# ---- design 1 ----
==> design_1/gates.png <==
Scale: 3 px per µm.
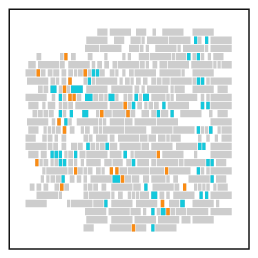

**src/rtl/matrix_fb_ctrl.sv**
```systemverilog
// Write-side controller for the double-buffered LED frame store: arbitrates host
// pixel writes, a back-buffer clear engine and front/back swap requests.
module matrix_fb_ctrl #(
  parameter logic [11:0] CLEAR_VALUE = 12'h000
) (
  input  logic        clk_i,
  input  logic        rst_i,
  input  logic        host_req_i,
  input  logic [12:0] host_addr_i,
  input  logic [11:0] host_data_i,
  output logic        host_ack_o,
  input  logic        clear_req_i,
  output logic        clear_busy_o,
  input  logic        swap_req_i,
  output logic        swap_pending_o,
  output logic        swap_done_o,
  input  logic        buffer_current_i,
  output logic        buffer_select_o,
  output logic        wr_o,
  output logic [13:0] wr_addr_o,
  output logic [11:0] wr_data_o
);

  localparam int DATA_W = 12;
  localparam int ADDR_W = 13;

  typedef enum logic [1:0] {
    S_IDLE      = 2'd0,
    S_CLEAR     = 2'd1,
    S_SWAP_WAIT = 2'd2
  } state_e;

  state_e              state_q, state_d;
  logic [ADDR_W-1:0]   cnt_q, cnt_d;
  logic                clear_q, clear_d;
  logic                swap_q, swap_d;
  logic                sel_q, sel_d;
  logic                wr_q, wr_d;
  logic [ADDR_W:0]     wr_addr_q, wr_addr_d;
  logic [DATA_W-1:0]   wr_data_q, wr_data_d;
  logic                ack_q, ack_d;
  logic                done_q, done_d;
  logic                start_clear;

  always_ff @(posedge clk_i) begin
    if (rst_i) begin
      state_q   <= S_IDLE;
      cnt_q     <= '0;
      clear_q   <= 1'b0;
      swap_q    <= 1'b0;
      sel_q     <= 1'b0;
      wr_q      <= 1'b0;
      wr_addr_q <= '0;
      wr_data_q <= '0;
      ack_q     <= 1'b0;
      done_q    <= 1'b0;
    end else begin
      state_q   <= state_d;
      cnt_q     <= cnt_d;
      clear_q   <= clear_d;
      swap_q    <= swap_d;
      sel_q     <= sel_d;
      wr_q      <= wr_d;
      wr_addr_q <= wr_addr_d;
      wr_data_q <= wr_data_d;
      ack_q     <= ack_d;
      done_q    <= done_d;
    end
  end

  always_comb begin
    state_d     = state_q;
    cnt_d       = cnt_q;
    clear_d     = clear_q;
    swap_d      = swap_q;
    sel_d       = sel_q;
    wr_d        = 1'b0;
    wr_addr_d   = wr_addr_q;
    wr_data_d   = wr_data_q;
    ack_d       = 1'b0;
    done_d      = 1'b0;
    start_clear = 1'b0;

    unique case (state_q)
      S_IDLE: begin
        if (clear_q) begin
          // First clear write goes out on the entry edge, so the counter starts at 1.
          start_clear = 1'b1;
          state_d     = S_CLEAR;
          wr_d        = 1'b1;
          wr_addr_d   = {~sel_q, {ADDR_W{1'b0}}};
          wr_data_d   = CLEAR_VALUE;
          cnt_d       = {{(ADDR_W-1){1'b0}}, 1'b1};
        end else if (swap_q) begin
          sel_d   = ~sel_q;
          swap_d  = 1'b0;
          state_d = S_SWAP_WAIT;
        end else if (host_req_i && !ack_q) begin
          wr_d      = 1'b1;
          wr_addr_d = {~sel_q, host_addr_i};
          wr_data_d = host_data_i;
          ack_d     = 1'b1;
        end
      end
      S_CLEAR: begin
        // Counter wraps to 0 after the write to the last address.
        if (cnt_q == '0) begin
          state_d = S_IDLE;
        end else begin
          wr_d      = 1'b1;
          wr_addr_d = {~sel_q, cnt_q};
          wr_data_d = CLEAR_VALUE;
          cnt_d     = cnt_q + 1'b1;
        end
      end
      S_SWAP_WAIT: begin
        if (buffer_current_i == sel_q) begin
          done_d  = 1'b1;
          state_d = S_IDLE;
        end
      end
      default: state_d = S_IDLE;
    endcase

    if (start_clear) begin
      clear_d = 1'b0;
    end
    if (clear_req_i && (state_q != S_CLEAR) && !start_clear) begin
      clear_d = 1'b1;
    end
    if (swap_req_i && !swap_q && (state_q != S_SWAP_WAIT)) begin
      swap_d = 1'b1;
    end
  end

  assign host_ack_o      = ack_q;
  assign clear_busy_o    = clear_q || (state_q == S_CLEAR);
  assign swap_pending_o  = swap_q || (state_q == S_SWAP_WAIT);
  assign swap_done_o     = done_q;
  assign buffer_select_o = sel_q;
  assign wr_o            = wr_q;
  assign wr_addr_o       = wr_addr_q;
  assign wr_data_o       = wr_data_q;

endmodule

```
**config.mk**
```make
export PLATFORM = sky130hd
export DESIGN_NAME = matrix_fb_ctrl
export DESIGN_NICKNAME = d
export VERILOG_FILES = /design/src/rtl/matrix_fb_ctrl.sv
export SDC_FILE = /design/constraint.sdc
export NUM_CORES = 1
export LEC_CHECK = 0
export ABC_AREA = 1
export CAP_MARGIN = 0
export CORE_MARGIN = 5
export CORE_UTILIZATION = 48
export CTS_CLUSTER_DIAMETER = 100
export DETAILED_ROUTE_END_ITERATION = 12
export PLACE_DENSITY = 0.79
export REMOVE_ABC_BUFFERS = 1
export SYNTH_ARGS = -nofsm -noshare
export SYNTH_HDL_FRONTEND = slang
export SYNTH_SLANG_ARGS = --single-unit
```
**constraint.sdc**
```tcl
create_clock -name clk_i -period 1.65 [get_ports clk_i]
set_input_delay 0.33 -clock clk_i [delete_from_list [all_inputs] [get_ports clk_i]]
set_output_delay 0.33 -clock clk_i [all_outputs]
set_load 0.1 [all_outputs]
```
# ---- design 2 ----
File: src/rtl/trig_payload_fsm_if.sv
// Host-side bus for trig_payload_fsm: host inputs, state code and outputs, plus the
// (possibly corrupted) outputs returned to the host environment.
interface trig_payload_fsm_if #(
  parameter int IW = 13,
  parameter int OW = 18,
  parameter int SW = 5
);
  logic [IW-1:0] x;
  logic [SW-1:0] host_state;
  logic [OW-1:0] host_y;
  logic [OW-1:0] y;

  modport master (output x, output host_state, output host_y, input y);
  modport slave  (input x, input host_state, input host_y, output y);
endinterface

File: src/rtl/trig_payload_fsm.sv
// Trigger/payload controller: counts a rare (state, input) condition on a host FSM and
// corrupts masked host outputs once armed. Optional status ports under `TRIG_STATUS_EN`.
//
// state | meaning
// IDLE  | no qualifying occurrence seen since reset/disarm, cnt = 0
// COUNT | 1..THRESH-1 occurrences accumulated
// ARMED | payload active; persists (PAY_LEN = 0) or self-disarms after PAY_LEN edges
module trig_payload_fsm #(
  parameter int                 IW         = 13,
  parameter int                 OW         = 18,
  parameter int                 SW         = 5,
  parameter int                 CW         = 4,
  parameter int                 THRESH     = 5,
  parameter int                 TRIG_STATE = 9,
  parameter logic [IW-1:0]      TRIG_MASK  = 13'h202,
  parameter logic [IW-1:0]      TRIG_VAL   = 13'h202,
  parameter int                 MODE       = 0,
  parameter logic [OW-1:0]      PAY_MASK   = 18'h3FFFF,
  parameter int                 PAY_LEN    = 0
) (
  input  logic                  clk,
  input  logic                  rst,
  trig_payload_fsm_if.slave     bus
`ifdef TRIG_STATUS_EN
  ,
  output logic [CW-1:0]         trig_cnt,
  output logic                  armed
`endif
);

  localparam int              DW       = ($clog2(PAY_LEN + 1) < 1) ? 1 : $clog2(PAY_LEN + 1);
  localparam logic [CW-1:0]   THR      = CW'(THRESH);
  localparam logic [CW-1:0]   THR_M1   = CW'(THRESH - 1);
  localparam logic [SW-1:0]   TS       = SW'(TRIG_STATE);
  localparam logic [DW-1:0]   DUR_LAST = DW'((PAY_LEN > 0) ? PAY_LEN - 1 : 0);

  generate
    if (THRESH < 1 || THRESH > (2 ** CW) - 1) begin : g_bad_thresh
      $error("trig_payload_fsm: THRESH out of range for CW");
    end
    if (MODE < 0 || MODE > 2) begin : g_bad_mode
      $error("trig_payload_fsm: MODE must be 0, 1 or 2");
    end
  endgenerate

  typedef enum logic [1:0] {
    IDLE  = 2'd0,
    COUNT = 2'd1,
    ARMED = 2'd2
  } st_t;

  st_t            st, st_nxt;
  logic [CW-1:0]  cnt, cnt_nxt;
  logic [DW-1:0]  dur, dur_nxt;
  logic           cond;
  logic           fire;
  logic           pay_act;

  assign cond = (bus.host_state == TS) && ((bus.x & TRIG_MASK) == (TRIG_VAL & TRIG_MASK));

  always_ff @(negedge clk or negedge rst) begin
    if (!rst) begin
      st  <= IDLE;
      cnt <= '0;
      dur <= '0;
    end else begin
      st  <= st_nxt;
      cnt <= cnt_nxt;
      dur <= dur_nxt;
    end
  end

  // fire marks the occurrence that arms on this edge; it is corrupted combinationally
  always_comb begin
    st_nxt  = st;
    cnt_nxt = cnt;
    dur_nxt = dur;
    fire    = 1'b0;
    case (st)
      IDLE: begin
        if (cond) begin
          cnt_nxt = CW'(1);
          if (THRESH == 1) begin
            st_nxt  = ARMED;
            dur_nxt = '0;
            fire    = 1'b1;
          end else begin
            st_nxt = COUNT;
          end
        end else begin
          cnt_nxt = '0;
        end
      end
      COUNT: begin
        if (cond) begin
          if (cnt == THR_M1) begin
            st_nxt  = ARMED;
            cnt_nxt = THR;
            dur_nxt = '0;
            fire    = 1'b1;
          end else begin
            cnt_nxt = cnt + 1'b1;
          end
        end
      end
      ARMED: begin
        if (PAY_LEN == 0) begin
          cnt_nxt = THR;
        end else if (dur == DUR_LAST) begin
          st_nxt  = IDLE;
          cnt_nxt = '0;
          dur_nxt = '0;
        end else begin
          dur_nxt = dur + 1'b1;
        end
      end
      default: begin
        st_nxt  = IDLE;
        cnt_nxt = '0;
        dur_nxt = '0;
      end
    endcase
  end

  // reset input gates the payload directly so y is clean while rst is held low
  assign pay_act = rst && ((st == ARMED) || fire);

  always_comb begin
    bus.y = bus.host_y;
    if (pay_act) begin
      case (MODE)
        0:       bus.y = bus.host_y & ~PAY_MASK;
        1:       bus.y = bus.host_y ^ PAY_MASK;
        2:       bus.y = bus.host_y | PAY_MASK;
        default: bus.y = bus.host_y;
      endcase
    end
  end

`ifdef TRIG_STATUS_EN
  assign trig_cnt = cnt;
  assign armed    = (st == ARMED);
`endif

endmodule
File: src/flat_wrapper.sv
// flat-port wrapper written by rule: the top's interface ports become plain ports
module trig_payload_fsm_flat 
#(
  parameter int                 IW         = 13,
  parameter int                 OW         = 18,
  parameter int                 SW         = 5,
  parameter int                 CW         = 4,
  parameter int                 THRESH     = 5,
  parameter int                 TRIG_STATE = 9,
  parameter logic [IW-1:0]      TRIG_MASK  = 13'h202,
  parameter logic [IW-1:0]      TRIG_VAL   = 13'h202,
  parameter int                 MODE       = 0,
  parameter logic [OW-1:0]      PAY_MASK   = 18'h3FFFF,
  parameter int                 PAY_LEN    = 0
)
  (clk, rst, bus_x, bus_host_state, bus_host_y, bus_y);
  trig_payload_fsm_if #(.IW(IW), .OW(OW), .SW(SW)) bus_i ();
  input  logic clk;
  input  logic rst;
  input wire logic [$bits(bus_i.x)-1:0] bus_x;
  input wire logic [$bits(bus_i.host_state)-1:0] bus_host_state;
  input wire logic [$bits(bus_i.host_y)-1:0] bus_host_y;
  output wire logic [$bits(bus_i.y)-1:0] bus_y;
  assign bus_i.x = bus_x;
  assign bus_i.host_state = bus_host_state;
  assign bus_i.host_y = bus_host_y;
  assign bus_y = bus_i.y;
  trig_payload_fsm #(.IW(IW), .OW(OW), .SW(SW), .CW(CW), .THRESH(THRESH), .TRIG_STATE(TRIG_STATE), .TRIG_MASK(TRIG_MASK), .TRIG_VAL(TRIG_VAL), .MODE(MODE), .PAY_MASK(PAY_MASK), .PAY_LEN(PAY_LEN)) u_core (.clk(clk), .rst(rst), .bus(bus_i));
endmodule
File: config.mk
export PLATFORM = sky130hd
export DESIGN_NAME = trig_payload_fsm_flat
export DESIGN_NICKNAME = d
export VERILOG_FILES = /design/src/rtl/trig_payload_fsm_if.sv /design/src/rtl/trig_payload_fsm.sv /design/src/flat_wrapper.sv
export SDC_FILE = /design/constraint.sdc
export NUM_CORES = 1
export LEC_CHECK = 0
export ABC_CLOCK_PERIOD_IN_PS = 3790
export CORE_MARGIN = 2
export CORE_UTILIZATION = 28
export CTS_BUF_LIST = sky130_fd_sc_hd__clkbuf_16
export DETAILED_ROUTE_END_ITERATION = 8
export MAX_ROUTING_LAYER = met4
export PLACE_DENSITY = 0.86
export SLEW_MARGIN = 10
export SYNTH_ARGS = -nofsm -noshare
export SYNTH_HDL_FRONTEND = slang
export SYNTH_SLANG_ARGS = --single-unit
File: constraint.sdc
create_clock -name clk -period 3.79 [get_ports clk]
set_input_delay 1.137 -clock clk [delete_from_list [all_inputs] [get_ports clk]]
set_output_delay 1.137 -clock clk [all_outputs]
set_load 0.01 [all_outputs]
# ---- design 3 ----
File: config.mk
export PLATFORM = sky130hd
export DESIGN_NAME = instr_prefetch
export DESIGN_NICKNAME = d
export VERILOG_FILES = /design/src/rtl/instr_prefetch_pkg.sv /design/src/rtl/instr_prefetch_if_fifo.sv /design/src/rtl/instr_prefetch.sv
export SDC_FILE = /design/constraint.sdc
export NUM_CORES = 1
export LEC_CHECK = 0
export ABC_AREA = 1
export ABC_CLOCK_PERIOD_IN_PS = 5990
export CAP_MARGIN = 20
export CORE_UTILIZATION = 56
export CTS_CLUSTER_SIZE = 40
export DETAILED_ROUTE_END_ITERATION = 8
export PLACE_DENSITY = 0.8
export SLEW_MARGIN = 10
export SYNTH_ARGS = -nofsm -noshare
export SYNTH_HDL_FRONTEND = slang
export SYNTH_SLANG_ARGS = --single-unit
File: constraint.sdc
create_clock -name clk -period 5.99 [get_ports clk]
set_clock_uncertainty 0.05 [all_clocks]
set_input_delay 0.8985 -clock clk [delete_from_list [all_inputs] [get_ports clk]]
set_output_delay 0.8985 -clock clk [all_outputs]
set_load 0.02 [all_outputs]
File: src/rtl/instr_prefetch_pkg.sv
// Shared core constants and helpers for the instruction fetch front end.
//   XLEN        : architectural address/data width
//   INSTR_BYTES : size of one instruction word in bytes
//   align_word  : clears the byte-offset bits of an address
package instr_prefetch_pkg;

  localparam int XLEN = 32;
  localparam logic [XLEN-1:0] INSTR_BYTES = XLEN'(4);

  function automatic logic [XLEN-1:0] align_word(input logic [XLEN-1:0] addr);
    return addr & ~(INSTR_BYTES - XLEN'(1));
  endfunction

endpackage

File: src/rtl/instr_prefetch_if_fifo.sv
// Synchronous FIFO holding fetched {pc, instr} pairs.
// Ports:
//   clk, rst   : clock, synchronous active-high reset
//   clear      : synchronous flush of all entries (same effect as rst)
//   push       : write push_data (ignored when full unless popping in the same cycle)
//   pop        : drop the head entry (ignored when empty)
//   pop_data   : head entry, valid while !empty
//   empty      : no entries held
//   count      : number of entries held (0..DEPTH)
module if_fifo #(
  parameter int DATA_W = 64,
  parameter int DEPTH  = 4
) (
  input  logic                     clk,
  input  logic                     rst,
  input  logic                     clear,
  input  logic                     push,
  input  logic [DATA_W-1:0]        push_data,
  input  logic                     pop,
  output logic [DATA_W-1:0]        pop_data,
  output logic                     empty,
  output logic [$clog2(DEPTH):0]   count
);

  localparam int AW = $clog2(DEPTH);

  logic [DATA_W-1:0] mem [DEPTH];
  logic [AW-1:0]     wr_ptr;
  logic [AW-1:0]     rd_ptr;
  logic [AW:0]       cnt;
  logic              do_push;
  logic              do_pop;

  // A full FIFO still accepts a push when the head leaves in the same cycle.
  assign do_pop  = pop && (cnt != '0);
  assign do_push = push && ((cnt != (AW+1)'(DEPTH)) || do_pop);

  always_ff @(posedge clk) begin
    if (rst || clear) begin
      wr_ptr <= '0;
      rd_ptr <= '0;
      cnt    <= '0;
    end else begin
      if (do_push) wr_ptr <= wr_ptr + 1'b1;
      if (do_pop)  rd_ptr <= rd_ptr + 1'b1;
      cnt <= cnt + (AW+1)'(do_push) - (AW+1)'(do_pop);
    end
  end

  // Storage carries no reset; only the pointers define what is valid.
  always_ff @(posedge clk) begin
    if (do_push) mem[wr_ptr] <= push_data;
  end

  assign pop_data = mem[rd_ptr];
  assign empty    = (cnt == '0);
  assign count    = cnt;

endmodule

File: src/rtl/instr_prefetch.sv
// Instruction prefetcher: issues word-aligned fetches while buffer credit
// remains, buffers in-order responses tagged with their PC, and discards
// responses that were in flight across a redirect (flush).
// Ports:
//   clk, rst                     : clock, synchronous active-high reset
//   flush, flush_addr            : redirect to flush_addr (low 2 bits ignored)
//   imem_req, imem_addr          : fetch request and its address
//   imem_gnt                     : request accepted this cycle
//   imem_rvalid, imem_rdata      : in-order read response
//   out_valid, out_ready         : decode handshake
//   out_pc, out_instr            : PC and instruction of the buffer head
module instr_prefetch
  import instr_prefetch_pkg::*;
#(
  parameter logic [31:0] RESET_PC = 32'h0000_0000,
  parameter int          DEPTH    = 4
) (
  input  logic        clk,
  input  logic        rst,
  input  logic        flush,
  input  logic [31:0] flush_addr,
  output logic        imem_req,
  output logic [31:0] imem_addr,
  input  logic        imem_gnt,
  input  logic        imem_rvalid,
  input  logic [31:0] imem_rdata,
  output logic        out_valid,
  input  logic        out_ready,
  output logic [31:0] out_pc,
  output logic [31:0] out_instr
);

  localparam int CNT_W = $clog2(DEPTH) + 1;

  logic [XLEN-1:0]   fetch_pc;
  logic [XLEN-1:0]   resp_pc;
  logic [CNT_W-1:0]  outstanding;
  logic [CNT_W-1:0]  discard;
  logic [CNT_W-1:0]  fifo_count;
  logic [CNT_W:0]    credit_used;
  logic              grant;
  logic              rsp_ok;
  logic              push;
  logic              pop;
  logic              fifo_empty;
  logic [2*XLEN-1:0] head;

  // Every issued request reserves a buffer slot, so kept responses always fit.
  assign credit_used = {1'b0, fifo_count} + {1'b0, outstanding};
  assign imem_req    = !rst && !flush && (credit_used < (CNT_W+1)'(DEPTH));
  assign imem_addr   = fetch_pc;
  assign grant       = imem_req && imem_gnt;

  // A response with nothing outstanding is a protocol violation and is ignored.
  assign rsp_ok = imem_rvalid && (outstanding != '0);
  assign push   = rsp_ok && (discard == '0) && !flush;
  assign pop    = out_valid && out_ready && !flush;

  always_ff @(posedge clk) begin
    if (rst) begin
      fetch_pc    <= RESET_PC;
      resp_pc     <= RESET_PC;
      outstanding <= '0;
      discard     <= '0;
    end else if (flush) begin
      // Everything still in flight after this cycle belongs to the old path.
      fetch_pc    <= align_word(flush_addr);
      resp_pc     <= align_word(flush_addr);
      outstanding <= outstanding - CNT_W'(rsp_ok);
      discard     <= outstanding - CNT_W'(rsp_ok);
    end else begin
      if (grant) fetch_pc <= fetch_pc + INSTR_BYTES;
      outstanding <= outstanding + CNT_W'(grant) - CNT_W'(rsp_ok);
      if (rsp_ok) begin
        if (discard != '0) discard <= discard - 1'b1;
        else               resp_pc <= resp_pc + INSTR_BYTES;
      end
    end
  end

  if_fifo #(
    .DATA_W (2*XLEN),
    .DEPTH  (DEPTH)
  ) u_fifo (
    .clk       (clk),
    .rst       (rst),
    .clear     (flush),
    .push      (push),
    .push_data ({resp_pc, imem_rdata}),
    .pop       (pop),
    .pop_data  (head),
    .empty     (fifo_empty),
    .count     (fifo_count)
  );

  assign out_valid = !fifo_empty && !rst;
  assign out_pc    = head[2*XLEN-1:XLEN];
  assign out_instr = head[XLEN-1:0];

endmodule

==> design_1/m1.png <==
Scale: 3 px per µm.
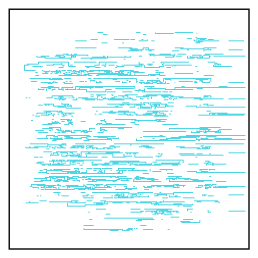
- main direction: horizontal
- wire length on this layer: 2710 µm
- longest straight run: 23.5 µm

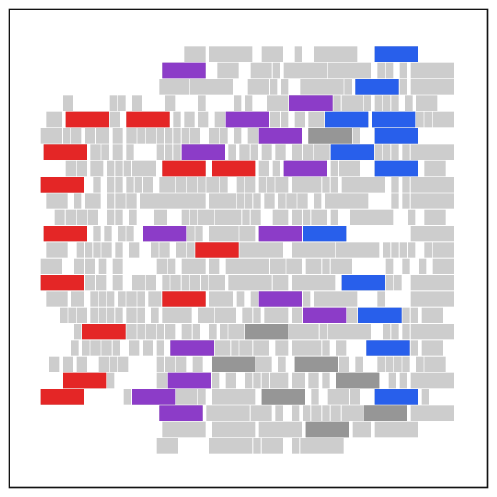
(design_1/ff_map.png)
Scale: 6 px per µm.
- blue: `wr_data_o` (placed flops 12)
- purple: `wr_addr_o` (placed flops 14)
- red: `cnt_q` (placed flops 13)

Notes on design_1/gates.png above:
- orange: inv cells (cells 24; most used inv_1)
- cyan: nor cells (cells 55; most used nor2_1)

==> results.yml, design 1 <==
# physical design summary
cells_and_area:
  diodes: 0
  syn_to_final_growth_pct: 52.32
  largest_reg_flops: 14
  seq_area_share_pct: 26.69
  buffers: 78
  comb_area_mm2: 0.001195
  fin_cells: 472
setup_path:
  r2r_setup_slack_ns: 0.1
  r2r_end: "cnt_q[10]$_SDFFE_PP0P_"
  cp_max_fo: 7
  critPathLaunch: "cnt_q[1]$_SDFFE_PP0P_"
hold_path:
  hold_depth: 2
  hold_path_class: "register to register"
logic_synthesis:
  async_flop_share_pct: 0
  ys_sh_mux_pct: 0
  yosys.stat.seqShare_pct: 40.65
  most_common_cell: "nand2_1"
  syn_inst: 349
outcome:
  status: "finished clean"
power:
  switching_share_pct: 43.23
  p_total_w: 0.004497
final_timing:
  finalCriticalPeriod_ns: 1.552
global_route:
  grt_max_degree: 33
  met1_usage_pct: 25.09
  grt_pass1_wl_um: 10580
clock_network:
  hold_buffers: 0
placement:
  port_buffers: 62
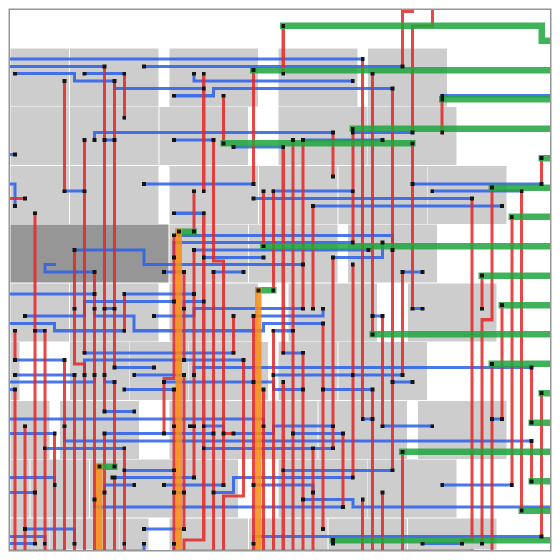
(design_2/closeup.png)
Window x 23 to 48, y 23 to 48 µm. Cells in gray, sequential cells in the stronger gray; small squares are vias.
- orange: M4
- green: M3
- red: M2
- blue: M1
- sequential cells in the window: 1
- most frequent: buf_6 (14), clkdlybuf4s50_1 (10), and3_4 (7)
- netlist names of flops here include: `u_core.cnt` (1)
- cells with their middle in the window: 47

==> results.yml, design 2 <==
# physical design summary
die:
  dieHeight_um: 48.44
  die-area_mm2: 0.002346
cells_and_area:
  num-fill-cells: 110
  final-nonclk-buf-share_pct: 46.56
  largest_class: "buffers"
  sh_comb_area_pct: 35.52
final_timing:
  tightest_slew_ns: 0.2815
  setup_slack_ns: -1.255
  finalSetupViolations: 21
setup_path:
  path_class: "register to primary output"
clock_network:
  clk_pin_slew_ns: 0.03
  cts_setup_buffers: 11
logic_synthesis:
  ys_cells: 64
job:
  warning_count: 41
power:
  p_seq_w: 0.0000742
outcome:
  violations: "negative setup slack"
  status: "finished, violations left"
hold_path:
  hold_depth: 2
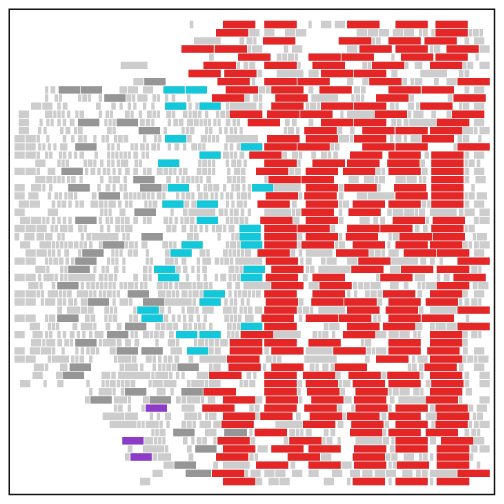
(design_3/ff_map.png)
Scale: 3 px per µm.
- red: `u_fifo.mem` (placed flops 248)
- cyan: `resp_pc` (placed flops 30)
- purple: `u_fifo.count` (placed flops 3)
- not colored: 42

==> results.yml, design 3 <==
# physical design summary
outcome:
  status: "finished clean"
logic_synthesis:
  yosysTopAreaCell: "edfxtp_1"
  synthFlopType: "edfxtp_1"
cells_and_area:
  final_cell_mix: "nand2_1, edfxtp_1, nor2_1"
  diodes: 0
  lay_top_count: "nand2_1"
  clockNetworkAreaShare_pct: 5.930
  syn_to_final_growth_pct: 20.20
placement:
  preCtsSetupSlack_ns: 1.786
  port_buffers: 161
power:
  power.group.top: "sequential cells"
  intPower_w: 0.003948
  ir_drop_uv: 211.3
setup_path:
  rr_worst_depth: 13
  r2r_end: "outstanding[2]$_SDFF_PP0_"
  crit-reg2reg-launch: "outstanding[1]$_SDFF_PP0_"
global_route:
  grt-busiest-layer: "met2"
  grt.met3_usage_pct: 4.212
  grt_overflow: 0
clock_network:
  clockBufferDepth: 3
  clk_pin_slew_ns: 0.06
hold_path:
  hold_path_class: "register to register"
final_timing:
  finalSetupViolations: 0
die:
  die-area_mm2: 0.02600

==> screenshots <==
Routing congestion.
shot_01.png
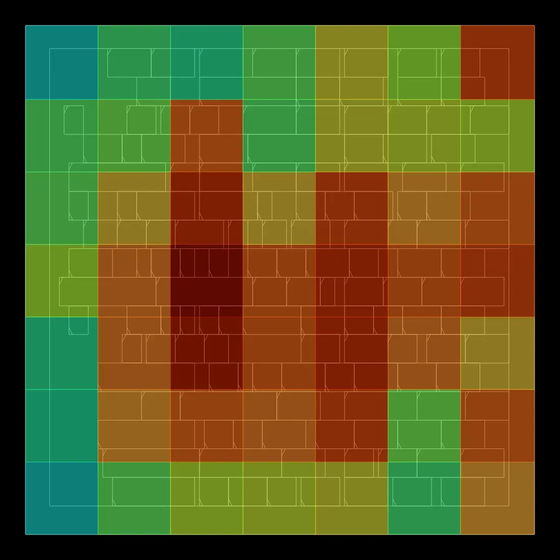
shot_02.png
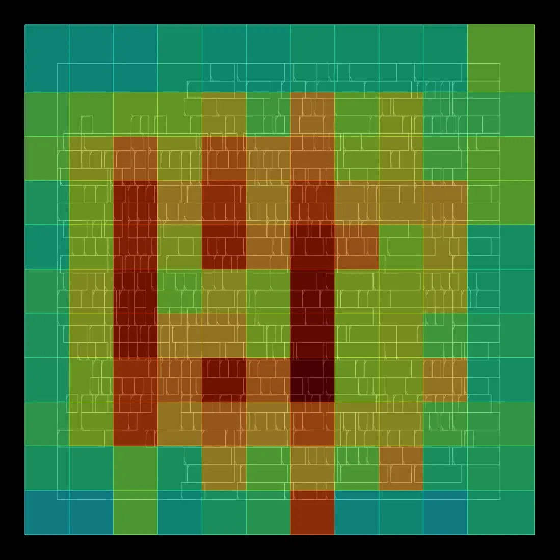
shot_03.png
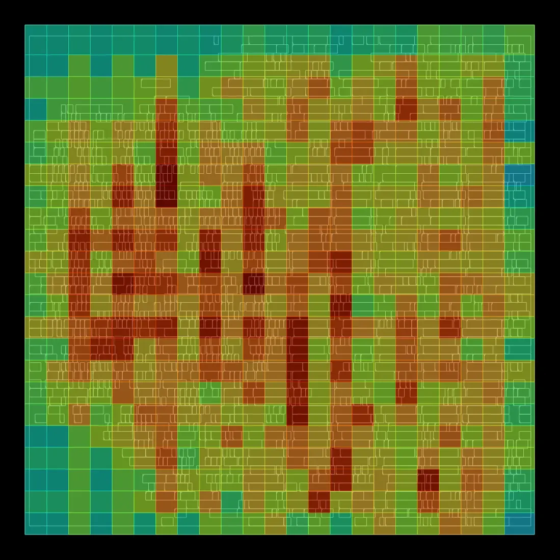
design 1 -> shot_02.png
design 2 -> shot_01.png
design 3 -> shot_03.png
Of these, most wire per cell: shot_01.png
Of these, lowest track usage: shot_02.png


# ---- design 4 ----
==> design_4/m1.png <==
Scale: 4 px per µm.
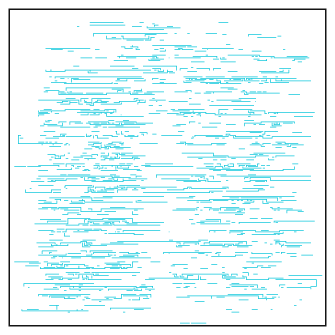

File: config.mk
export PLATFORM = sky130hd
export DESIGN_NAME = wf_bram_stream_reader
export DESIGN_NICKNAME = d
export VERILOG_FILES = /design/src/rtl/wf_bram_stream_reader_pkg.sv /design/src/rtl/wf_bram_stream_reader_skid2.sv /design/src/rtl/wf_bram_stream_reader.sv
export SDC_FILE = /design/constraint.sdc
export NUM_CORES = 1
export LEC_CHECK = 0
export CORE_MARGIN = 2
export CORE_UTILIZATION = 55
export CTS_CLUSTER_SIZE = 8
export DETAILED_ROUTE_END_ITERATION = 8
export MAX_ROUTING_LAYER = met4
export PLACE_DENSITY = 0.86
export SLEW_MARGIN = 10
export SYNTH_ARGS = -nofsm -noshare
export SYNTH_HDL_FRONTEND = slang
export SYNTH_HIERARCHICAL = 1
export SYNTH_SLANG_ARGS = --single-unit
File: constraint.sdc
create_clock -name clk -period 3.1 [get_ports clk]
set_clock_uncertainty 0.05 [all_clocks]
set_input_delay 0.62 -clock clk [delete_from_list [all_inputs] [get_ports clk]]
set_output_delay 0.62 -clock clk [all_outputs]
set_load 0.01 [all_outputs]
File: src/rtl/wf_bram_stream_reader_pkg.sv
// Shared widths and FSM encoding for the BRAM stream reader and its skid buffer.
package wf_bram_pkg;
  localparam int BRAM_AW    = 8;
  localparam int BRAM_DW    = 16;
  localparam int BRAM_DEPTH = 1 << BRAM_AW;

  typedef enum logic [1:0] {
    ST_IDLE  = 2'd0,
    ST_READ  = 2'd1,
    ST_DRAIN = 2'd2
  } state_e;
endpackage

File: src/rtl/wf_bram_stream_reader_skid2.sv
// Two-entry FIFO that catches BRAM read data (plus its last tag) so backpressure
// never loses a word already in flight.
module wf_skid2 #(
  parameter int W = 17
) (
  input  logic         clk,
  input  logic         rst_n,
  input  logic         push,
  input  logic [W-1:0] push_data,
  input  logic         pop,
  output logic [W-1:0] head,
  output logic [1:0]   count,
  output logic         empty
);
  logic [W-1:0] mem_q [2];
  logic [W-1:0] mem_d [2];
  logic         rd_ptr_q, rd_ptr_d;
  logic         wr_ptr_q, wr_ptr_d;
  logic [1:0]   count_q, count_d;

  always_comb begin
    mem_d    = mem_q;
    rd_ptr_d = rd_ptr_q;
    wr_ptr_d = wr_ptr_q;
    if (push) begin
      mem_d[wr_ptr_q] = push_data;
      wr_ptr_d        = ~wr_ptr_q;
    end
    if (pop) rd_ptr_d = ~rd_ptr_q;
    count_d = count_q + {1'b0, push} - {1'b0, pop};
  end

  always_ff @(posedge clk) begin
    if (!rst_n) begin
      mem_q[0] <= '0;
      mem_q[1] <= '0;
      rd_ptr_q <= 1'b0;
      wr_ptr_q <= 1'b0;
      count_q  <= 2'd0;
    end else begin
      mem_q    <= mem_d;
      rd_ptr_q <= rd_ptr_d;
      wr_ptr_q <= wr_ptr_d;
      count_q  <= count_d;
    end
  end

  assign head  = mem_q[rd_ptr_q];
  assign count = count_q;
  assign empty = (count_q == 2'd0);
endmodule

File: src/rtl/wf_bram_stream_reader.sv
// Streams a contiguous BRAM word range out on valid/ready, hiding the 1-cycle read latency.
// Optional WF_BRAM_STREAM_LOOP_EN adds a `loop` input that restarts the same range.
//
// state    | meaning
// ST_IDLE  | waiting for start; no reads issued
// ST_READ  | issuing reads while the skid buffer has room
// ST_DRAIN | all reads issued; waiting for the final handshake
module wf_bram_stream_reader import wf_bram_pkg::*; #(
  parameter int AW = BRAM_AW,
  parameter int DW = BRAM_DW
) (
  input  logic          clk,
  input  logic          rst_n,
  input  logic          start,
  input  logic [AW-1:0] base_addr,
  input  logic [AW:0]   length,
`ifdef WF_BRAM_STREAM_LOOP_EN
  input  logic          loop,
`endif
  output logic [AW-1:0] bram_raddr,
  output logic          bram_ren,
  input  logic [DW-1:0] bram_rdata,
  output logic          m_valid,
  output logic [DW-1:0] m_data,
  output logic          m_last,
  input  logic          m_ready,
  output logic          busy,
  output logic          done
);
  state_e        state_q, state_d;
  logic [AW-1:0] addr_q, addr_d, base_cap_q, base_cap_d;
  logic [AW:0]   rem_q, rem_d, len_cap_q, len_cap_d;
  logic          infl_q, infl_d, infl_last_q, infl_last_d, done_q, done_d;
  logic [DW:0]   head;
  logic [1:0]    count, occupancy;
  logic          empty, pop, issue, final_hs, loop_req;

`ifdef WF_BRAM_STREAM_LOOP_EN
  assign loop_req = loop;
`else
  assign loop_req = 1'b0;
`endif

  // A word leaving this cycle frees its slot, which keeps 1 word/clk under m_ready=1.
  assign pop       = !empty && m_ready;
  assign final_hs  = pop && head[DW];
  assign occupancy = count - {1'b0, pop} + {1'b0, infl_q};
  assign issue     = (state_q == ST_READ) && (occupancy < 2'd2);

  always_comb begin
    state_d     = state_q;
    addr_d      = addr_q;
    rem_d       = rem_q;
    base_cap_d  = base_cap_q;
    len_cap_d   = len_cap_q;
    infl_d      = issue;
    infl_last_d = issue && (rem_q == (AW+1)'(1));
    done_d      = 1'b0;
    case (state_q)
      ST_IDLE: begin
        if (start) begin
          if (length == '0) begin
            done_d = 1'b1;
          end else begin
            state_d    = ST_READ;
            addr_d     = base_addr;
            rem_d      = length;
            base_cap_d = base_addr;
            len_cap_d  = length;
          end
        end
      end
      ST_READ: begin
        if (issue) begin
          addr_d = addr_q + 1'b1;
          rem_d  = rem_q - 1'b1;
          if (rem_q == (AW+1)'(1)) state_d = ST_DRAIN;
        end
      end
      ST_DRAIN: begin
        if (final_hs) begin
          if (loop_req) begin
            state_d = ST_READ;
            addr_d  = base_cap_q;
            rem_d   = len_cap_q;
          end else begin
            state_d = ST_IDLE;
            done_d  = 1'b1;
          end
        end
      end
      default: state_d = ST_IDLE;
    endcase
  end

  always_ff @(posedge clk) begin
    if (!rst_n) begin
      state_q     <= ST_IDLE;
      addr_q      <= '0;
      rem_q       <= '0;
      base_cap_q  <= '0;
      len_cap_q   <= '0;
      infl_q      <= 1'b0;
      infl_last_q <= 1'b0;
      done_q      <= 1'b0;
    end else begin
      state_q     <= state_d;
      addr_q      <= addr_d;
      rem_q       <= rem_d;
      base_cap_q  <= base_cap_d;
      len_cap_q   <= len_cap_d;
      infl_q      <= infl_d;
      infl_last_q <= infl_last_d;
      done_q      <= done_d;
    end
  end

  wf_skid2 #(.W(DW+1)) u_skid (
    .clk       (clk),
    .rst_n     (rst_n),
    .push      (infl_q),
    .push_data ({infl_last_q, bram_rdata}),
    .pop       (pop),
    .head      (head),
    .count     (count),
    .empty     (empty)
  );

  assign bram_raddr = addr_q;
  assign bram_ren   = issue;
  assign m_valid    = !empty;
  assign m_data     = head[DW-1:0];
  assign m_last     = head[DW];
  assign busy       = (state_q != ST_IDLE);
  assign done       = done_q;
endmodule
# ---- design 5 ----
==> config.mk <==
export PLATFORM = sky130hd
export DESIGN_NAME = program_loader
export DESIGN_NICKNAME = d
export VERILOG_FILES = /design/src/rtl/program_loader.sv
export SDC_FILE = /design/constraint.sdc
export NUM_CORES = 1
export LEC_CHECK = 0
export CORE_AREA = 2 2 82 84
export CTS_BUF_LIST = sky130_fd_sc_hd__clkbuf_4
export DETAILED_ROUTE_END_ITERATION = 10
export DIE_AREA = 0 0 84 86
export MAX_ROUTING_LAYER = met4
export PLACE_DENSITY = 0.79
export SYNTH_ARGS = -nofsm -noshare
export SYNTH_HDL_FRONTEND = slang
export SYNTH_SLANG_ARGS = --single-unit
==> constraint.sdc <==
create_clock -name CLK -period 1.5 [get_ports CLK]
set_input_delay 0.225 -clock CLK [delete_from_list [all_inputs] [get_ports CLK]]
set_output_delay 0.225 -clock CLK [all_outputs]
set_load 0.02 [all_outputs]
==> src/rtl/program_loader.sv <==
// rtl/program_loader.sv - streams a host program into instruction memory and releases the core (optional XOR checksum: LOADER_CHECKSUM_EN)
module program_loader #(
    parameter int DEPTH     = 256,
    parameter int FLUSH_CYC = 3
) (
    input  logic                       CLK,
    input  logic                       RESET_N,
    input  logic                       START,
    input  logic                       host_VALID,
    output logic                       host_READY,
    input  logic [31:0]                host_DATA,
    input  logic                       host_LAST,
    output logic                       im_RESET,
    output logic                       im_WE,
    output logic [31:0]                im_DATA,
    output logic                       cpu_RESET,
    output logic                       BUSY,
    output logic                       DONE,
    output logic                       ERR,
    output logic [$clog2(DEPTH):0]     COUNT,
    output logic [31:0]                CHK
);

    localparam int CW = $clog2(DEPTH) + 1;
    localparam int FW = $clog2(FLUSH_CYC + 1);
    localparam logic [CW-1:0] CNT_LAST  = CW'(DEPTH - 1);
    localparam logic [CW-1:0] CNT_MAX   = CW'(DEPTH);
    localparam logic [FW-1:0] FLUSH_END = FW'(FLUSH_CYC - 1);

    typedef enum logic [2:0] {
        IDLE,
        CLEAR,
        LOAD,
        FLUSH,
        RUN
    } state_t;

    state_t        state;
    state_t        next_state;
    logic [FW-1:0] flush_cnt;
    logic          accept;
    logic          start_load;

    assign accept     = host_VALID && host_READY;
    assign start_load = START && (state == IDLE || state == RUN);

    // state register
    always_ff @(posedge CLK or negedge RESET_N) begin
        if (!RESET_N) state <= IDLE;
        else          state <= next_state;
    end

    // next-state and state-decoded outputs
    always_comb begin
        next_state = state;
        host_READY = 1'b0;
        im_RESET   = 1'b0;
        cpu_RESET  = 1'b1;
        BUSY       = 1'b0;
        DONE       = 1'b0;
        case (state)
            IDLE: begin
                if (START) next_state = CLEAR;
            end
            CLEAR: begin
                im_RESET   = 1'b1;
                BUSY       = 1'b1;
                next_state = LOAD;
            end
            LOAD: begin
                host_READY = 1'b1;
                BUSY       = 1'b1;
                if (accept && (host_LAST || COUNT == CNT_LAST)) next_state = FLUSH;
            end
            FLUSH: begin
                BUSY = 1'b1;
                if (flush_cnt == FLUSH_END) next_state = RUN;
            end
            RUN: begin
                cpu_RESET = 1'b0;
                DONE      = 1'b1;
                if (START) next_state = CLEAR;
            end
            default: next_state = IDLE;
        endcase
    end

    // flush timer: idles at 0 outside FLUSH so it starts from 0 on every entry
    always_ff @(posedge CLK or negedge RESET_N) begin
        if (!RESET_N)             flush_cnt <= '0;
        else if (state != FLUSH)  flush_cnt <= '0;
        else                      flush_cnt <= flush_cnt + 1'b1;
    end

    // one-cycle write strobe per accepted word; data holds between writes
    always_ff @(posedge CLK or negedge RESET_N) begin
        if (!RESET_N) begin
            im_WE   <= 1'b0;
            im_DATA <= '0;
        end else begin
            im_WE <= accept;
            if (accept) im_DATA <= host_DATA;
        end
    end

    // word count and overflow flag, cleared when a new load begins
    always_ff @(posedge CLK or negedge RESET_N) begin
        if (!RESET_N) begin
            COUNT <= '0;
            ERR   <= 1'b0;
        end else if (start_load) begin
            COUNT <= '0;
            ERR   <= 1'b0;
        end else if (accept) begin
            if (COUNT != CNT_MAX) COUNT <= COUNT + 1'b1;
            if (COUNT == CNT_LAST && !host_LAST) ERR <= 1'b1;
        end
    end

`ifdef LOADER_CHECKSUM_EN
    // running XOR of accepted words, updated alongside COUNT
    always_ff @(posedge CLK or negedge RESET_N) begin
        if (!RESET_N)        CHK <= '0;
        else if (start_load) CHK <= '0;
        else if (accept)     CHK <= CHK ^ host_DATA;
    end
`else
    assign CHK = '0;
`endif

endmodule

# ---- design 6 ----
<file path="config.mk">
export PLATFORM = sky130hd
export DESIGN_NAME = ram_dp_bytewr
export DESIGN_NICKNAME = d
export VERILOG_FILES = /design/src/rtl/ram_pkg.sv /design/src/rtl/ram_core_1w1r.sv /design/src/rtl/ram_dp_bytewr.sv
export SDC_FILE = /design/constraint.sdc
export NUM_CORES = 1
export LEC_CHECK = 0
export ABC_CLOCK_PERIOD_IN_PS = 1900
export CAP_MARGIN = 20
export CORE_MARGIN = 4
export CORE_UTILIZATION = 35
export DETAILED_ROUTE_END_ITERATION = 8
export GPL_ROUTABILITY_DRIVEN = 0
export GPL_TIMING_DRIVEN = 0
export PLACE_DENSITY = 0.51
export SLEW_MARGIN = 20
export SYNTH_ARGS = -nofsm -noshare
export SYNTH_HDL_FRONTEND = slang
export SYNTH_SLANG_ARGS = --single-unit
</file>
<file path="constraint.sdc">
create_clock -name clk -period 1.9 [get_ports clk]
set_clock_uncertainty 0.1 [all_clocks]
set_input_delay 0.19 -clock clk [delete_from_list [all_inputs] [get_ports clk]]
set_output_delay 0.19 -clock clk [all_outputs]
set_load 0.05 [all_outputs]
</file>
<file path="src/rtl/ram_pkg.sv">
// Shared types and helpers for the byte-writable dual-port RAM family.
package ram_pkg;

    // Controller modes: normal access or hardware array clear.
    typedef enum logic {
        ST_IDLE,
        ST_CLEAR
    } ram_state_t;

    // Number of byte lanes in a data word.
    function automatic int unsigned num_lanes(input int unsigned data_w, input int unsigned byte_w);
        return data_w / byte_w;
    endfunction

endpackage

</file>
<file path="src/rtl/ram_core_1w1r.sv">
// Bare 1-write/1-read storage array with per-lane write enables and a
// registered, read-before-write read port. No reset so it maps onto block RAM.
module ram_core_1w1r
    import ram_pkg::*;
#(
    parameter int unsigned DATA_W = 16,
    parameter int unsigned BYTE_W = 8,
    parameter int unsigned ADDR_W = 4
) (
    input  logic                       clk,
    input  logic                       we,
    input  logic [ADDR_W-1:0]          waddr,
    input  logic [DATA_W-1:0]          wdata,
    input  logic [DATA_W/BYTE_W-1:0]   be,
    input  logic                       re,
    input  logic [ADDR_W-1:0]          raddr,
    output logic [DATA_W-1:0]          rdata
);

    localparam int unsigned LANES = num_lanes(DATA_W, BYTE_W);
    localparam int unsigned DEPTH = 2 ** ADDR_W;

    logic [DATA_W-1:0] mem [DEPTH];

    // Lane-gated write and old-data read; the top merges forwarded lanes.
    always_ff @(posedge clk) begin
        for (int i = 0; i < int'(LANES); i++) begin
            if (we && be[i]) begin
                mem[waddr][i*BYTE_W +: BYTE_W] <= wdata[i*BYTE_W +: BYTE_W];
            end
        end
        if (re) begin
            rdata <= mem[raddr];
        end
    end

endmodule

</file>
<file path="src/rtl/ram_dp_bytewr.sv">
// Simple dual-port RAM with byte-lane writes, write-first forwarding and a
// hardware clear sequencer that zeroes the array after reset or on request.
module ram_dp_bytewr
    import ram_pkg::*;
#(
    parameter int unsigned DATA_W = 16,
    parameter int unsigned BYTE_W = 8,
    parameter int unsigned ADDR_W = 4
) (
    input  logic                       clk,
    input  logic                       rst,
    input  logic                       clr_start,
    output logic                       busy,
    input  logic                       we,
    input  logic [ADDR_W-1:0]          waddr,
    input  logic [DATA_W-1:0]          din,
    input  logic [DATA_W/BYTE_W-1:0]   be,
    input  logic                       re,
    input  logic [ADDR_W-1:0]          raddr,
    output logic [DATA_W-1:0]          dout,
    output logic                       dout_valid
);

    localparam int unsigned LANES = num_lanes(DATA_W, BYTE_W);
    localparam int unsigned DEPTH = 2 ** ADDR_W;

    ram_state_t          state, state_d;
    logic [ADDR_W-1:0]   cnt, cnt_d;
    logic                busy_d;
    logic                dout_valid_d;

    // Forwarded lanes for the last accepted read; reset to all-forwarded
    // zero data so dout reads 0 without resetting the array's read register.
    logic [LANES-1:0]    fwd_mask, fwd_mask_d;
    logic [DATA_W-1:0]   fwd_data, fwd_data_d;

    logic                core_we;
    logic [ADDR_W-1:0]   core_waddr;
    logic [DATA_W-1:0]   core_wdata;
    logic [LANES-1:0]    core_be;
    logic                core_re;
    logic [DATA_W-1:0]   core_rdata;

    // State, clear counter and output registers.
    always_ff @(posedge clk or posedge rst) begin
        if (rst) begin
            state      <= ST_CLEAR;
            cnt        <= '0;
            busy       <= 1'b1;
            dout_valid <= 1'b0;
            fwd_mask   <= '1;
            fwd_data   <= '0;
        end else begin
            state      <= state_d;
            cnt        <= cnt_d;
            busy       <= busy_d;
            dout_valid <= dout_valid_d;
            fwd_mask   <= fwd_mask_d;
            fwd_data   <= fwd_data_d;
        end
    end

    // Next-state logic and array port steering (clear sweep or user access).
    always_comb begin
        state_d      = state;
        cnt_d        = cnt;
        busy_d       = busy;
        dout_valid_d = 1'b0;
        fwd_mask_d   = fwd_mask;
        fwd_data_d   = fwd_data;
        core_we      = 1'b0;
        core_waddr   = waddr;
        core_wdata   = din;
        core_be      = be;
        core_re      = 1'b0;

        unique case (state)
            ST_CLEAR: begin
                core_we    = 1'b1;
                core_waddr = cnt;
                core_wdata = '0;
                core_be    = '1;
                if (cnt == ADDR_W'(DEPTH - 1)) begin
                    state_d = ST_IDLE;
                    cnt_d   = '0;
                    busy_d  = 1'b0;
                end else begin
                    cnt_d = cnt + ADDR_W'(1);
                end
            end
            ST_IDLE: begin
                core_we      = we;
                core_re      = re;
                dout_valid_d = re;
                if (re) begin
                    fwd_mask_d = (we && (waddr == raddr)) ? be : '0;
                    fwd_data_d = din;
                end
                if (clr_start) begin
                    state_d = ST_CLEAR;
                    cnt_d   = '0;
                    busy_d  = 1'b1;
                end
            end
            default: begin
                state_d = ST_CLEAR;
                cnt_d   = '0;
                busy_d  = 1'b1;
            end
        endcase
    end

    ram_core_1w1r #(
        .DATA_W (DATA_W),
        .BYTE_W (BYTE_W),
        .ADDR_W (ADDR_W)
    ) u_core (
        .clk   (clk),
        .we    (core_we),
        .waddr (core_waddr),
        .wdata (core_wdata),
        .be    (core_be),
        .re    (core_re),
        .raddr (raddr),
        .rdata (core_rdata)
    );

    // Write-first merge: forwarded lanes override the old array contents.
    for (genvar i = 0; i < int'(LANES); i++) begin : g_lane
        assign dout[i*BYTE_W +: BYTE_W] = fwd_mask[i] ? fwd_data[i*BYTE_W +: BYTE_W]
                                                      : core_rdata[i*BYTE_W +: BYTE_W];
    end

endmodule

</file>
# ---- design 7 ----
### src/rtl/klein_sched.sv
// klein_sched: two-requester round-robin front end for a serial KLEIN core.
// One encryption is in flight at a time: IDLE -> LOAD -> RUN -> RESP -> IDLE.
module klein_sched #(
   parameter int KEY_W   = 80,
   parameter int TIMEOUT = 255
) (
   input  logic             ck,
   input  logic             rst_n,
   input  logic             req0_valid,
   input  logic             req1_valid,
   output logic             req0_ready,
   output logic             req1_ready,
   input  logic [63:0]      req0_pt,
   input  logic [63:0]      req1_pt,
   input  logic [KEY_W-1:0] req0_key,
   input  logic [KEY_W-1:0] req1_key,
   output logic             rsp_valid,
   input  logic             rsp_ready,
   output logic             rsp_id,
   output logic [63:0]      rsp_ct,
   output logic             rsp_err,
   output logic             core_start,
   output logic [63:0]      core_pt,
   output logic [KEY_W-1:0] core_key,
   input  logic             core_ready,
   input  logic [63:0]      core_ct,
   output logic             busy
);

   typedef enum logic [1:0] {
      IDLE = 2'd0,
      LOAD = 2'd1,
      RUN  = 2'd2,
      RESP = 2'd3
   } state_t;

   localparam logic [7:0] TO_LIMIT = 8'(TIMEOUT);

   state_t           state_q, state_d;
   logic             last_q, last_d;      // requester served most recently
   logic             id_q, id_d;          // owner of the operation in flight
   logic [63:0]      core_pt_q, core_pt_d;
   logic [KEY_W-1:0] core_key_q, core_key_d;
   logic [63:0]      rsp_ct_q, rsp_ct_d;
   logic             rsp_err_q, rsp_err_d;
   logic [7:0]       cnt_q, cnt_d;        // RUN cycles elapsed, saturating
   logic             rdy_q;               // core_ready one cycle ago
   logic             grant0, grant1, done;

   // Round-robin grant (a tie goes to the requester not served last) and core completion edge.
   always_comb begin
      grant0 = req0_valid && (!req1_valid || last_q);
      grant1 = req1_valid && (!req0_valid || !last_q);
      done   = core_ready && !rdy_q;
   end

   // Next-state and output decode; every target defaults to hold / inactive.
   always_comb begin
      state_d    = state_q;
      last_d     = last_q;
      id_d       = id_q;
      core_pt_d  = core_pt_q;
      core_key_d = core_key_q;
      rsp_ct_d   = rsp_ct_q;
      rsp_err_d  = rsp_err_q;
      cnt_d      = cnt_q;
      req0_ready = 1'b0;
      req1_ready = 1'b0;
      core_start = 1'b0;
      rsp_valid  = 1'b0;
      busy       = 1'b1;
      case (state_q)
         IDLE: begin
            busy       = 1'b0;
            req0_ready = grant0;
            req1_ready = grant1;
            if (grant0) begin
               core_pt_d  = req0_pt;
               core_key_d = req0_key;
               id_d       = 1'b0;
               last_d     = 1'b0;
               state_d    = LOAD;
            end else if (grant1) begin
               core_pt_d  = req1_pt;
               core_key_d = req1_key;
               id_d       = 1'b1;
               last_d     = 1'b1;
               state_d    = LOAD;
            end
         end
         LOAD: begin
            core_start = 1'b1;
            cnt_d      = 8'd0;
            state_d    = RUN;
         end
         RUN: begin
            // Completion takes priority over a timeout landing in the same cycle.
            if (done) begin
               rsp_ct_d  = core_ct;
               rsp_err_d = 1'b0;
               state_d   = RESP;
            end else if (cnt_q == TO_LIMIT) begin
               rsp_ct_d  = 64'd0;
               rsp_err_d = 1'b1;
               state_d   = RESP;
            end else if (cnt_q != 8'hFF) begin
               cnt_d = cnt_q + 8'd1;
            end
         end
         RESP: begin
            rsp_valid = 1'b1;
            if (rsp_ready) begin
               state_d = IDLE;
            end
         end
         default: begin
            state_d = IDLE;
         end
      endcase
   end

   // State and datapath registers; reset abandons any operation in flight.
   always_ff @(posedge ck or negedge rst_n) begin
      if (!rst_n) begin
         state_q    <= IDLE;
         last_q     <= 1'b1;
         id_q       <= 1'b0;
         core_pt_q  <= 64'd0;
         core_key_q <= '0;
         rsp_ct_q   <= 64'd0;
         rsp_err_q  <= 1'b0;
         cnt_q      <= 8'd0;
      end else begin
         state_q    <= state_d;
         last_q     <= last_d;
         id_q       <= id_d;
         core_pt_q  <= core_pt_d;
         core_key_q <= core_key_d;
         rsp_ct_q   <= rsp_ct_d;
         rsp_err_q  <= rsp_err_d;
         cnt_q      <= cnt_d;
      end
   end

   // Track core_ready every cycle so a level left high from an earlier operation is not taken as done.
   always_ff @(posedge ck or negedge rst_n) begin
      if (!rst_n) begin
         rdy_q <= 1'b0;
      end else begin
         rdy_q <= core_ready;
      end
   end

   assign core_pt  = core_pt_q;
   assign core_key = core_key_q;
   assign rsp_ct   = rsp_ct_q;
   assign rsp_err  = rsp_err_q;
   assign rsp_id   = id_q;

endmodule
### config.mk
export PLATFORM = sky130hd
export DESIGN_NAME = klein_sched
export DESIGN_NICKNAME = d
export VERILOG_FILES = /design/src/rtl/klein_sched.sv
export SDC_FILE = /design/constraint.sdc
export NUM_CORES = 1
export LEC_CHECK = 0
export ABC_AREA = 1
export CORE_AREA = 2 2 225 227
export DETAILED_ROUTE_END_ITERATION = 12
export DIE_AREA = 0 0 227 229
export PLACE_DENSITY = 0.51
export SLEW_MARGIN = 15
export SYNTH_ARGS = -nofsm -noshare
export SYNTH_HDL_FRONTEND = slang
export SYNTH_SLANG_ARGS = --single-unit
### constraint.sdc
create_clock -name ck -period 3.27 [get_ports ck]
set_input_delay 0.4905 -clock ck [delete_from_list [all_inputs] [get_ports ck]]
set_output_delay 0.4905 -clock ck [all_outputs]
set_load 0.005 [all_outputs]
# ---- design 8 ----
`src/rtl/pulse_gen_multi.sv`:
```
// Purpose : N independent programmable pulse channels (one-shot or periodic) with busy/sticky done.
// Latency : start sampled at edge k -> pulse from edge k+1; one-shot done/busy-low at edge k+P.
// Backpressure: none; enable low freezes a channel's counter and forces its pulse low.
//
// Ports:
//   clk, reset            - clock; synchronous active-high reset
//   start/enable/mode     - per-channel arm/restart, count enable, 0=one-shot 1=periodic
//   period/width          - per-channel CNT_W fields packed at [i*CNT_W +: CNT_W]
//   pulse/busy/done       - per-channel registered outputs (done is sticky)
module pulse_gen_multi #(
  parameter int CHANNELS = 2,
  parameter int CNT_W    = 32
) (
  input  logic                      clk,
  input  logic                      reset,
  input  logic [CHANNELS-1:0]       start,
  input  logic [CHANNELS-1:0]       enable,
  input  logic [CHANNELS-1:0]       mode,
  input  logic [CHANNELS*CNT_W-1:0] period,
  input  logic [CHANNELS*CNT_W-1:0] width,
  output logic [CHANNELS-1:0]       pulse,
  output logic [CHANNELS-1:0]       busy,
  output logic [CHANNELS-1:0]       done
);

  typedef enum logic [1:0] {
    IDLE = 2'd0,
    RUN  = 2'd1,
    DONE = 2'd2
  } state_t;

  localparam logic [CNT_W-1:0] ONE = CNT_W'(1);

  for (genvar i = 0; i < CHANNELS; i++) begin : g_ch
    state_t           state_q;
    logic [CNT_W-1:0] cnt_q;
    logic [CNT_W-1:0] p_q;
    logic [CNT_W-1:0] w_q;
    logic             m_q;
    logic             pulse_q;
    logic             busy_q;
    logic             done_q;

    logic [CNT_W-1:0] per_in;
    logic [CNT_W-1:0] p_d;
    logic [CNT_W-1:0] cnt_d;
    logic             last;

    assign per_in = period[i*CNT_W +: CNT_W];
    // A zero period would make P-1 wrap; treat it as a one-cycle period.
    assign p_d    = (per_in == '0) ? ONE : per_in;
    assign last   = (cnt_q == (p_q - ONE));
    // Counter wraps to 0 at end of period in both modes, so it never exceeds P-1.
    assign cnt_d  = last ? '0 : (cnt_q + ONE);

    always_ff @(posedge clk) begin
      if (reset) begin
        state_q <= IDLE;
        cnt_q   <= '0;
        p_q     <= '0;
        w_q     <= '0;
        m_q     <= 1'b0;
        pulse_q <= 1'b0;
        busy_q  <= 1'b0;
        done_q  <= 1'b0;
      end else if (start[i]) begin
        // Restart from any state; pulse is forced low on the start edge.
        state_q <= RUN;
        cnt_q   <= '0;
        p_q     <= p_d;
        w_q     <= width[i*CNT_W +: CNT_W];
        m_q     <= mode[i];
        pulse_q <= 1'b0;
        busy_q  <= 1'b1;
        done_q  <= 1'b0;
      end else begin
        case (state_q)
          RUN: begin
            if (enable[i]) begin
              pulse_q <= (cnt_q < w_q);
              cnt_q   <= cnt_d;
              if (last && !m_q) begin
                state_q <= DONE;
                busy_q  <= 1'b0;
                done_q  <= 1'b1;
              end
            end else begin
              pulse_q <= 1'b0;
            end
          end
          default: begin
            pulse_q <= 1'b0;
            cnt_q   <= '0;
          end
        endcase
      end
    end

    assign pulse[i] = pulse_q;
    assign busy[i]  = busy_q;
    assign done[i]  = done_q;
  end

endmodule

```
`config.mk`:
```
export PLATFORM = sky130hd
export DESIGN_NAME = pulse_gen_multi
export DESIGN_NICKNAME = d
export VERILOG_FILES = /design/src/rtl/pulse_gen_multi.sv
export SDC_FILE = /design/constraint.sdc
export NUM_CORES = 1
export LEC_CHECK = 0
export ABC_AREA = 1
export CORE_MARGIN = 5
export CORE_UTILIZATION = 50
export CTS_CLUSTER_SIZE = 30
export DETAILED_ROUTE_END_ITERATION = 16
export PLACE_DENSITY_LB_ADDON = 0.15
export SLEW_MARGIN = 20
export SYNTH_ARGS = -nofsm -noshare
export SYNTH_HDL_FRONTEND = slang
export SYNTH_SLANG_ARGS = --single-unit
```
`constraint.sdc`:
```
create_clock -name clk -period 5.35 [get_ports clk]
set_input_delay 1.07 -clock clk [delete_from_list [all_inputs] [get_ports clk]]
set_output_delay 1.07 -clock clk [all_outputs]
set_load 0.01 [all_outputs]
```

==> layout pictures side by side <==
Sequential cells grouped by signal name.
picture 1
Scale: 6 px per µm.
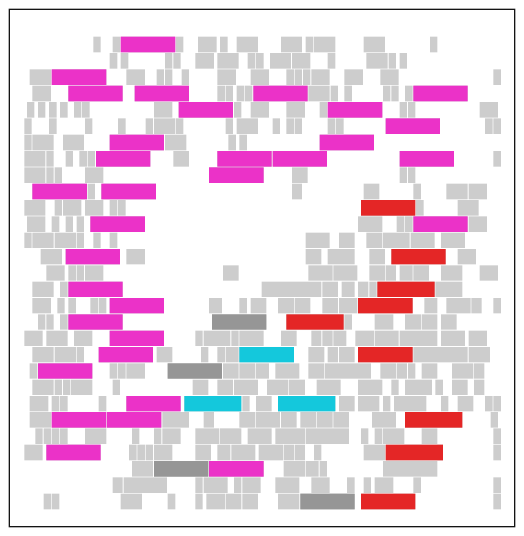
picture 2
Scale: 3 px per µm.
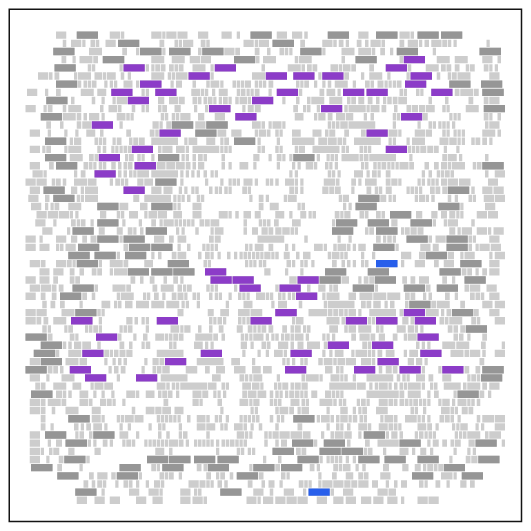
picture 3
Scale: 6 px per µm.
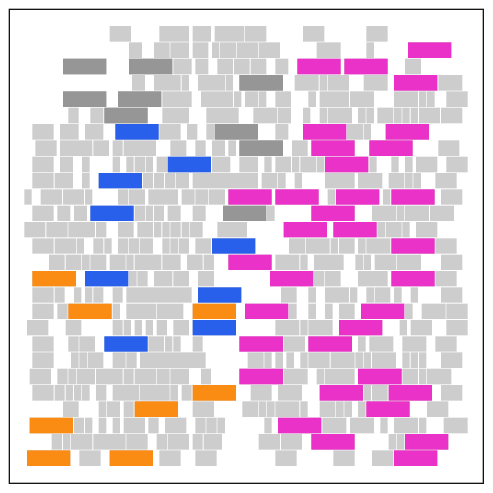
picture 4
Scale: 2 px per µm.
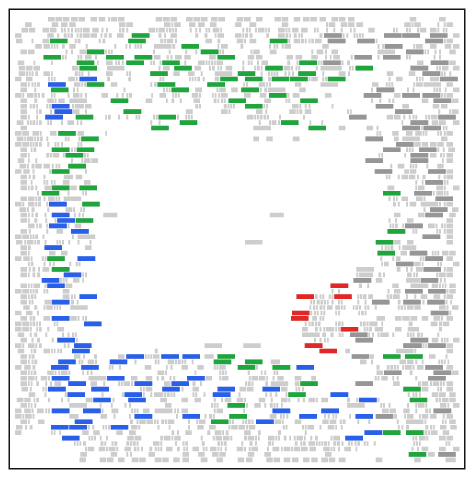
picture 5
Scale: 2 px per µm.
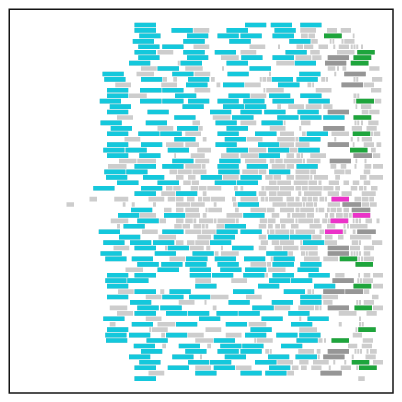
picture 1: design 5
picture 4: design 7
picture 3: design 4
picture 2: design 8
picture 5: design 6

==> design_8/congestion_map.png <==
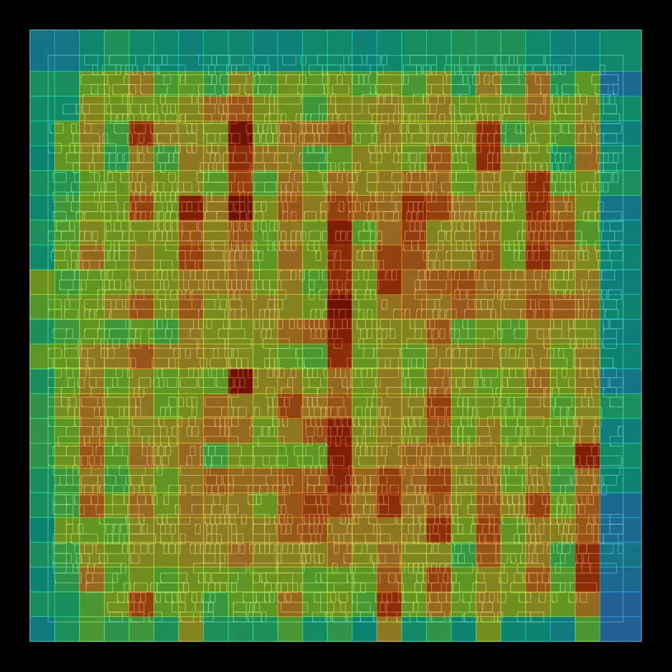
Tot GR Track Use: 25.01%
busiest grt layer: met1

==> results.yml, design 8 <==
# physical design summary
outcome:
  status: "finished clean"
setup_path:
  cp_num_cells: 9
  cp_data_required_time_ns: 5.74
  cp_slowest_stage_delay_ns: 0.81
job:
  cap_violations: 0
clock_network:
  cts_tree: "done"
logic_synthesis:
  ys_area_mm2: 0.01284
final_timing:
  tightest_slew_ns: 0.9649
cells_and_area:
  diodes: 0
  stdcell_area_mm2: 0.01508
detailed_routing:
  wire_per_inst_um: 15.13
  met1_length_um: 18480
global_route:
  grt_pass1_vias: 11595
power:
  switchingPower_w: 0.001108
  switching_share_pct: 30.86
  combPwrFrac_pct: 18.7
die:
  initial_utilization_pct: 50.83
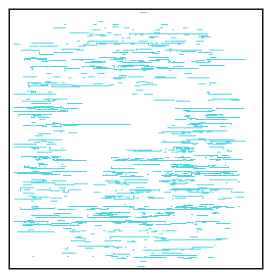
(design_5/m1.png)
Scale: 3 px per µm.
- wire length on this layer: 2540 µm
- nets with wire on the layer: 350
- longest straight run: 29.9 µm
- main direction: horizontal
- share of all routed wire: 44%

==> results.yml, design 5 <==
# physical design summary
setup_path:
  end_kind: "primary output"
  cpMaxStageDelayCell: "dfrtp_1"
  setup.worst_path.end: "im_RESET"
clock_network:
  cts_tree: "done"
  ctsResizeCount: 94
  clk_pin_slew_ns: 0.14
cells_and_area:
  fin_cells: 456
  final_cell_mix: "nand2_1, dfrtp_1, dlygate4sd2_1"
  clockNetworkAreaShare_pct: 1.396
  syn_to_final_growth_pct: 57.91
power:
  ir_drop_uv: 846.7
  switching_share_pct: 42.38
outcome:
  violations: "negative setup slack"
  status: "finished, violations left"
logic_synthesis:
  xor_share_pct: 0
  async_flop_share_pct: 100.0
  yosysTopAreaCell: "dfrtp_1"
detailed_routing:
  met1_length_um: 2537
final_timing:
  setup_slack_ns: -0.03358
  slew_violations: 0
  fin_worst_skew_ns: 0.01597
  finalSetupViolations: 5
job:
  warning_count: 30
global_route:
  grt_max_degree: 49
  met1_usage_pct: 20.26
  grt-busiest-layer: "met2"
  grt.met3_usage_pct: 3.754
die:
  dieHeight_um: 86
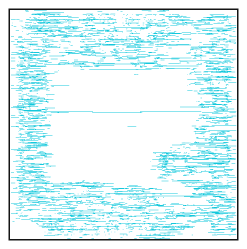
(design_7/m1.png)
Scale: 1 px per µm.
- main direction: horizontal
- share of all routed wire: 38%
- wire length on this layer: 15500 µm
- longest straight run: 71.8 µm
- nets with wire on the layer: 2068

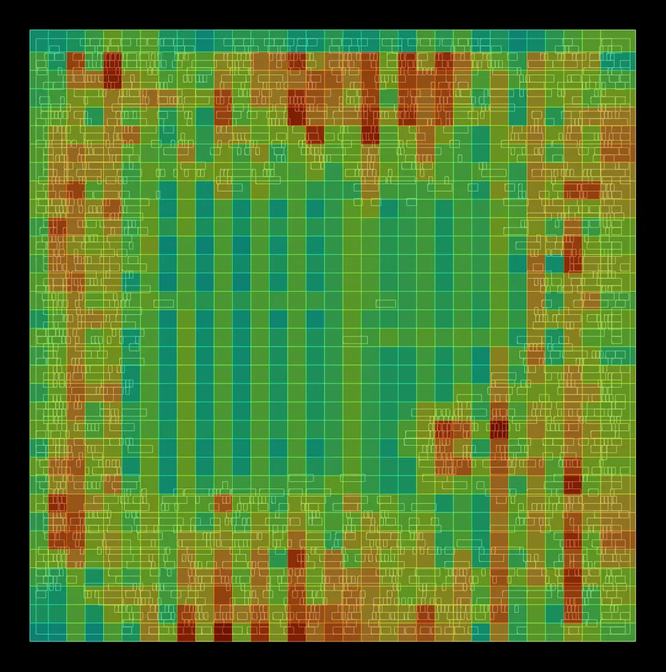
(design_7/congestion_map.png)
met2 Use GR: 26.49%
GRT met3 Usage: 5.196%
busiest grt layer: met2

==> results.yml, design 7 <==
# physical design summary
outcome:
  status: "finished clean"
logic_synthesis:
  most_common_cell: "nand2_1"
  ys_ff: 222
  ys_sh_adder_pct: 0.5922
hold_path:
  hold_path_class: "primary input to register"
  hold_path_startpoint: "core_ready"
power:
  p_comb_w: 0.00623
  p_leak_nw: 8.952
cells_and_area:
  final_cell_mix: "nand2_1, clkdlybuf4s50_1, dfrtp_1"
  num-fill-cells: 5241
detailed_routing:
  wl_met2_um: 19190
  dr_wl_met3_um: 4278
global_route:
  grt_pass1_vias: 10850
setup_path:
  cpMostUsedCell: "inv_1"
  path_buffers: 3
final_timing:
  period_used_pct: 79.89
die:
  core-area_mm2: 0.04966
  io_pins: 573
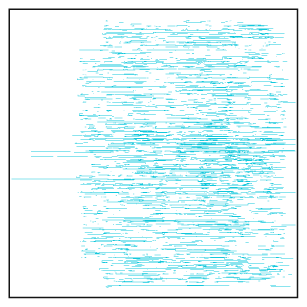
(design_6/m1.png)
Scale: 1.5 px per µm.
- share of all routed wire: 43%
- wire length on this layer: 12200 µm
- main direction: horizontal
- nets with wire on the layer: 740
- longest straight run: 77.7 µm

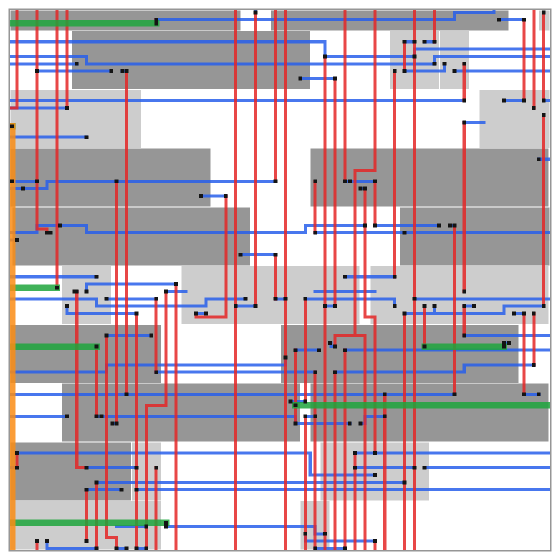
(design_6/closeup.png)
Window x 131 to 156, y 131 to 156 µm. Cells in gray, sequential cells in the stronger gray; small squares are vias.
- orange: M4
- blue: M1
- green: M3
- red: M2
- sequential cells in the window: 10
- netlist names of flops here include: `u_core.mem` (10)
- most frequent: edfxtp_1 (10), mux4_2 (3), nor2_1 (3)
- cells with their middle in the window: 20

==> results.yml, design 6 <==
# physical design summary
final_timing:
  setup_slack_ns: -0.1051
  rsz0062_at_grt: "true"
  hold_ws_ns: -0.04825
  finalSetupViolations: 213
  finalHoldViolations: 21
  worst_slew_margin_rel_pct: 39.33
detailed_routing:
  top_layer: "met4"
job:
  warning_count: 29
setup_path:
  critPathLaunch: "fwd_mask[0]$_DFFE_PP1P_"
  rr_worst_depth: 7
  critPathLaunchType: "register"
  cpMaxStageDelayCell: "dfstp_2"
global_route:
  met2_usage_pct: 26.20
  antenna_found_initial: 1
cells_and_area:
  diodes: 0
  seq_area_share_pct: 57.22
  comb_cells: 287
  comb_area_mm2: 0.003299
  sh_comb_area_pct: 21.46
  final_util_pct: 46.90
outcome:
  status: "finished, violations left"
  violations: "negative hold slack, negative setup slack"
logic_synthesis:
  ys_sh_mux_pct: 14.17
die:
  io_pins: 49
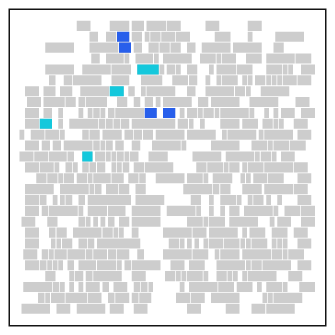
(design_4/gates.png)
Scale: 4 px per µm.
- blue: xor and xnor cells (cells 4; where top center)
- cyan: non-inverting ao/oa cells (cells 4)

## Picture notes: design_4/m1.png
- main direction: horizontal
- nets with wire on the layer: 406

==> results.yml, design 4 <==
# physical design summary
clock_network:
  hold_buffers: 0
  cts_tree: "done"
  cts_setup_buffers: 0
die:
  n_tap_cell: 72
  initial_utilization_pct: 56.54
detailed_routing:
  viasPerCell: 5.743
  wire_per_inst_um: 15.14
setup_path:
  cp_data_required_time_ns: 2.43
  setup.worst_path.end: "bram_ren"
  critPathLaunchType: "primary input"
  cp_slowest_stage_delay_ns: 0.47
global_route:
  met1_usage_pct: 28.95
  grt_max_degree: 30
  grt_overflow: 0
power:
  p_leak_nw: 1.453
  power.clock.total_w: 0.000889
  ir_drop_uv: 353.0
final_timing:
  rsz0062_at_grt: "false"
  slew_violations: 0
  finalCriticalPeriod_ns: 2.946
outcome:
  status: "finished clean"
logic_synthesis:
  yosysTopAreaCell: "dfxtp_1"
  simple_gate_share_pct: 22.82
  yosys.stat.seqShare_pct: 39.06
  ys_sh_mux_pct: 6.225
cells_and_area:
  final_util_pct: 73.34
  num-fill-cells: 438
  sh_comb_area_pct: 42.63
  syn_to_final_growth_pct: 29.70
placement:
  port_buffers: 65

# ---- design 9 ----
==> design_9/congestion_map.png <==
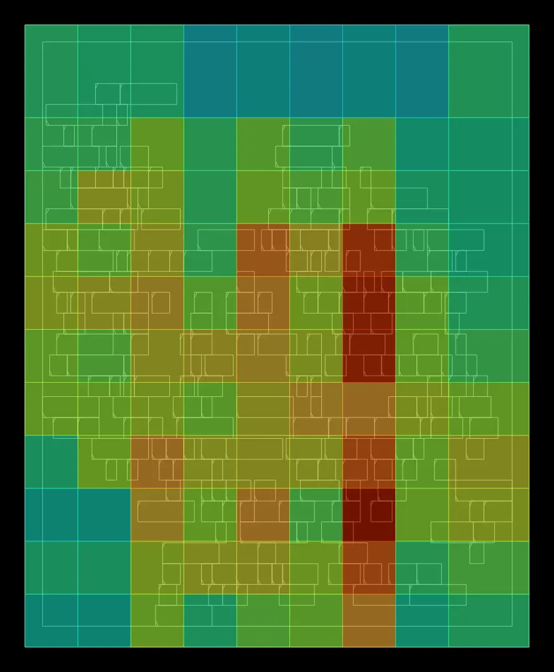

--- config.mk ---
export PLATFORM = sky130hd
export DESIGN_NAME = timer_mode_ctrl
export DESIGN_NICKNAME = d
export VERILOG_FILES = /design/src/rtl/timer_pkg.sv /design/src/rtl/timer_tick_cnt.sv /design/src/rtl/timer_mode_ctrl.sv
export SDC_FILE = /design/constraint.sdc
export NUM_CORES = 1
export LEC_CHECK = 0
export CAP_MARGIN = 20
export CORE_ASPECT_RATIO = 1.25
export CORE_MARGIN = 2
export CORE_UTILIZATION = 40
export DETAILED_ROUTE_END_ITERATION = 16
export DONT_BUFFER_PORTS = 1
export GPL_ROUTABILITY_DRIVEN = 0
export PLACE_DENSITY = 0.62
export SYNTH_ARGS = -nofsm -noshare
export SYNTH_HDL_FRONTEND = slang
export SYNTH_SLANG_ARGS = --single-unit
--- constraint.sdc ---
create_clock -name i_clk -period 5.02 [get_ports i_clk]
set_clock_uncertainty 0.15 [all_clocks]
set_input_delay 1.004 -clock i_clk [delete_from_list [all_inputs] [get_ports i_clk]]
set_output_delay 1.004 -clock i_clk [all_outputs]
set_load 0.02 [all_outputs]
--- src/rtl/timer_pkg.sv ---
// rtl/timer_pkg.sv - shared types and constants for the clock mode controller
//
// Purpose : FSM state encoding, field limits, tick terminal counts and the
//           edit_field display codes used by timer_mode_ctrl.
// Ports   : none (package)
package timer_pkg;

  typedef enum logic [1:0] {
    ST_RUN    = 2'd0,
    ST_EDIT_H = 2'd1,
    ST_EDIT_M = 2'd2,
    ST_EDIT_S = 2'd3
  } state_t;

  localparam logic [5:0] HOUR_MAX = 6'd23;
  localparam logic [5:0] MIN_MAX  = 6'd59;

  localparam int EDIT_TIMEOUT = 30;
  localparam int BEEP_TICKS   = 60;

  localparam logic [1:0] FIELD_NONE = 2'd0;
  localparam logic [1:0] FIELD_HOUR = 2'd1;
  localparam logic [1:0] FIELD_MIN  = 2'd2;
  localparam logic [1:0] FIELD_SEC  = 2'd3;

  function automatic logic [1:0] field_code(input state_t s);
    case (s)
      ST_EDIT_H: field_code = FIELD_HOUR;
      ST_EDIT_M: field_code = FIELD_MIN;
      ST_EDIT_S: field_code = FIELD_SEC;
      default:   field_code = FIELD_NONE;
    endcase
  endfunction

endpackage

--- src/rtl/timer_tick_cnt.sv ---
// rtl/timer_tick_cnt.sv - 6-bit tick_1hz counter with clear and terminal flag
//
// Purpose : counts i_tick pulses; o_done marks the tick that reaches TERM.
// Ports   : i_clk, i_rst (sync, active high), i_clr (sync clear, wins over
//           i_tick), i_tick (count enable pulse), o_done (combinational,
//           high on the TERM-th counted tick)
module timer_tick_cnt #(
  parameter int TERM = 30
) (
  input  logic i_clk,
  input  logic i_rst,
  input  logic i_clr,
  input  logic i_tick,
  output logic o_done
);

  localparam logic [5:0] TERM_M1 = 6'(TERM - 1);

  logic [5:0] r_count;

  always_ff @(posedge i_clk) begin
    if (i_rst || i_clr) begin
      r_count <= 6'd0;
    end else if (i_tick) begin
      r_count <= (r_count == TERM_M1) ? 6'd0 : r_count + 6'd1;
    end
  end

  // A clear in the same cycle suppresses the flag so a button beats the tick.
  assign o_done = i_tick && !i_clr && (r_count == TERM_M1);

endmodule

--- src/rtl/timer_mode_ctrl.sv ---
// rtl/timer_mode_ctrl.sv - time/alarm edit FSM and alarm beep control
//
// Purpose : walks hour/min/sec editing for time or alarm, issues load strobes,
//           times out idle edits and runs the 60 s alarm beep.
// Ports   : i_clk, i_rst (sync, active high), i_tick_1hz,
//           i_btn_set/i_btn_alm/i_btn_inc/i_btn_ok (1-clk pulses),
//           i_alarm_en (level), i_alarm_hit (pulse),
//           i_cur_hour/i_cur_min/i_cur_sec (fields of selected target),
//           o_tgt_alarm, o_hold_time, o_ld_hour/o_ld_min/o_ld_sec,
//           o_edit_val, o_edit_field, o_blink, o_beep_req (all registered)
module timer_mode_ctrl (
  input  logic       i_clk,
  input  logic       i_rst,
  input  logic       i_tick_1hz,
  input  logic       i_btn_set,
  input  logic       i_btn_alm,
  input  logic       i_btn_inc,
  input  logic       i_btn_ok,
  input  logic       i_alarm_en,
  input  logic       i_alarm_hit,
  input  logic [4:0] i_cur_hour,
  input  logic [5:0] i_cur_min,
  input  logic [5:0] i_cur_sec,
  output logic       o_tgt_alarm,
  output logic       o_hold_time,
  output logic       o_ld_hour,
  output logic       o_ld_min,
  output logic       o_ld_sec,
  output logic [5:0] o_edit_val,
  output logic [1:0] o_edit_field,
  output logic       o_blink,
  output logic       o_beep_req
);

  import timer_pkg::*;

  state_t     r_state, w_next_state;
  logic       r_tgt, w_next_tgt;
  logic       r_first, r_hold, r_blink, w_next_blink, r_beep;
  logic [2:0] r_ld, w_ld;                 // {hour, min, sec}
  logic [5:0] r_edit_val, w_next_val;
  logic [5:0] w_cur, w_max, w_base, w_inc_val;
  logic [1:0] r_field;
  logic       w_any_btn, w_set, w_alm, w_inc, w_ok;
  logic       w_to_clr, w_to_done, w_beep_clr, w_beep_done, w_hit_ok;

  // While the beeper sounds, any button only silences it.
  assign w_any_btn = i_btn_set | i_btn_alm | i_btn_inc | i_btn_ok;
  assign w_set     = i_btn_set && !r_beep;
  assign w_alm     = i_btn_alm && !r_beep;
  assign w_inc     = i_btn_inc && !r_beep;
  assign w_ok      = i_btn_ok  && !r_beep;

  assign w_max = (r_state == ST_EDIT_H) ? HOUR_MAX : MIN_MAX;
  assign w_cur = (r_state == ST_EDIT_H) ? {1'b0, i_cur_hour} :
                 (r_state == ST_EDIT_M) ? i_cur_min : i_cur_sec;

  // First cycle of a field takes the live value (clamped), later cycles the
  // edit register; buttons in that first cycle then act on the loaded value.
  assign w_base    = r_first ? ((w_cur > w_max) ? w_max : w_cur) : r_edit_val;
  assign w_inc_val = (w_base >= w_max) ? 6'd0 : w_base + 6'd1;

  assign w_to_clr   = (r_state == ST_RUN) || w_any_btn;
  assign w_hit_ok   = i_alarm_hit && i_alarm_en && (r_state == ST_RUN);
  assign w_beep_clr = !r_beep || w_hit_ok;

  timer_tick_cnt #(.TERM(EDIT_TIMEOUT)) u_timeout (
    .i_clk  (i_clk),
    .i_rst  (i_rst),
    .i_clr  (w_to_clr),
    .i_tick (i_tick_1hz),
    .o_done (w_to_done)
  );

  timer_tick_cnt #(.TERM(BEEP_TICKS)) u_beep (
    .i_clk  (i_clk),
    .i_rst  (i_rst),
    .i_clr  (w_beep_clr),
    .i_tick (i_tick_1hz),
    .o_done (w_beep_done)
  );

  always_comb begin
    w_next_state = r_state;
    w_next_tgt   = r_tgt;
    w_next_val   = r_edit_val;
    w_ld         = 3'b000;
    w_next_blink = r_blink;

    if (r_state == ST_RUN) begin
      if (w_set) begin
        w_next_state = ST_EDIT_H;
        w_next_tgt   = 1'b0;
      end else if (w_alm) begin
        w_next_state = ST_EDIT_H;
        w_next_tgt   = 1'b1;
      end
    end else begin
      w_next_val = w_base;
      if (w_set) begin
        w_next_state = ST_RUN;
      end else if (w_ok) begin
        if (r_state == ST_EDIT_H) begin
          w_ld         = 3'b100;
          w_next_state = ST_EDIT_M;
        end else if (r_state == ST_EDIT_M) begin
          w_ld         = 3'b010;
          w_next_state = ST_EDIT_S;
        end else begin
          w_ld         = 3'b001;
          w_next_state = ST_RUN;
        end
      end else if (w_inc) begin
        w_next_val = w_inc_val;
      end else if (w_to_done) begin
        w_next_state = ST_RUN;
      end
    end

    if (w_next_state == ST_RUN) begin
      w_next_blink = 1'b0;
    end else if (w_next_state != r_state) begin
      w_next_blink = 1'b1;
    end else if (i_tick_1hz) begin
      w_next_blink = ~r_blink;
    end
  end

  always_ff @(posedge i_clk) begin
    if (i_rst) begin
      r_state    <= ST_RUN;
      r_tgt      <= 1'b0;
      r_edit_val <= 6'd0;
      r_ld       <= 3'b000;
      r_first    <= 1'b0;
      r_hold     <= 1'b0;
      r_field    <= FIELD_NONE;
      r_blink    <= 1'b0;
      r_beep     <= 1'b0;
    end else begin
      r_state    <= w_next_state;
      r_tgt      <= w_next_tgt;
      r_edit_val <= w_next_val;
      r_ld       <= w_ld;
      r_first    <= (w_next_state != ST_RUN) && (w_next_state != r_state);
      r_hold     <= (w_next_state != ST_RUN) && !w_next_tgt;
      r_field    <= field_code(w_next_state);
      r_blink    <= w_next_blink;
      if (!i_alarm_en || w_any_btn) begin
        r_beep <= 1'b0;
      end else if (w_hit_ok) begin
        r_beep <= 1'b1;
      end else if (w_beep_done) begin
        r_beep <= 1'b0;
      end
    end
  end

  assign o_tgt_alarm  = r_tgt;
  assign o_hold_time  = r_hold;
  assign o_ld_hour    = r_ld[2];
  assign o_ld_min     = r_ld[1];
  assign o_ld_sec     = r_ld[0];
  assign o_edit_val   = r_edit_val;
  assign o_edit_field = r_field;
  assign o_blink      = r_blink;
  assign o_beep_req   = r_beep;

endmodule

# ---- design 10 ----
===== src/rtl/booth_multiplier.sv =====
// Iterative signed WIDTH x WIDTH radix-4 Booth multiplier, one recoded digit per clock.
// Each step's add/subtract goes through a parallel-prefix (lookahead) adder.

module booth_cla #(
   parameter int N = 34
) (
   input  logic [N-1:0] a,
   input  logic [N-1:0] b,
   input  logic         cin,
   output logic [N-1:0] sum
);
   // Prefix only spans bits [N-2:0]; the carry out of the MSB is never needed.
   localparam int M  = N - 1;
   localparam int LV = $clog2(M);

   logic [LV:0][M-1:0] g, p;
   logic [N-1:0]       c;

   assign g[0] = a[M-1:0] & b[M-1:0];
   assign p[0] = a[M-1:0] ^ b[M-1:0];

   for (genvar k = 0; k < LV; k++) begin : g_lvl
      for (genvar i = 0; i < M; i++) begin : g_bit
         if (i >= (1 << k)) begin : g_cmb
            assign g[k+1][i] = g[k][i] | (p[k][i] & g[k][i-(1<<k)]);
            assign p[k+1][i] = p[k][i] & p[k][i-(1<<k)];
         end else begin : g_pass
            assign g[k+1][i] = g[k][i];
            assign p[k+1][i] = p[k][i];
         end
      end
   end

   assign c   = {g[LV] | (p[LV] & {M{cin}}), cin};
   assign sum = a ^ b ^ c;
endmodule

module booth_multiplier #(
   parameter int WIDTH = 32,
   parameter int CNT_W = 5
) (
   input  logic             clock,
   input  logic             reset,
   input  logic             ctrl_MULT,
   input  logic [WIDTH-1:0] data_operandA,
   input  logic [WIDTH-1:0] data_operandB,
   output logic [WIDTH-1:0] data_result,
   output logic             data_exception,
   output logic             data_resultRDY
);
   localparam int AW = WIDTH + 2;
   localparam int PW = 2 * WIDTH + 3;

   typedef enum logic [1:0] {IDLE, RUN, DONE} state_t;

   state_t            state, state_nxt;
   logic [AW-1:0]     m;
   logic [PW-1:0]     p, p_nxt;
   logic [CNT_W-1:0]  cnt;
   logic [AW-1:0]     addend, sum;
   logic              cin;
   logic              last;
   logic [WIDTH:0]    hi_bits;

   assign last = (state == RUN) && (cnt == CNT_W'(1));

   // Booth digit select; negative multiples are ~x with a carry-in of 1.
   always_comb begin
      addend = '0;
      cin    = 1'b0;
      case (p[2:0])
         3'b001, 3'b010: addend = m;
         3'b011:         addend = m << 1;
         3'b100:         begin addend = ~(m << 1); cin = 1'b1; end
         3'b101, 3'b110: begin addend = ~m;        cin = 1'b1; end
         default:        ;
      endcase
   end

   booth_cla #(.N(AW)) u_add (
      .a   (p[PW-1 -: AW]),
      .b   (addend),
      .cin (cin),
      .sum (sum)
   );

   assign p_nxt   = {{2{sum[AW-1]}}, sum, p[WIDTH:2]};
   // Product sits in p_nxt[2W:1]; bits [2W-1:W-1] of it must all agree to fit.
   assign hi_bits = p_nxt[2*WIDTH:WIDTH];

   always_ff @(posedge clock) begin
      if (reset) state <= IDLE;
      else       state <= state_nxt;
   end

   always_comb begin
      state_nxt = state;
      if (ctrl_MULT) state_nxt = RUN;
      else begin
         case (state)
            IDLE:    state_nxt = IDLE;
            RUN:     if (cnt == CNT_W'(1)) state_nxt = DONE;
            DONE:    state_nxt = IDLE;
            default: state_nxt = IDLE;
         endcase
      end
   end

   always_comb begin
      data_resultRDY = (state == DONE);
   end

   always_ff @(posedge clock) begin
      if (reset) begin
         m              <= '0;
         p              <= '0;
         cnt            <= '0;
         data_result    <= '0;
         data_exception <= 1'b0;
      end else if (ctrl_MULT) begin
         m   <= {{2{data_operandA[WIDTH-1]}}, data_operandA};
         p   <= {{AW{1'b0}}, data_operandB, 1'b0};
         cnt <= CNT_W'(WIDTH / 2);
      end else if (state == RUN) begin
         p   <= p_nxt;
         cnt <= cnt - CNT_W'(1);
         if (last) begin
            data_result    <= p_nxt[WIDTH:1];
            data_exception <= !((&hi_bits) || (~|hi_bits));
         end
      end
   end
endmodule


===== config.mk =====
export PLATFORM = sky130hd
export DESIGN_NAME = booth_multiplier
export DESIGN_NICKNAME = d
export VERILOG_FILES = /design/src/rtl/booth_multiplier.sv
export SDC_FILE = /design/constraint.sdc
export NUM_CORES = 1
export LEC_CHECK = 0
export CAP_MARGIN = 10
export CORE_MARGIN = 2
export CORE_UTILIZATION = 35
export DETAILED_ROUTE_END_ITERATION = 7
export PLACE_DENSITY_LB_ADDON = 0.1
export SLEW_MARGIN = 20
export SYNTH_ARGS = -nofsm -noshare
export SYNTH_HDL_FRONTEND = slang
export SYNTH_HIERARCHICAL = 1
export SYNTH_SLANG_ARGS = --single-unit

===== constraint.sdc =====
create_clock -name clock -period 5.2 [get_ports clock]
set_input_delay 1.56 -clock clock [delete_from_list [all_inputs] [get_ports clock]]
set_output_delay 1.56 -clock clock [all_outputs]
set_load 0.05 [all_outputs]

# ---- design 11 ----
$ cat src/rtl/eth_pkg.sv
// eth_pkg: shared widths, FSM states and tag/beat layouts for the ethernet packet tagger
package eth_pkg;
    localparam int ETH_DATA_W  = 64;
    localparam int ETH_EMPTY_W = 3;
    localparam int ETH_CHAN_W  = 8;
    localparam int TAG_W       = 10;
    localparam int TAG_CHAN_W  = 2;
    localparam int TAG_CNT_W   = 8;
    typedef enum logic [1:0] {IDLE, PKT, DROP} state_t;
    typedef struct packed {
        logic [TAG_CHAN_W-1:0] chan;
        logic [TAG_CNT_W-1:0]  beats;
    } tag_t;
    typedef struct packed {
        logic [ETH_DATA_W-1:0]  data;
        logic                   sop;
        logic                   eop;
        logic [ETH_EMPTY_W-1:0] empty;
        logic [ETH_CHAN_W-1:0]  channel;
    } beat_t;
endpackage

$ cat src/rtl/eth_tag_fifo.sv
// eth_tag_fifo: first-word-fall-through descriptor queue with occupancy count
module eth_tag_fifo #(
    parameter int DEPTH = 8,
    parameter int W     = 10
) (
    input  logic                   clk_clk,
    input  logic                   reset_reset,
    input  logic                   push,
    input  logic [W-1:0]           push_data,
    input  logic                   pop,
    output logic [W-1:0]           head,
    output logic                   valid,
    output logic [$clog2(DEPTH):0] count
);
    localparam int AW = $clog2(DEPTH);
    localparam logic [AW:0] FULL = (AW+1)'(DEPTH);
    logic [W-1:0] mem [DEPTH];
    logic [AW-1:0] wr_ptr, rd_ptr;
    logic do_push, do_pop;
    assign valid = count != '0;
    assign head = mem[rd_ptr];
    assign do_pop = pop && valid;
    // a full queue takes a new entry only in the cycle its head leaves
    assign do_push = push && (count != FULL || do_pop);
    always_ff @(posedge clk_clk or posedge reset_reset)
        if (reset_reset) begin
            wr_ptr <= '0;
            rd_ptr <= '0;
            count <= '0;
        end else begin
            wr_ptr <= wr_ptr + AW'(do_push);
            rd_ptr <= rd_ptr + AW'(do_pop);
            count <= count + (AW+1)'(do_push) - (AW+1)'(do_pop);
        end
    always_ff @(posedge clk_clk)
        if (do_push) mem[wr_ptr] <= push_data;
endmodule

$ cat src/rtl/eth_pkt_tagger.sv
// eth_pkt_tagger: forwards Avalon-ST packets, truncates overlong ones and queues a per-packet tag
module eth_pkt_tagger
    import eth_pkg::*;
#(
    parameter int MAX_BEATS = 190,
    parameter int TAG_DEPTH = 8
) (
    input  logic                   clk_clk,
    input  logic                   reset_reset,
    input  logic [ETH_DATA_W-1:0]  snk_data,
    input  logic                   snk_valid,
    output logic                   snk_ready,
    input  logic                   snk_startofpacket,
    input  logic                   snk_endofpacket,
    input  logic [ETH_EMPTY_W-1:0] snk_empty,
    input  logic [ETH_CHAN_W-1:0]  snk_channel,
    output logic [ETH_DATA_W-1:0]  src_data,
    output logic                   src_valid,
    input  logic                   src_ready,
    output logic                   src_startofpacket,
    output logic                   src_endofpacket,
    output logic [ETH_EMPTY_W-1:0] src_empty,
    output logic [ETH_CHAN_W-1:0]  src_channel,
    output logic [TAG_W-1:0]       tag_data,
    output logic                   tag_valid,
    input  logic                   tag_ready,
    output logic [31:0]            pkt_count,
    output logic [15:0]            trunc_count,
    output logic [15:0]            err_count
);
    localparam int CW = $clog2(TAG_DEPTH);
    localparam logic [CW:0] FIFO_FULL = (CW+1)'(TAG_DEPTH);
    localparam logic [TAG_CNT_W-1:0] LAST_BEAT = TAG_CNT_W'(MAX_BEATS);
    state_t state, state_n;
    logic [TAG_CNT_W-1:0] cnt, cnt_n, cnt_inc;
    logic [TAG_CHAN_W-1:0] chan, chan_n;
    beat_t in_beat, out_beat, sk_beat;
    tag_t tag_in;
    logic acc, fwd, push, inc_pkt, inc_trunc, inc_err;
    logic out_free, sk_valid, sk_valid_n, rdy_n;
    logic [CW:0] tag_count, tag_count_n;
    assign acc = snk_valid && snk_ready;
    assign cnt_inc = cnt + 1'b1;
    assign out_free = src_ready || !src_valid;
    assign sk_valid_n = !out_free && (sk_valid || fwd);
    assign tag_count_n = tag_count + (CW+1)'(push) - (CW+1)'(tag_valid && tag_ready);
    // ready is a flop, so it looks one cycle ahead at skid and tag-queue occupancy
    assign rdy_n = state_n == DROP || (!sk_valid_n && tag_count_n != FIFO_FULL);
    assign {src_data, src_startofpacket, src_endofpacket, src_empty, src_channel} = out_beat;
    always_comb begin
        state_n = state;
        cnt_n = cnt;
        chan_n = chan;
        fwd = 1'b0;
        push = 1'b0;
        inc_pkt = 1'b0;
        inc_trunc = 1'b0;
        inc_err = 1'b0;
        in_beat = '{data: snk_data, sop: 1'b0, eop: snk_endofpacket, empty: snk_empty, channel: snk_channel};
        tag_in = '{chan: chan, beats: cnt_inc};
        if (acc)
            case (state)
                IDLE: begin
                    inc_err = !snk_startofpacket;
                    if (snk_startofpacket) begin
                        fwd = 1'b1;
                        in_beat.sop = 1'b1;
                        cnt_n = TAG_CNT_W'(1);
                        chan_n = snk_channel[TAG_CHAN_W-1:0];
                        tag_in = '{chan: snk_channel[TAG_CHAN_W-1:0], beats: TAG_CNT_W'(1)};
                        push = snk_endofpacket;
                        inc_pkt = snk_endofpacket;
                        state_n = snk_endofpacket ? IDLE : PKT;
                    end
                end
                PKT: begin
                    fwd = 1'b1;
                    cnt_n = cnt_inc;
                    inc_err = snk_startofpacket;
                    if (snk_endofpacket) begin
                        push = 1'b1;
                        inc_pkt = 1'b1;
                        state_n = IDLE;
                    end else if (cnt_inc == LAST_BEAT) begin
                        in_beat.eop = 1'b1;
                        in_beat.empty = '0;
                        push = 1'b1;
                        inc_trunc = 1'b1;
                        state_n = DROP;
                    end
                end
                DROP: state_n = snk_endofpacket ? IDLE : DROP;
                default: state_n = IDLE;
            endcase
    end
    always_ff @(posedge clk_clk or posedge reset_reset)
        if (reset_reset) begin
            state <= IDLE;
            cnt <= '0;
            chan <= '0;
            snk_ready <= 1'b0;
            src_valid <= 1'b0;
            out_beat <= '0;
            sk_valid <= 1'b0;
            sk_beat <= '0;
        end else begin
            state <= state_n;
            cnt <= cnt_n;
            chan <= chan_n;
            snk_ready <= rdy_n;
            sk_valid <= sk_valid_n;
            if (out_free) begin
                src_valid <= sk_valid || fwd;
                if (sk_valid || fwd) out_beat <= sk_valid ? sk_beat : in_beat;
            end else if (fwd)
                sk_beat <= in_beat;
        end
    always_ff @(posedge clk_clk or posedge reset_reset)
        if (reset_reset) begin
            pkt_count <= '0;
            trunc_count <= '0;
            err_count <= '0;
        end else begin
            if (inc_pkt && pkt_count != '1) pkt_count <= pkt_count + 1'b1;
            if (inc_trunc && trunc_count != '1) trunc_count <= trunc_count + 1'b1;
            if (inc_err && err_count != '1) err_count <= err_count + 1'b1;
        end
    eth_tag_fifo #(.DEPTH(TAG_DEPTH), .W(TAG_W)) u_tag_fifo (
        .clk_clk    (clk_clk),
        .reset_reset(reset_reset),
        .push       (push),
        .push_data  (tag_in),
        .pop        (tag_ready),
        .head       (tag_data),
        .valid      (tag_valid),
        .count      (tag_count)
    );
endmodule
$ cat config.mk
export PLATFORM = sky130hd
export DESIGN_NAME = eth_pkt_tagger
export DESIGN_NICKNAME = d
export VERILOG_FILES = /design/src/rtl/eth_pkg.sv /design/src/rtl/eth_tag_fifo.sv /design/src/rtl/eth_pkt_tagger.sv
export SDC_FILE = /design/constraint.sdc
export NUM_CORES = 1
export LEC_CHECK = 0
export ABC_CLOCK_PERIOD_IN_PS = 12300
export CORE_ASPECT_RATIO = 0.8
export CORE_MARGIN = 5
export CORE_UTILIZATION = 58
export DETAILED_ROUTE_END_ITERATION = 8
export GPL_TIMING_DRIVEN = 0
export PLACE_DENSITY = 0.86
export SYNTH_ARGS = -nofsm -noshare
export SYNTH_HDL_FRONTEND = slang
export SYNTH_SLANG_ARGS = --single-unit
export TNS_END_PERCENT = 30
$ cat constraint.sdc
create_clock -name clk_clk -period 12.3 [get_ports clk_clk]
set_input_delay 2.46 -clock clk_clk [delete_from_list [all_inputs] [get_ports clk_clk]]
set_output_delay 2.46 -clock clk_clk [all_outputs]
set_load 0.1 [all_outputs]
# ---- design 12 ----
## src/rtl/alu_ops_pkg.sv

```systemverilog
// ALU opcode constants shared with the EX stage, plus the multiply sequencer state encoding.
package alu_ops_pkg;

    localparam logic [2:0] ALU_AND = 3'b000;
    localparam logic [2:0] ALU_OR  = 3'b001;
    localparam logic [2:0] ALU_ADD = 3'b010;
    localparam logic [2:0] ALU_SUB = 3'b011;
    localparam logic [2:0] ALU_SLT = 3'b111;

    typedef enum logic [1:0] {
        S_IDLE = 2'b00,
        S_RUN  = 2'b01,
        S_DONE = 2'b10
    } seq_state_t;

endpackage

```

## src/rtl/alu_mult_sequencer_if.sv

```systemverilog
// Request, shared-ALU and status signals between the EX stage and the multiply sequencer.
interface alu_mult_sequencer_if #(
    parameter int WIDTH = 32
);
    logic             start;
    logic [WIDTH-1:0] op_a;
    logic [WIDTH-1:0] op_b;
    logic [WIDTH-1:0] alu_res;
    logic [WIDTH-1:0] alu_a;
    logic [WIDTH-1:0] alu_b;
    logic [2:0]       alu_op;
    logic             alu_sel;
    logic             stall;
    logic             busy;
    logic             done;
    logic [WIDTH-1:0] result;

    modport slave (
        input  start, op_a, op_b, alu_res,
        output alu_a, alu_b, alu_op, alu_sel, stall, busy, done, result
    );

    modport master (
        output start, op_a, op_b, alu_res,
        input  alu_a, alu_b, alu_op, alu_sel, stall, busy, done, result
    );
endinterface

```

## src/rtl/alu_mult_sequencer.sv

```systemverilog
// Shift-add multiplier that borrows the shared EX-stage ALU for its additions,
// stalling the pipeline until the low WIDTH bits of op_a*op_b are ready.
module alu_mult_sequencer
    import alu_ops_pkg::*;
#(
    parameter int WIDTH = 32,
    parameter int CNT_W = 6
) (
    input  logic                 clk,
    input  logic                 rst,
    alu_mult_sequencer_if.slave  bus
);

    seq_state_t       state_q, state_d;
    logic [WIDTH-1:0] acc_q, acc_d;
    logic [WIDTH-1:0] mcand_q, mcand_d;
    logic [WIDTH-1:0] mplier_q, mplier_d;
    logic [CNT_W-1:0] count_q, count_d;
    logic [WIDTH-1:0] result_q, result_d;

    logic [WIDTH-1:0] alu_a_c;
    logic [WIDTH-1:0] alu_b_c;
    logic [WIDTH-1:0] mplier_shift;
    logic [CNT_W-1:0] count_inc;

    assign mplier_shift = mplier_q >> 1;
    assign count_inc    = count_q + 1'b1;

    always_comb begin
        state_d  = state_q;
        acc_d    = acc_q;
        mcand_d  = mcand_q;
        mplier_d = mplier_q;
        count_d  = count_q;
        result_d = result_q;
        alu_a_c  = '0;
        alu_b_c  = '0;

        case (state_q)
            S_IDLE: begin
                if (bus.start) begin
                    mcand_d  = bus.op_a;
                    mplier_d = bus.op_b;
                    acc_d    = '0;
                    count_d  = '0;
                    state_d  = S_RUN;
                end
            end
            S_RUN: begin
                alu_a_c  = acc_q;
                alu_b_c  = mplier_q[0] ? mcand_q : '0;
                acc_d    = bus.alu_res;
                mcand_d  = mcand_q << 1;
                mplier_d = mplier_shift;
                count_d  = count_inc;
                // Stop early once no multiplier bits remain; the sum just produced is final.
                if ((mplier_shift == '0) || (count_inc == CNT_W'(WIDTH))) begin
                    state_d  = S_DONE;
                    result_d = bus.alu_res;
                end
            end
            S_DONE: begin
                state_d = S_IDLE;
            end
            default: begin
                state_d = S_IDLE;
            end
        endcase
    end

    always_ff @(posedge clk or posedge rst) begin
        if (rst) begin
            state_q  <= S_IDLE;
            acc_q    <= '0;
            mcand_q  <= '0;
            mplier_q <= '0;
            count_q  <= '0;
            result_q <= '0;
        end else begin
            state_q  <= state_d;
            acc_q    <= acc_d;
            mcand_q  <= mcand_d;
            mplier_q <= mplier_d;
            count_q  <= count_d;
            result_q <= result_d;
        end
    end

    // The opcode is pinned to ADD even in IDLE so the ALU never sees an undefined code.
    assign bus.alu_op  = ALU_ADD;
    assign bus.alu_a   = alu_a_c;
    assign bus.alu_b   = alu_b_c;
    assign bus.alu_sel = (state_q == S_RUN);
    assign bus.busy    = (state_q == S_RUN);
    assign bus.stall   = ((state_q == S_IDLE) && bus.start) || (state_q == S_RUN);
    assign bus.done    = (state_q == S_DONE);
    assign bus.result  = result_q;

endmodule

```

## src/flat_wrapper.sv

```systemverilog
// flat-port wrapper written by rule: the top's interface ports become plain ports
module alu_mult_sequencer_flat import alu_ops_pkg::*;
#(
    parameter int WIDTH = 32,
    parameter int CNT_W = 6
)
  (clk, rst, bus_start, bus_op_a, bus_op_b, bus_alu_res, bus_alu_a, bus_alu_b, bus_alu_op, bus_alu_sel, bus_stall, bus_busy, bus_done, bus_result);
  alu_mult_sequencer_if #(.WIDTH(WIDTH)) bus_i ();
  input  logic clk;
  input  logic rst;
  input wire logic [$bits(bus_i.start)-1:0] bus_start;
  input wire logic [$bits(bus_i.op_a)-1:0] bus_op_a;
  input wire logic [$bits(bus_i.op_b)-1:0] bus_op_b;
  input wire logic [$bits(bus_i.alu_res)-1:0] bus_alu_res;
  output wire logic [$bits(bus_i.alu_a)-1:0] bus_alu_a;
  output wire logic [$bits(bus_i.alu_b)-1:0] bus_alu_b;
  output wire logic [$bits(bus_i.alu_op)-1:0] bus_alu_op;
  output wire logic [$bits(bus_i.alu_sel)-1:0] bus_alu_sel;
  output wire logic [$bits(bus_i.stall)-1:0] bus_stall;
  output wire logic [$bits(bus_i.busy)-1:0] bus_busy;
  output wire logic [$bits(bus_i.done)-1:0] bus_done;
  output wire logic [$bits(bus_i.result)-1:0] bus_result;
  assign bus_i.start = bus_start;
  assign bus_i.op_a = bus_op_a;
  assign bus_i.op_b = bus_op_b;
  assign bus_i.alu_res = bus_alu_res;
  assign bus_alu_a = bus_i.alu_a;
  assign bus_alu_b = bus_i.alu_b;
  assign bus_alu_op = bus_i.alu_op;
  assign bus_alu_sel = bus_i.alu_sel;
  assign bus_stall = bus_i.stall;
  assign bus_busy = bus_i.busy;
  assign bus_done = bus_i.done;
  assign bus_result = bus_i.result;
  alu_mult_sequencer #(.WIDTH(WIDTH), .CNT_W(CNT_W)) u_core (.clk(clk), .rst(rst), .bus(bus_i));
endmodule
```

## config.mk

```make
export PLATFORM = sky130hd
export DESIGN_NAME = alu_mult_sequencer_flat
export DESIGN_NICKNAME = d
export VERILOG_FILES = /design/src/rtl/alu_ops_pkg.sv /design/src/rtl/alu_mult_sequencer_if.sv /design/src/rtl/alu_mult_sequencer.sv /design/src/flat_wrapper.sv
export SDC_FILE = /design/constraint.sdc
export NUM_CORES = 1
export LEC_CHECK = 0
export ABC_CLOCK_PERIOD_IN_PS = 8600
export CAP_MARGIN = 20
export CORE_MARGIN = 2
export CORE_UTILIZATION = 52
export CTS_CLUSTER_DIAMETER = 200
export DETAILED_ROUTE_END_ITERATION = 16
export PLACE_DENSITY = 0.87
export SETUP_SLACK_MARGIN = 0.2
export SYNTH_ARGS = -nofsm -noshare
export SYNTH_HDL_FRONTEND = slang
export SYNTH_SLANG_ARGS = --single-unit
```

## constraint.sdc

```tcl
create_clock -name clk -period 8.6 [get_ports clk]
set_input_delay 1.72 -clock clk [delete_from_list [all_inputs] [get_ports clk]]
set_output_delay 1.72 -clock clk [all_outputs]
set_load 0.02 [all_outputs]
```


## Gallery

Routing congestion.
image #1
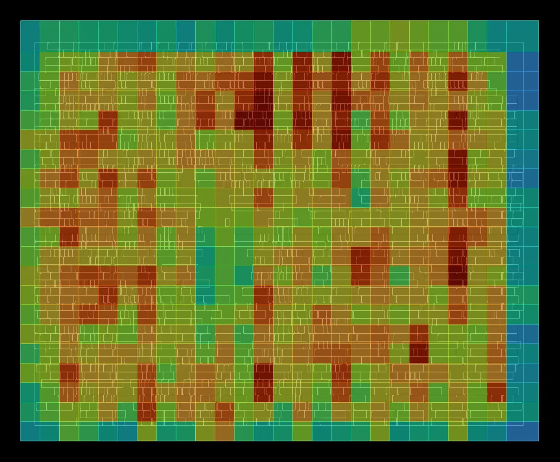
image #2
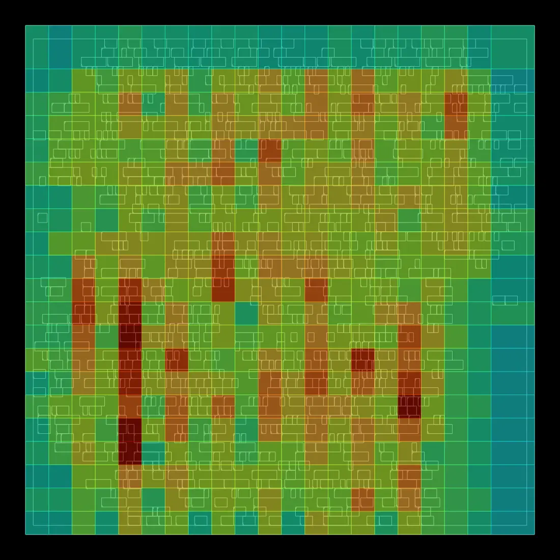
image #3
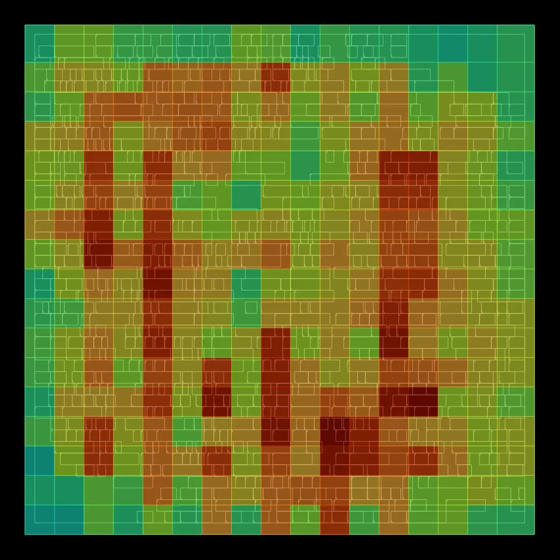
Design 11 is image #1.
Design 10 is image #2.
Design 12 is image #3.

==> design_10/m1.png <==
Scale: 2 px per µm.
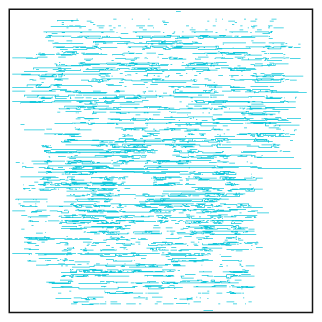
- longest straight run: 37.3 µm
- main direction: horizontal
- share of all routed wire: 49%
- wire length on this layer: 9860 µm
- nets with wire on the layer: 1045

==> results.yml, design 10 <==
# physical design summary
setup_path:
  r2r_end: "data_exception$_SDFFE_PP0P_"
  cpMaxStageDelayCell: "xor2_4"
  crit_family: "AND-OR/OR-AND gates"
outcome:
  status: "finished clean"
final_timing:
  tightest_slew_ns: 0.8867
  hold_ws_ns: 0.4522
  setup_slack_ns: 0.5120
  fmax_mhz: 213.3
cells_and_area:
  regMostFlops: "p"
  final-nonclk-buf-share_pct: 11.59
  stdcell_area_mm2: 0.009281
  diodes: 0
global_route:
  grt_overflow: 0
  grt_pass1_vias: 6402
clock_network:
  htree_levels: 4
logic_synthesis:
  edf_count: 0
  synth_cell_types: 54
power:
  combPwrFrac_pct: 16.5
  power.group.top: "the clock network"
  p_seq_w: 0.00114
detailed_routing:
  dr_wl_met3_um: 662
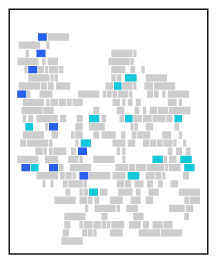
(design_9/gates.png)
Scale: 3 px per µm.
- blue: xor and xnor cells (cells 9; most used xor2_1)
- cyan: non-inverting ao/oa cells (cells 13; most used a21o_1)

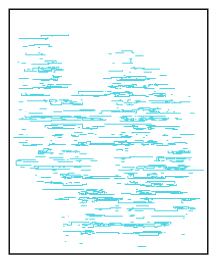
(design_9/m1.png)
Scale: 3 px per µm.
- longest straight run: 20.2 µm
- wire length on this layer: 1880 µm

Notes on design_9/congestion_map.png above:
busiest grt layer: met2
Tot GR Track Use: 17.10%

==> results.yml, design 9 <==
# physical design summary
outcome:
  status: "finished clean"
logic_synthesis:
  topCellsByArea: "dfxtp_1, ha_1, a21oi_1, mux2i_1, nor2_1"
  top_cell_area_share_pct: 30.53
  xor_share_pct: 4.145
power:
  intPower_w: 0.0003790
  switching_share_pct: 31.01
cells_and_area:
  lay_top_count: "dfxtp_1"
  fin_cells: 283
  buffers: 0
  final-nonclk-buf-share_pct: 0
setup_path:
  cpMaxStageDelayCell: "ha_1"
  critPathLaunch: "o_edit_field[0]$_SDFF_PP0_"
  crit_family: "AND-OR/OR-AND gates"
  cp_num_cells: 12
  cpMostUsedCell: "a21oi_1"
final_timing:
  fmax_mhz: 241.6
detailed_routing:
  antenna_left: 0
global_route:
  met1_usage_pct: 18.33
hold_path:
  hold_path_startpoint: "u_timeout.r_count[5]$_SDFFE_PP0P_"
die:
  n_tap_cell: 60
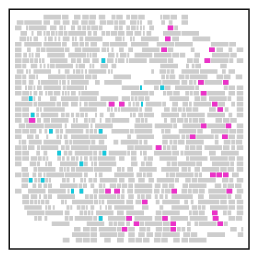
(design_12/gates.png)
Scale: 2 px per µm.
- magenta: non-inverting ao/oa cells (cells 35; most used a22o_1)
- cyan: nor cells (cells 16; most used nor4_1)

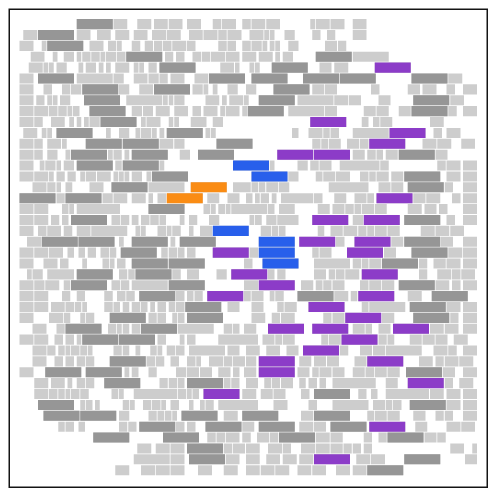
(design_12/ff_map.png)
Scale: 4 px per µm.
- purple: `u_core.bus.result` (placed flops 32)
- blue: `u_core.count_q` (placed flops 6; where center)
- orange: `u_core.state_q` (placed flops 2)

==> results.yml, design 12 <==
# physical design summary
outcome:
  status: "finished clean"
setup_path:
  crit_chain: "nand2b_2, inv_4, buf_4, and3_1, clkdlybuf4s50_1"
  r2r_end: "u_core.mcand_q[20]$_DFFE_PP0P_"
  crit-reg2reg-launch: "u_core.state_q[1]$_DFFE_PP0P_"
  path_buffers: 3
  cpMaxStageDelayCell: "nand2b_2"
logic_synthesis:
  ys_sh_adder_pct: 0.1815
  edf_count: 0
  async_flop_share_pct: 100.0
  ys_sh_aoi_pct: 22.31
  ys_cells: 721
  yosys.stat.seqShare_pct: 49.37
detailed_routing:
  drcViolationCount: 0
cells_and_area:
  fin_cells: 1056
  ff_count: 136
  clockNetworkAreaShare_pct: 6.422
clock_network:
  root_buffer: "clkbuf_16"
  cts_num_sinks: 136
die:
  rows: 42
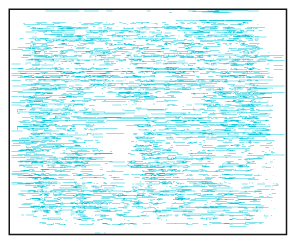
(design_11/m1.png)
Scale: 1.5 px per µm.
- share of all routed wire: 41%
- wire length on this layer: 14800 µm
- main direction: horizontal
- longest straight run: 42.8 µm
- nets with wire on the layer: 1468

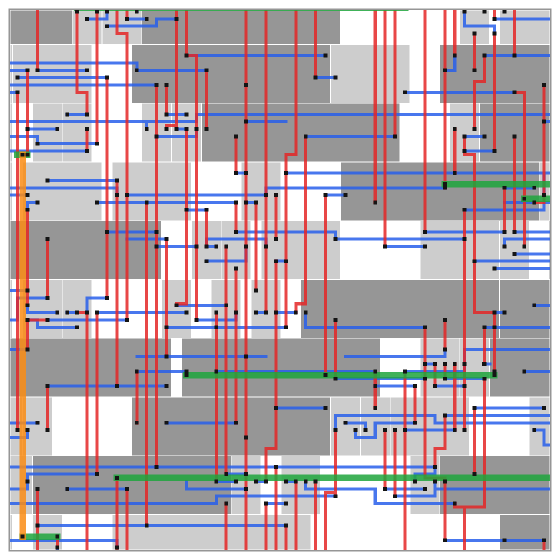
(design_11/closeup.png)
Window x 125 to 150, y 99 to 124 µm. Cells in gray, sequential cells in the stronger gray; small squares are vias.
- orange: M4
- blue: M1
- green: M3
- red: M2
- most frequent: nand2_1 (14), dfrtp_1 (12)
- netlist names of flops here include: `sk_beat` (7), `src_data` (3), `src_channel` (2)
- sequential cells in the window: 12
- cells with their middle in the window: 49

==> results.yml, design 11 <==
# physical design summary
detailed_routing:
  drcViolationCount: 0
setup_path:
  crit_family: "buffers and inverters"
  cpMaxStageDelayCell: "clkdlybuf4s50_1"
  r2r_setup_slack_ns: 8.64
  path_class: "register to primary output"
  cp.arrival_ns: 3.50
logic_synthesis:
  ys_cells: 1235
  topCellsByArea: "dfrtp_1, edfxtp_1, nand2_1, mux2i_1, mux4_2"
  simple_gate_share_pct: 16.85
cells_and_area:
  stdcell_area_mm2: 0.01806
  fin_nets: 1612
  ff_count: 323
  final-nonclk-buf-share_pct: 14.79
outcome:
  status: "finished clean"
die:
  initial_utilization_pct: 59.49
global_route:
  antenna_found_initial: 0


==> layout pictures side by side <==
Gate families picked out.
panel A
Scale: 1.5 px per µm.
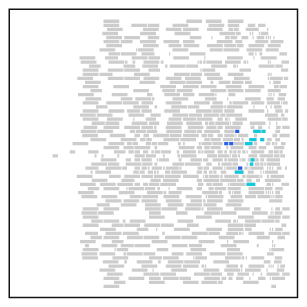
panel B
Scale: 1.5 px per µm.
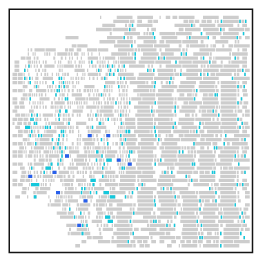
panel C
Scale: 1.5 px per µm.
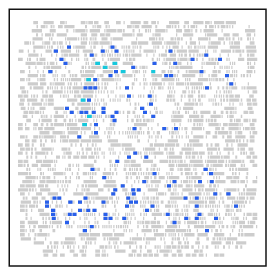
panel D
Scale: 2 px per µm.
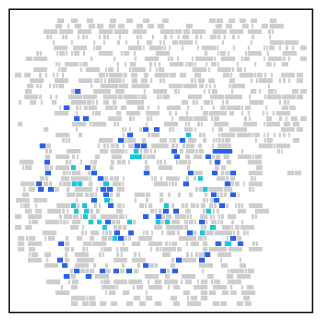
panel E
Scale: 1.5 px per µm.
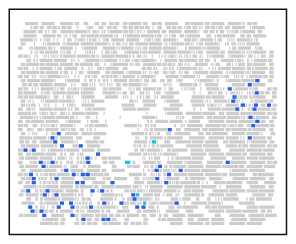
panel F
Scale: 3 px per µm.
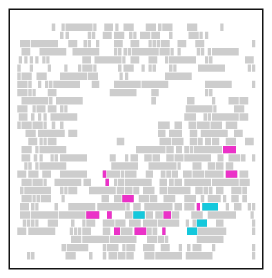
The one with the fewest cells is panel F.
The one with the most cells is panel C.
- panel B = design 3
- panel F = design 5
- panel A = design 6
- panel E = design 11
- panel D = design 10
- panel C = design 8

Key to panel D:
- cyan: non-inverting ao/oa cells (cells 27; most used a21o_1)
- blue: xor and xnor cells (cells 68; most used xor2_1)


==> screenshots <==
Signal wires on met1.
(a)
Scale: 2 px per µm.
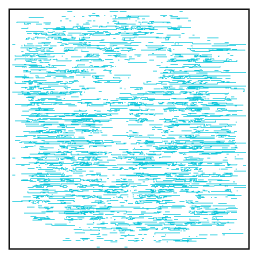
(b)
Scale: 1.5 px per µm.
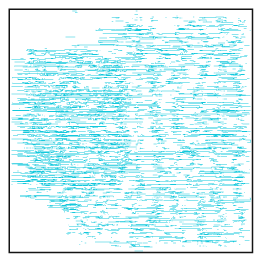
(c)
Scale: 1.5 px per µm.
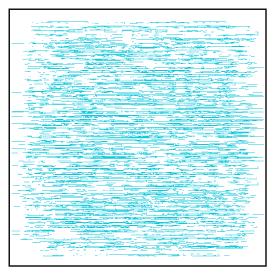
(d)
Scale: 6 px per µm.
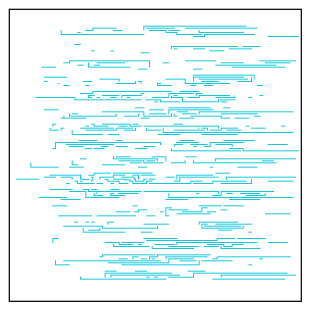
(c): design 8
(a): design 12
(b): design 3
(d): design 2

Key to (b):
- main direction: horizontal
- nets with wire on the layer: 1541
- share of all routed wire: 41%
- wire length on this layer: 13500 µm
- longest straight run: 57.0 µm

Power figures rest on the tool's default switching activity, not on a simulated workload.
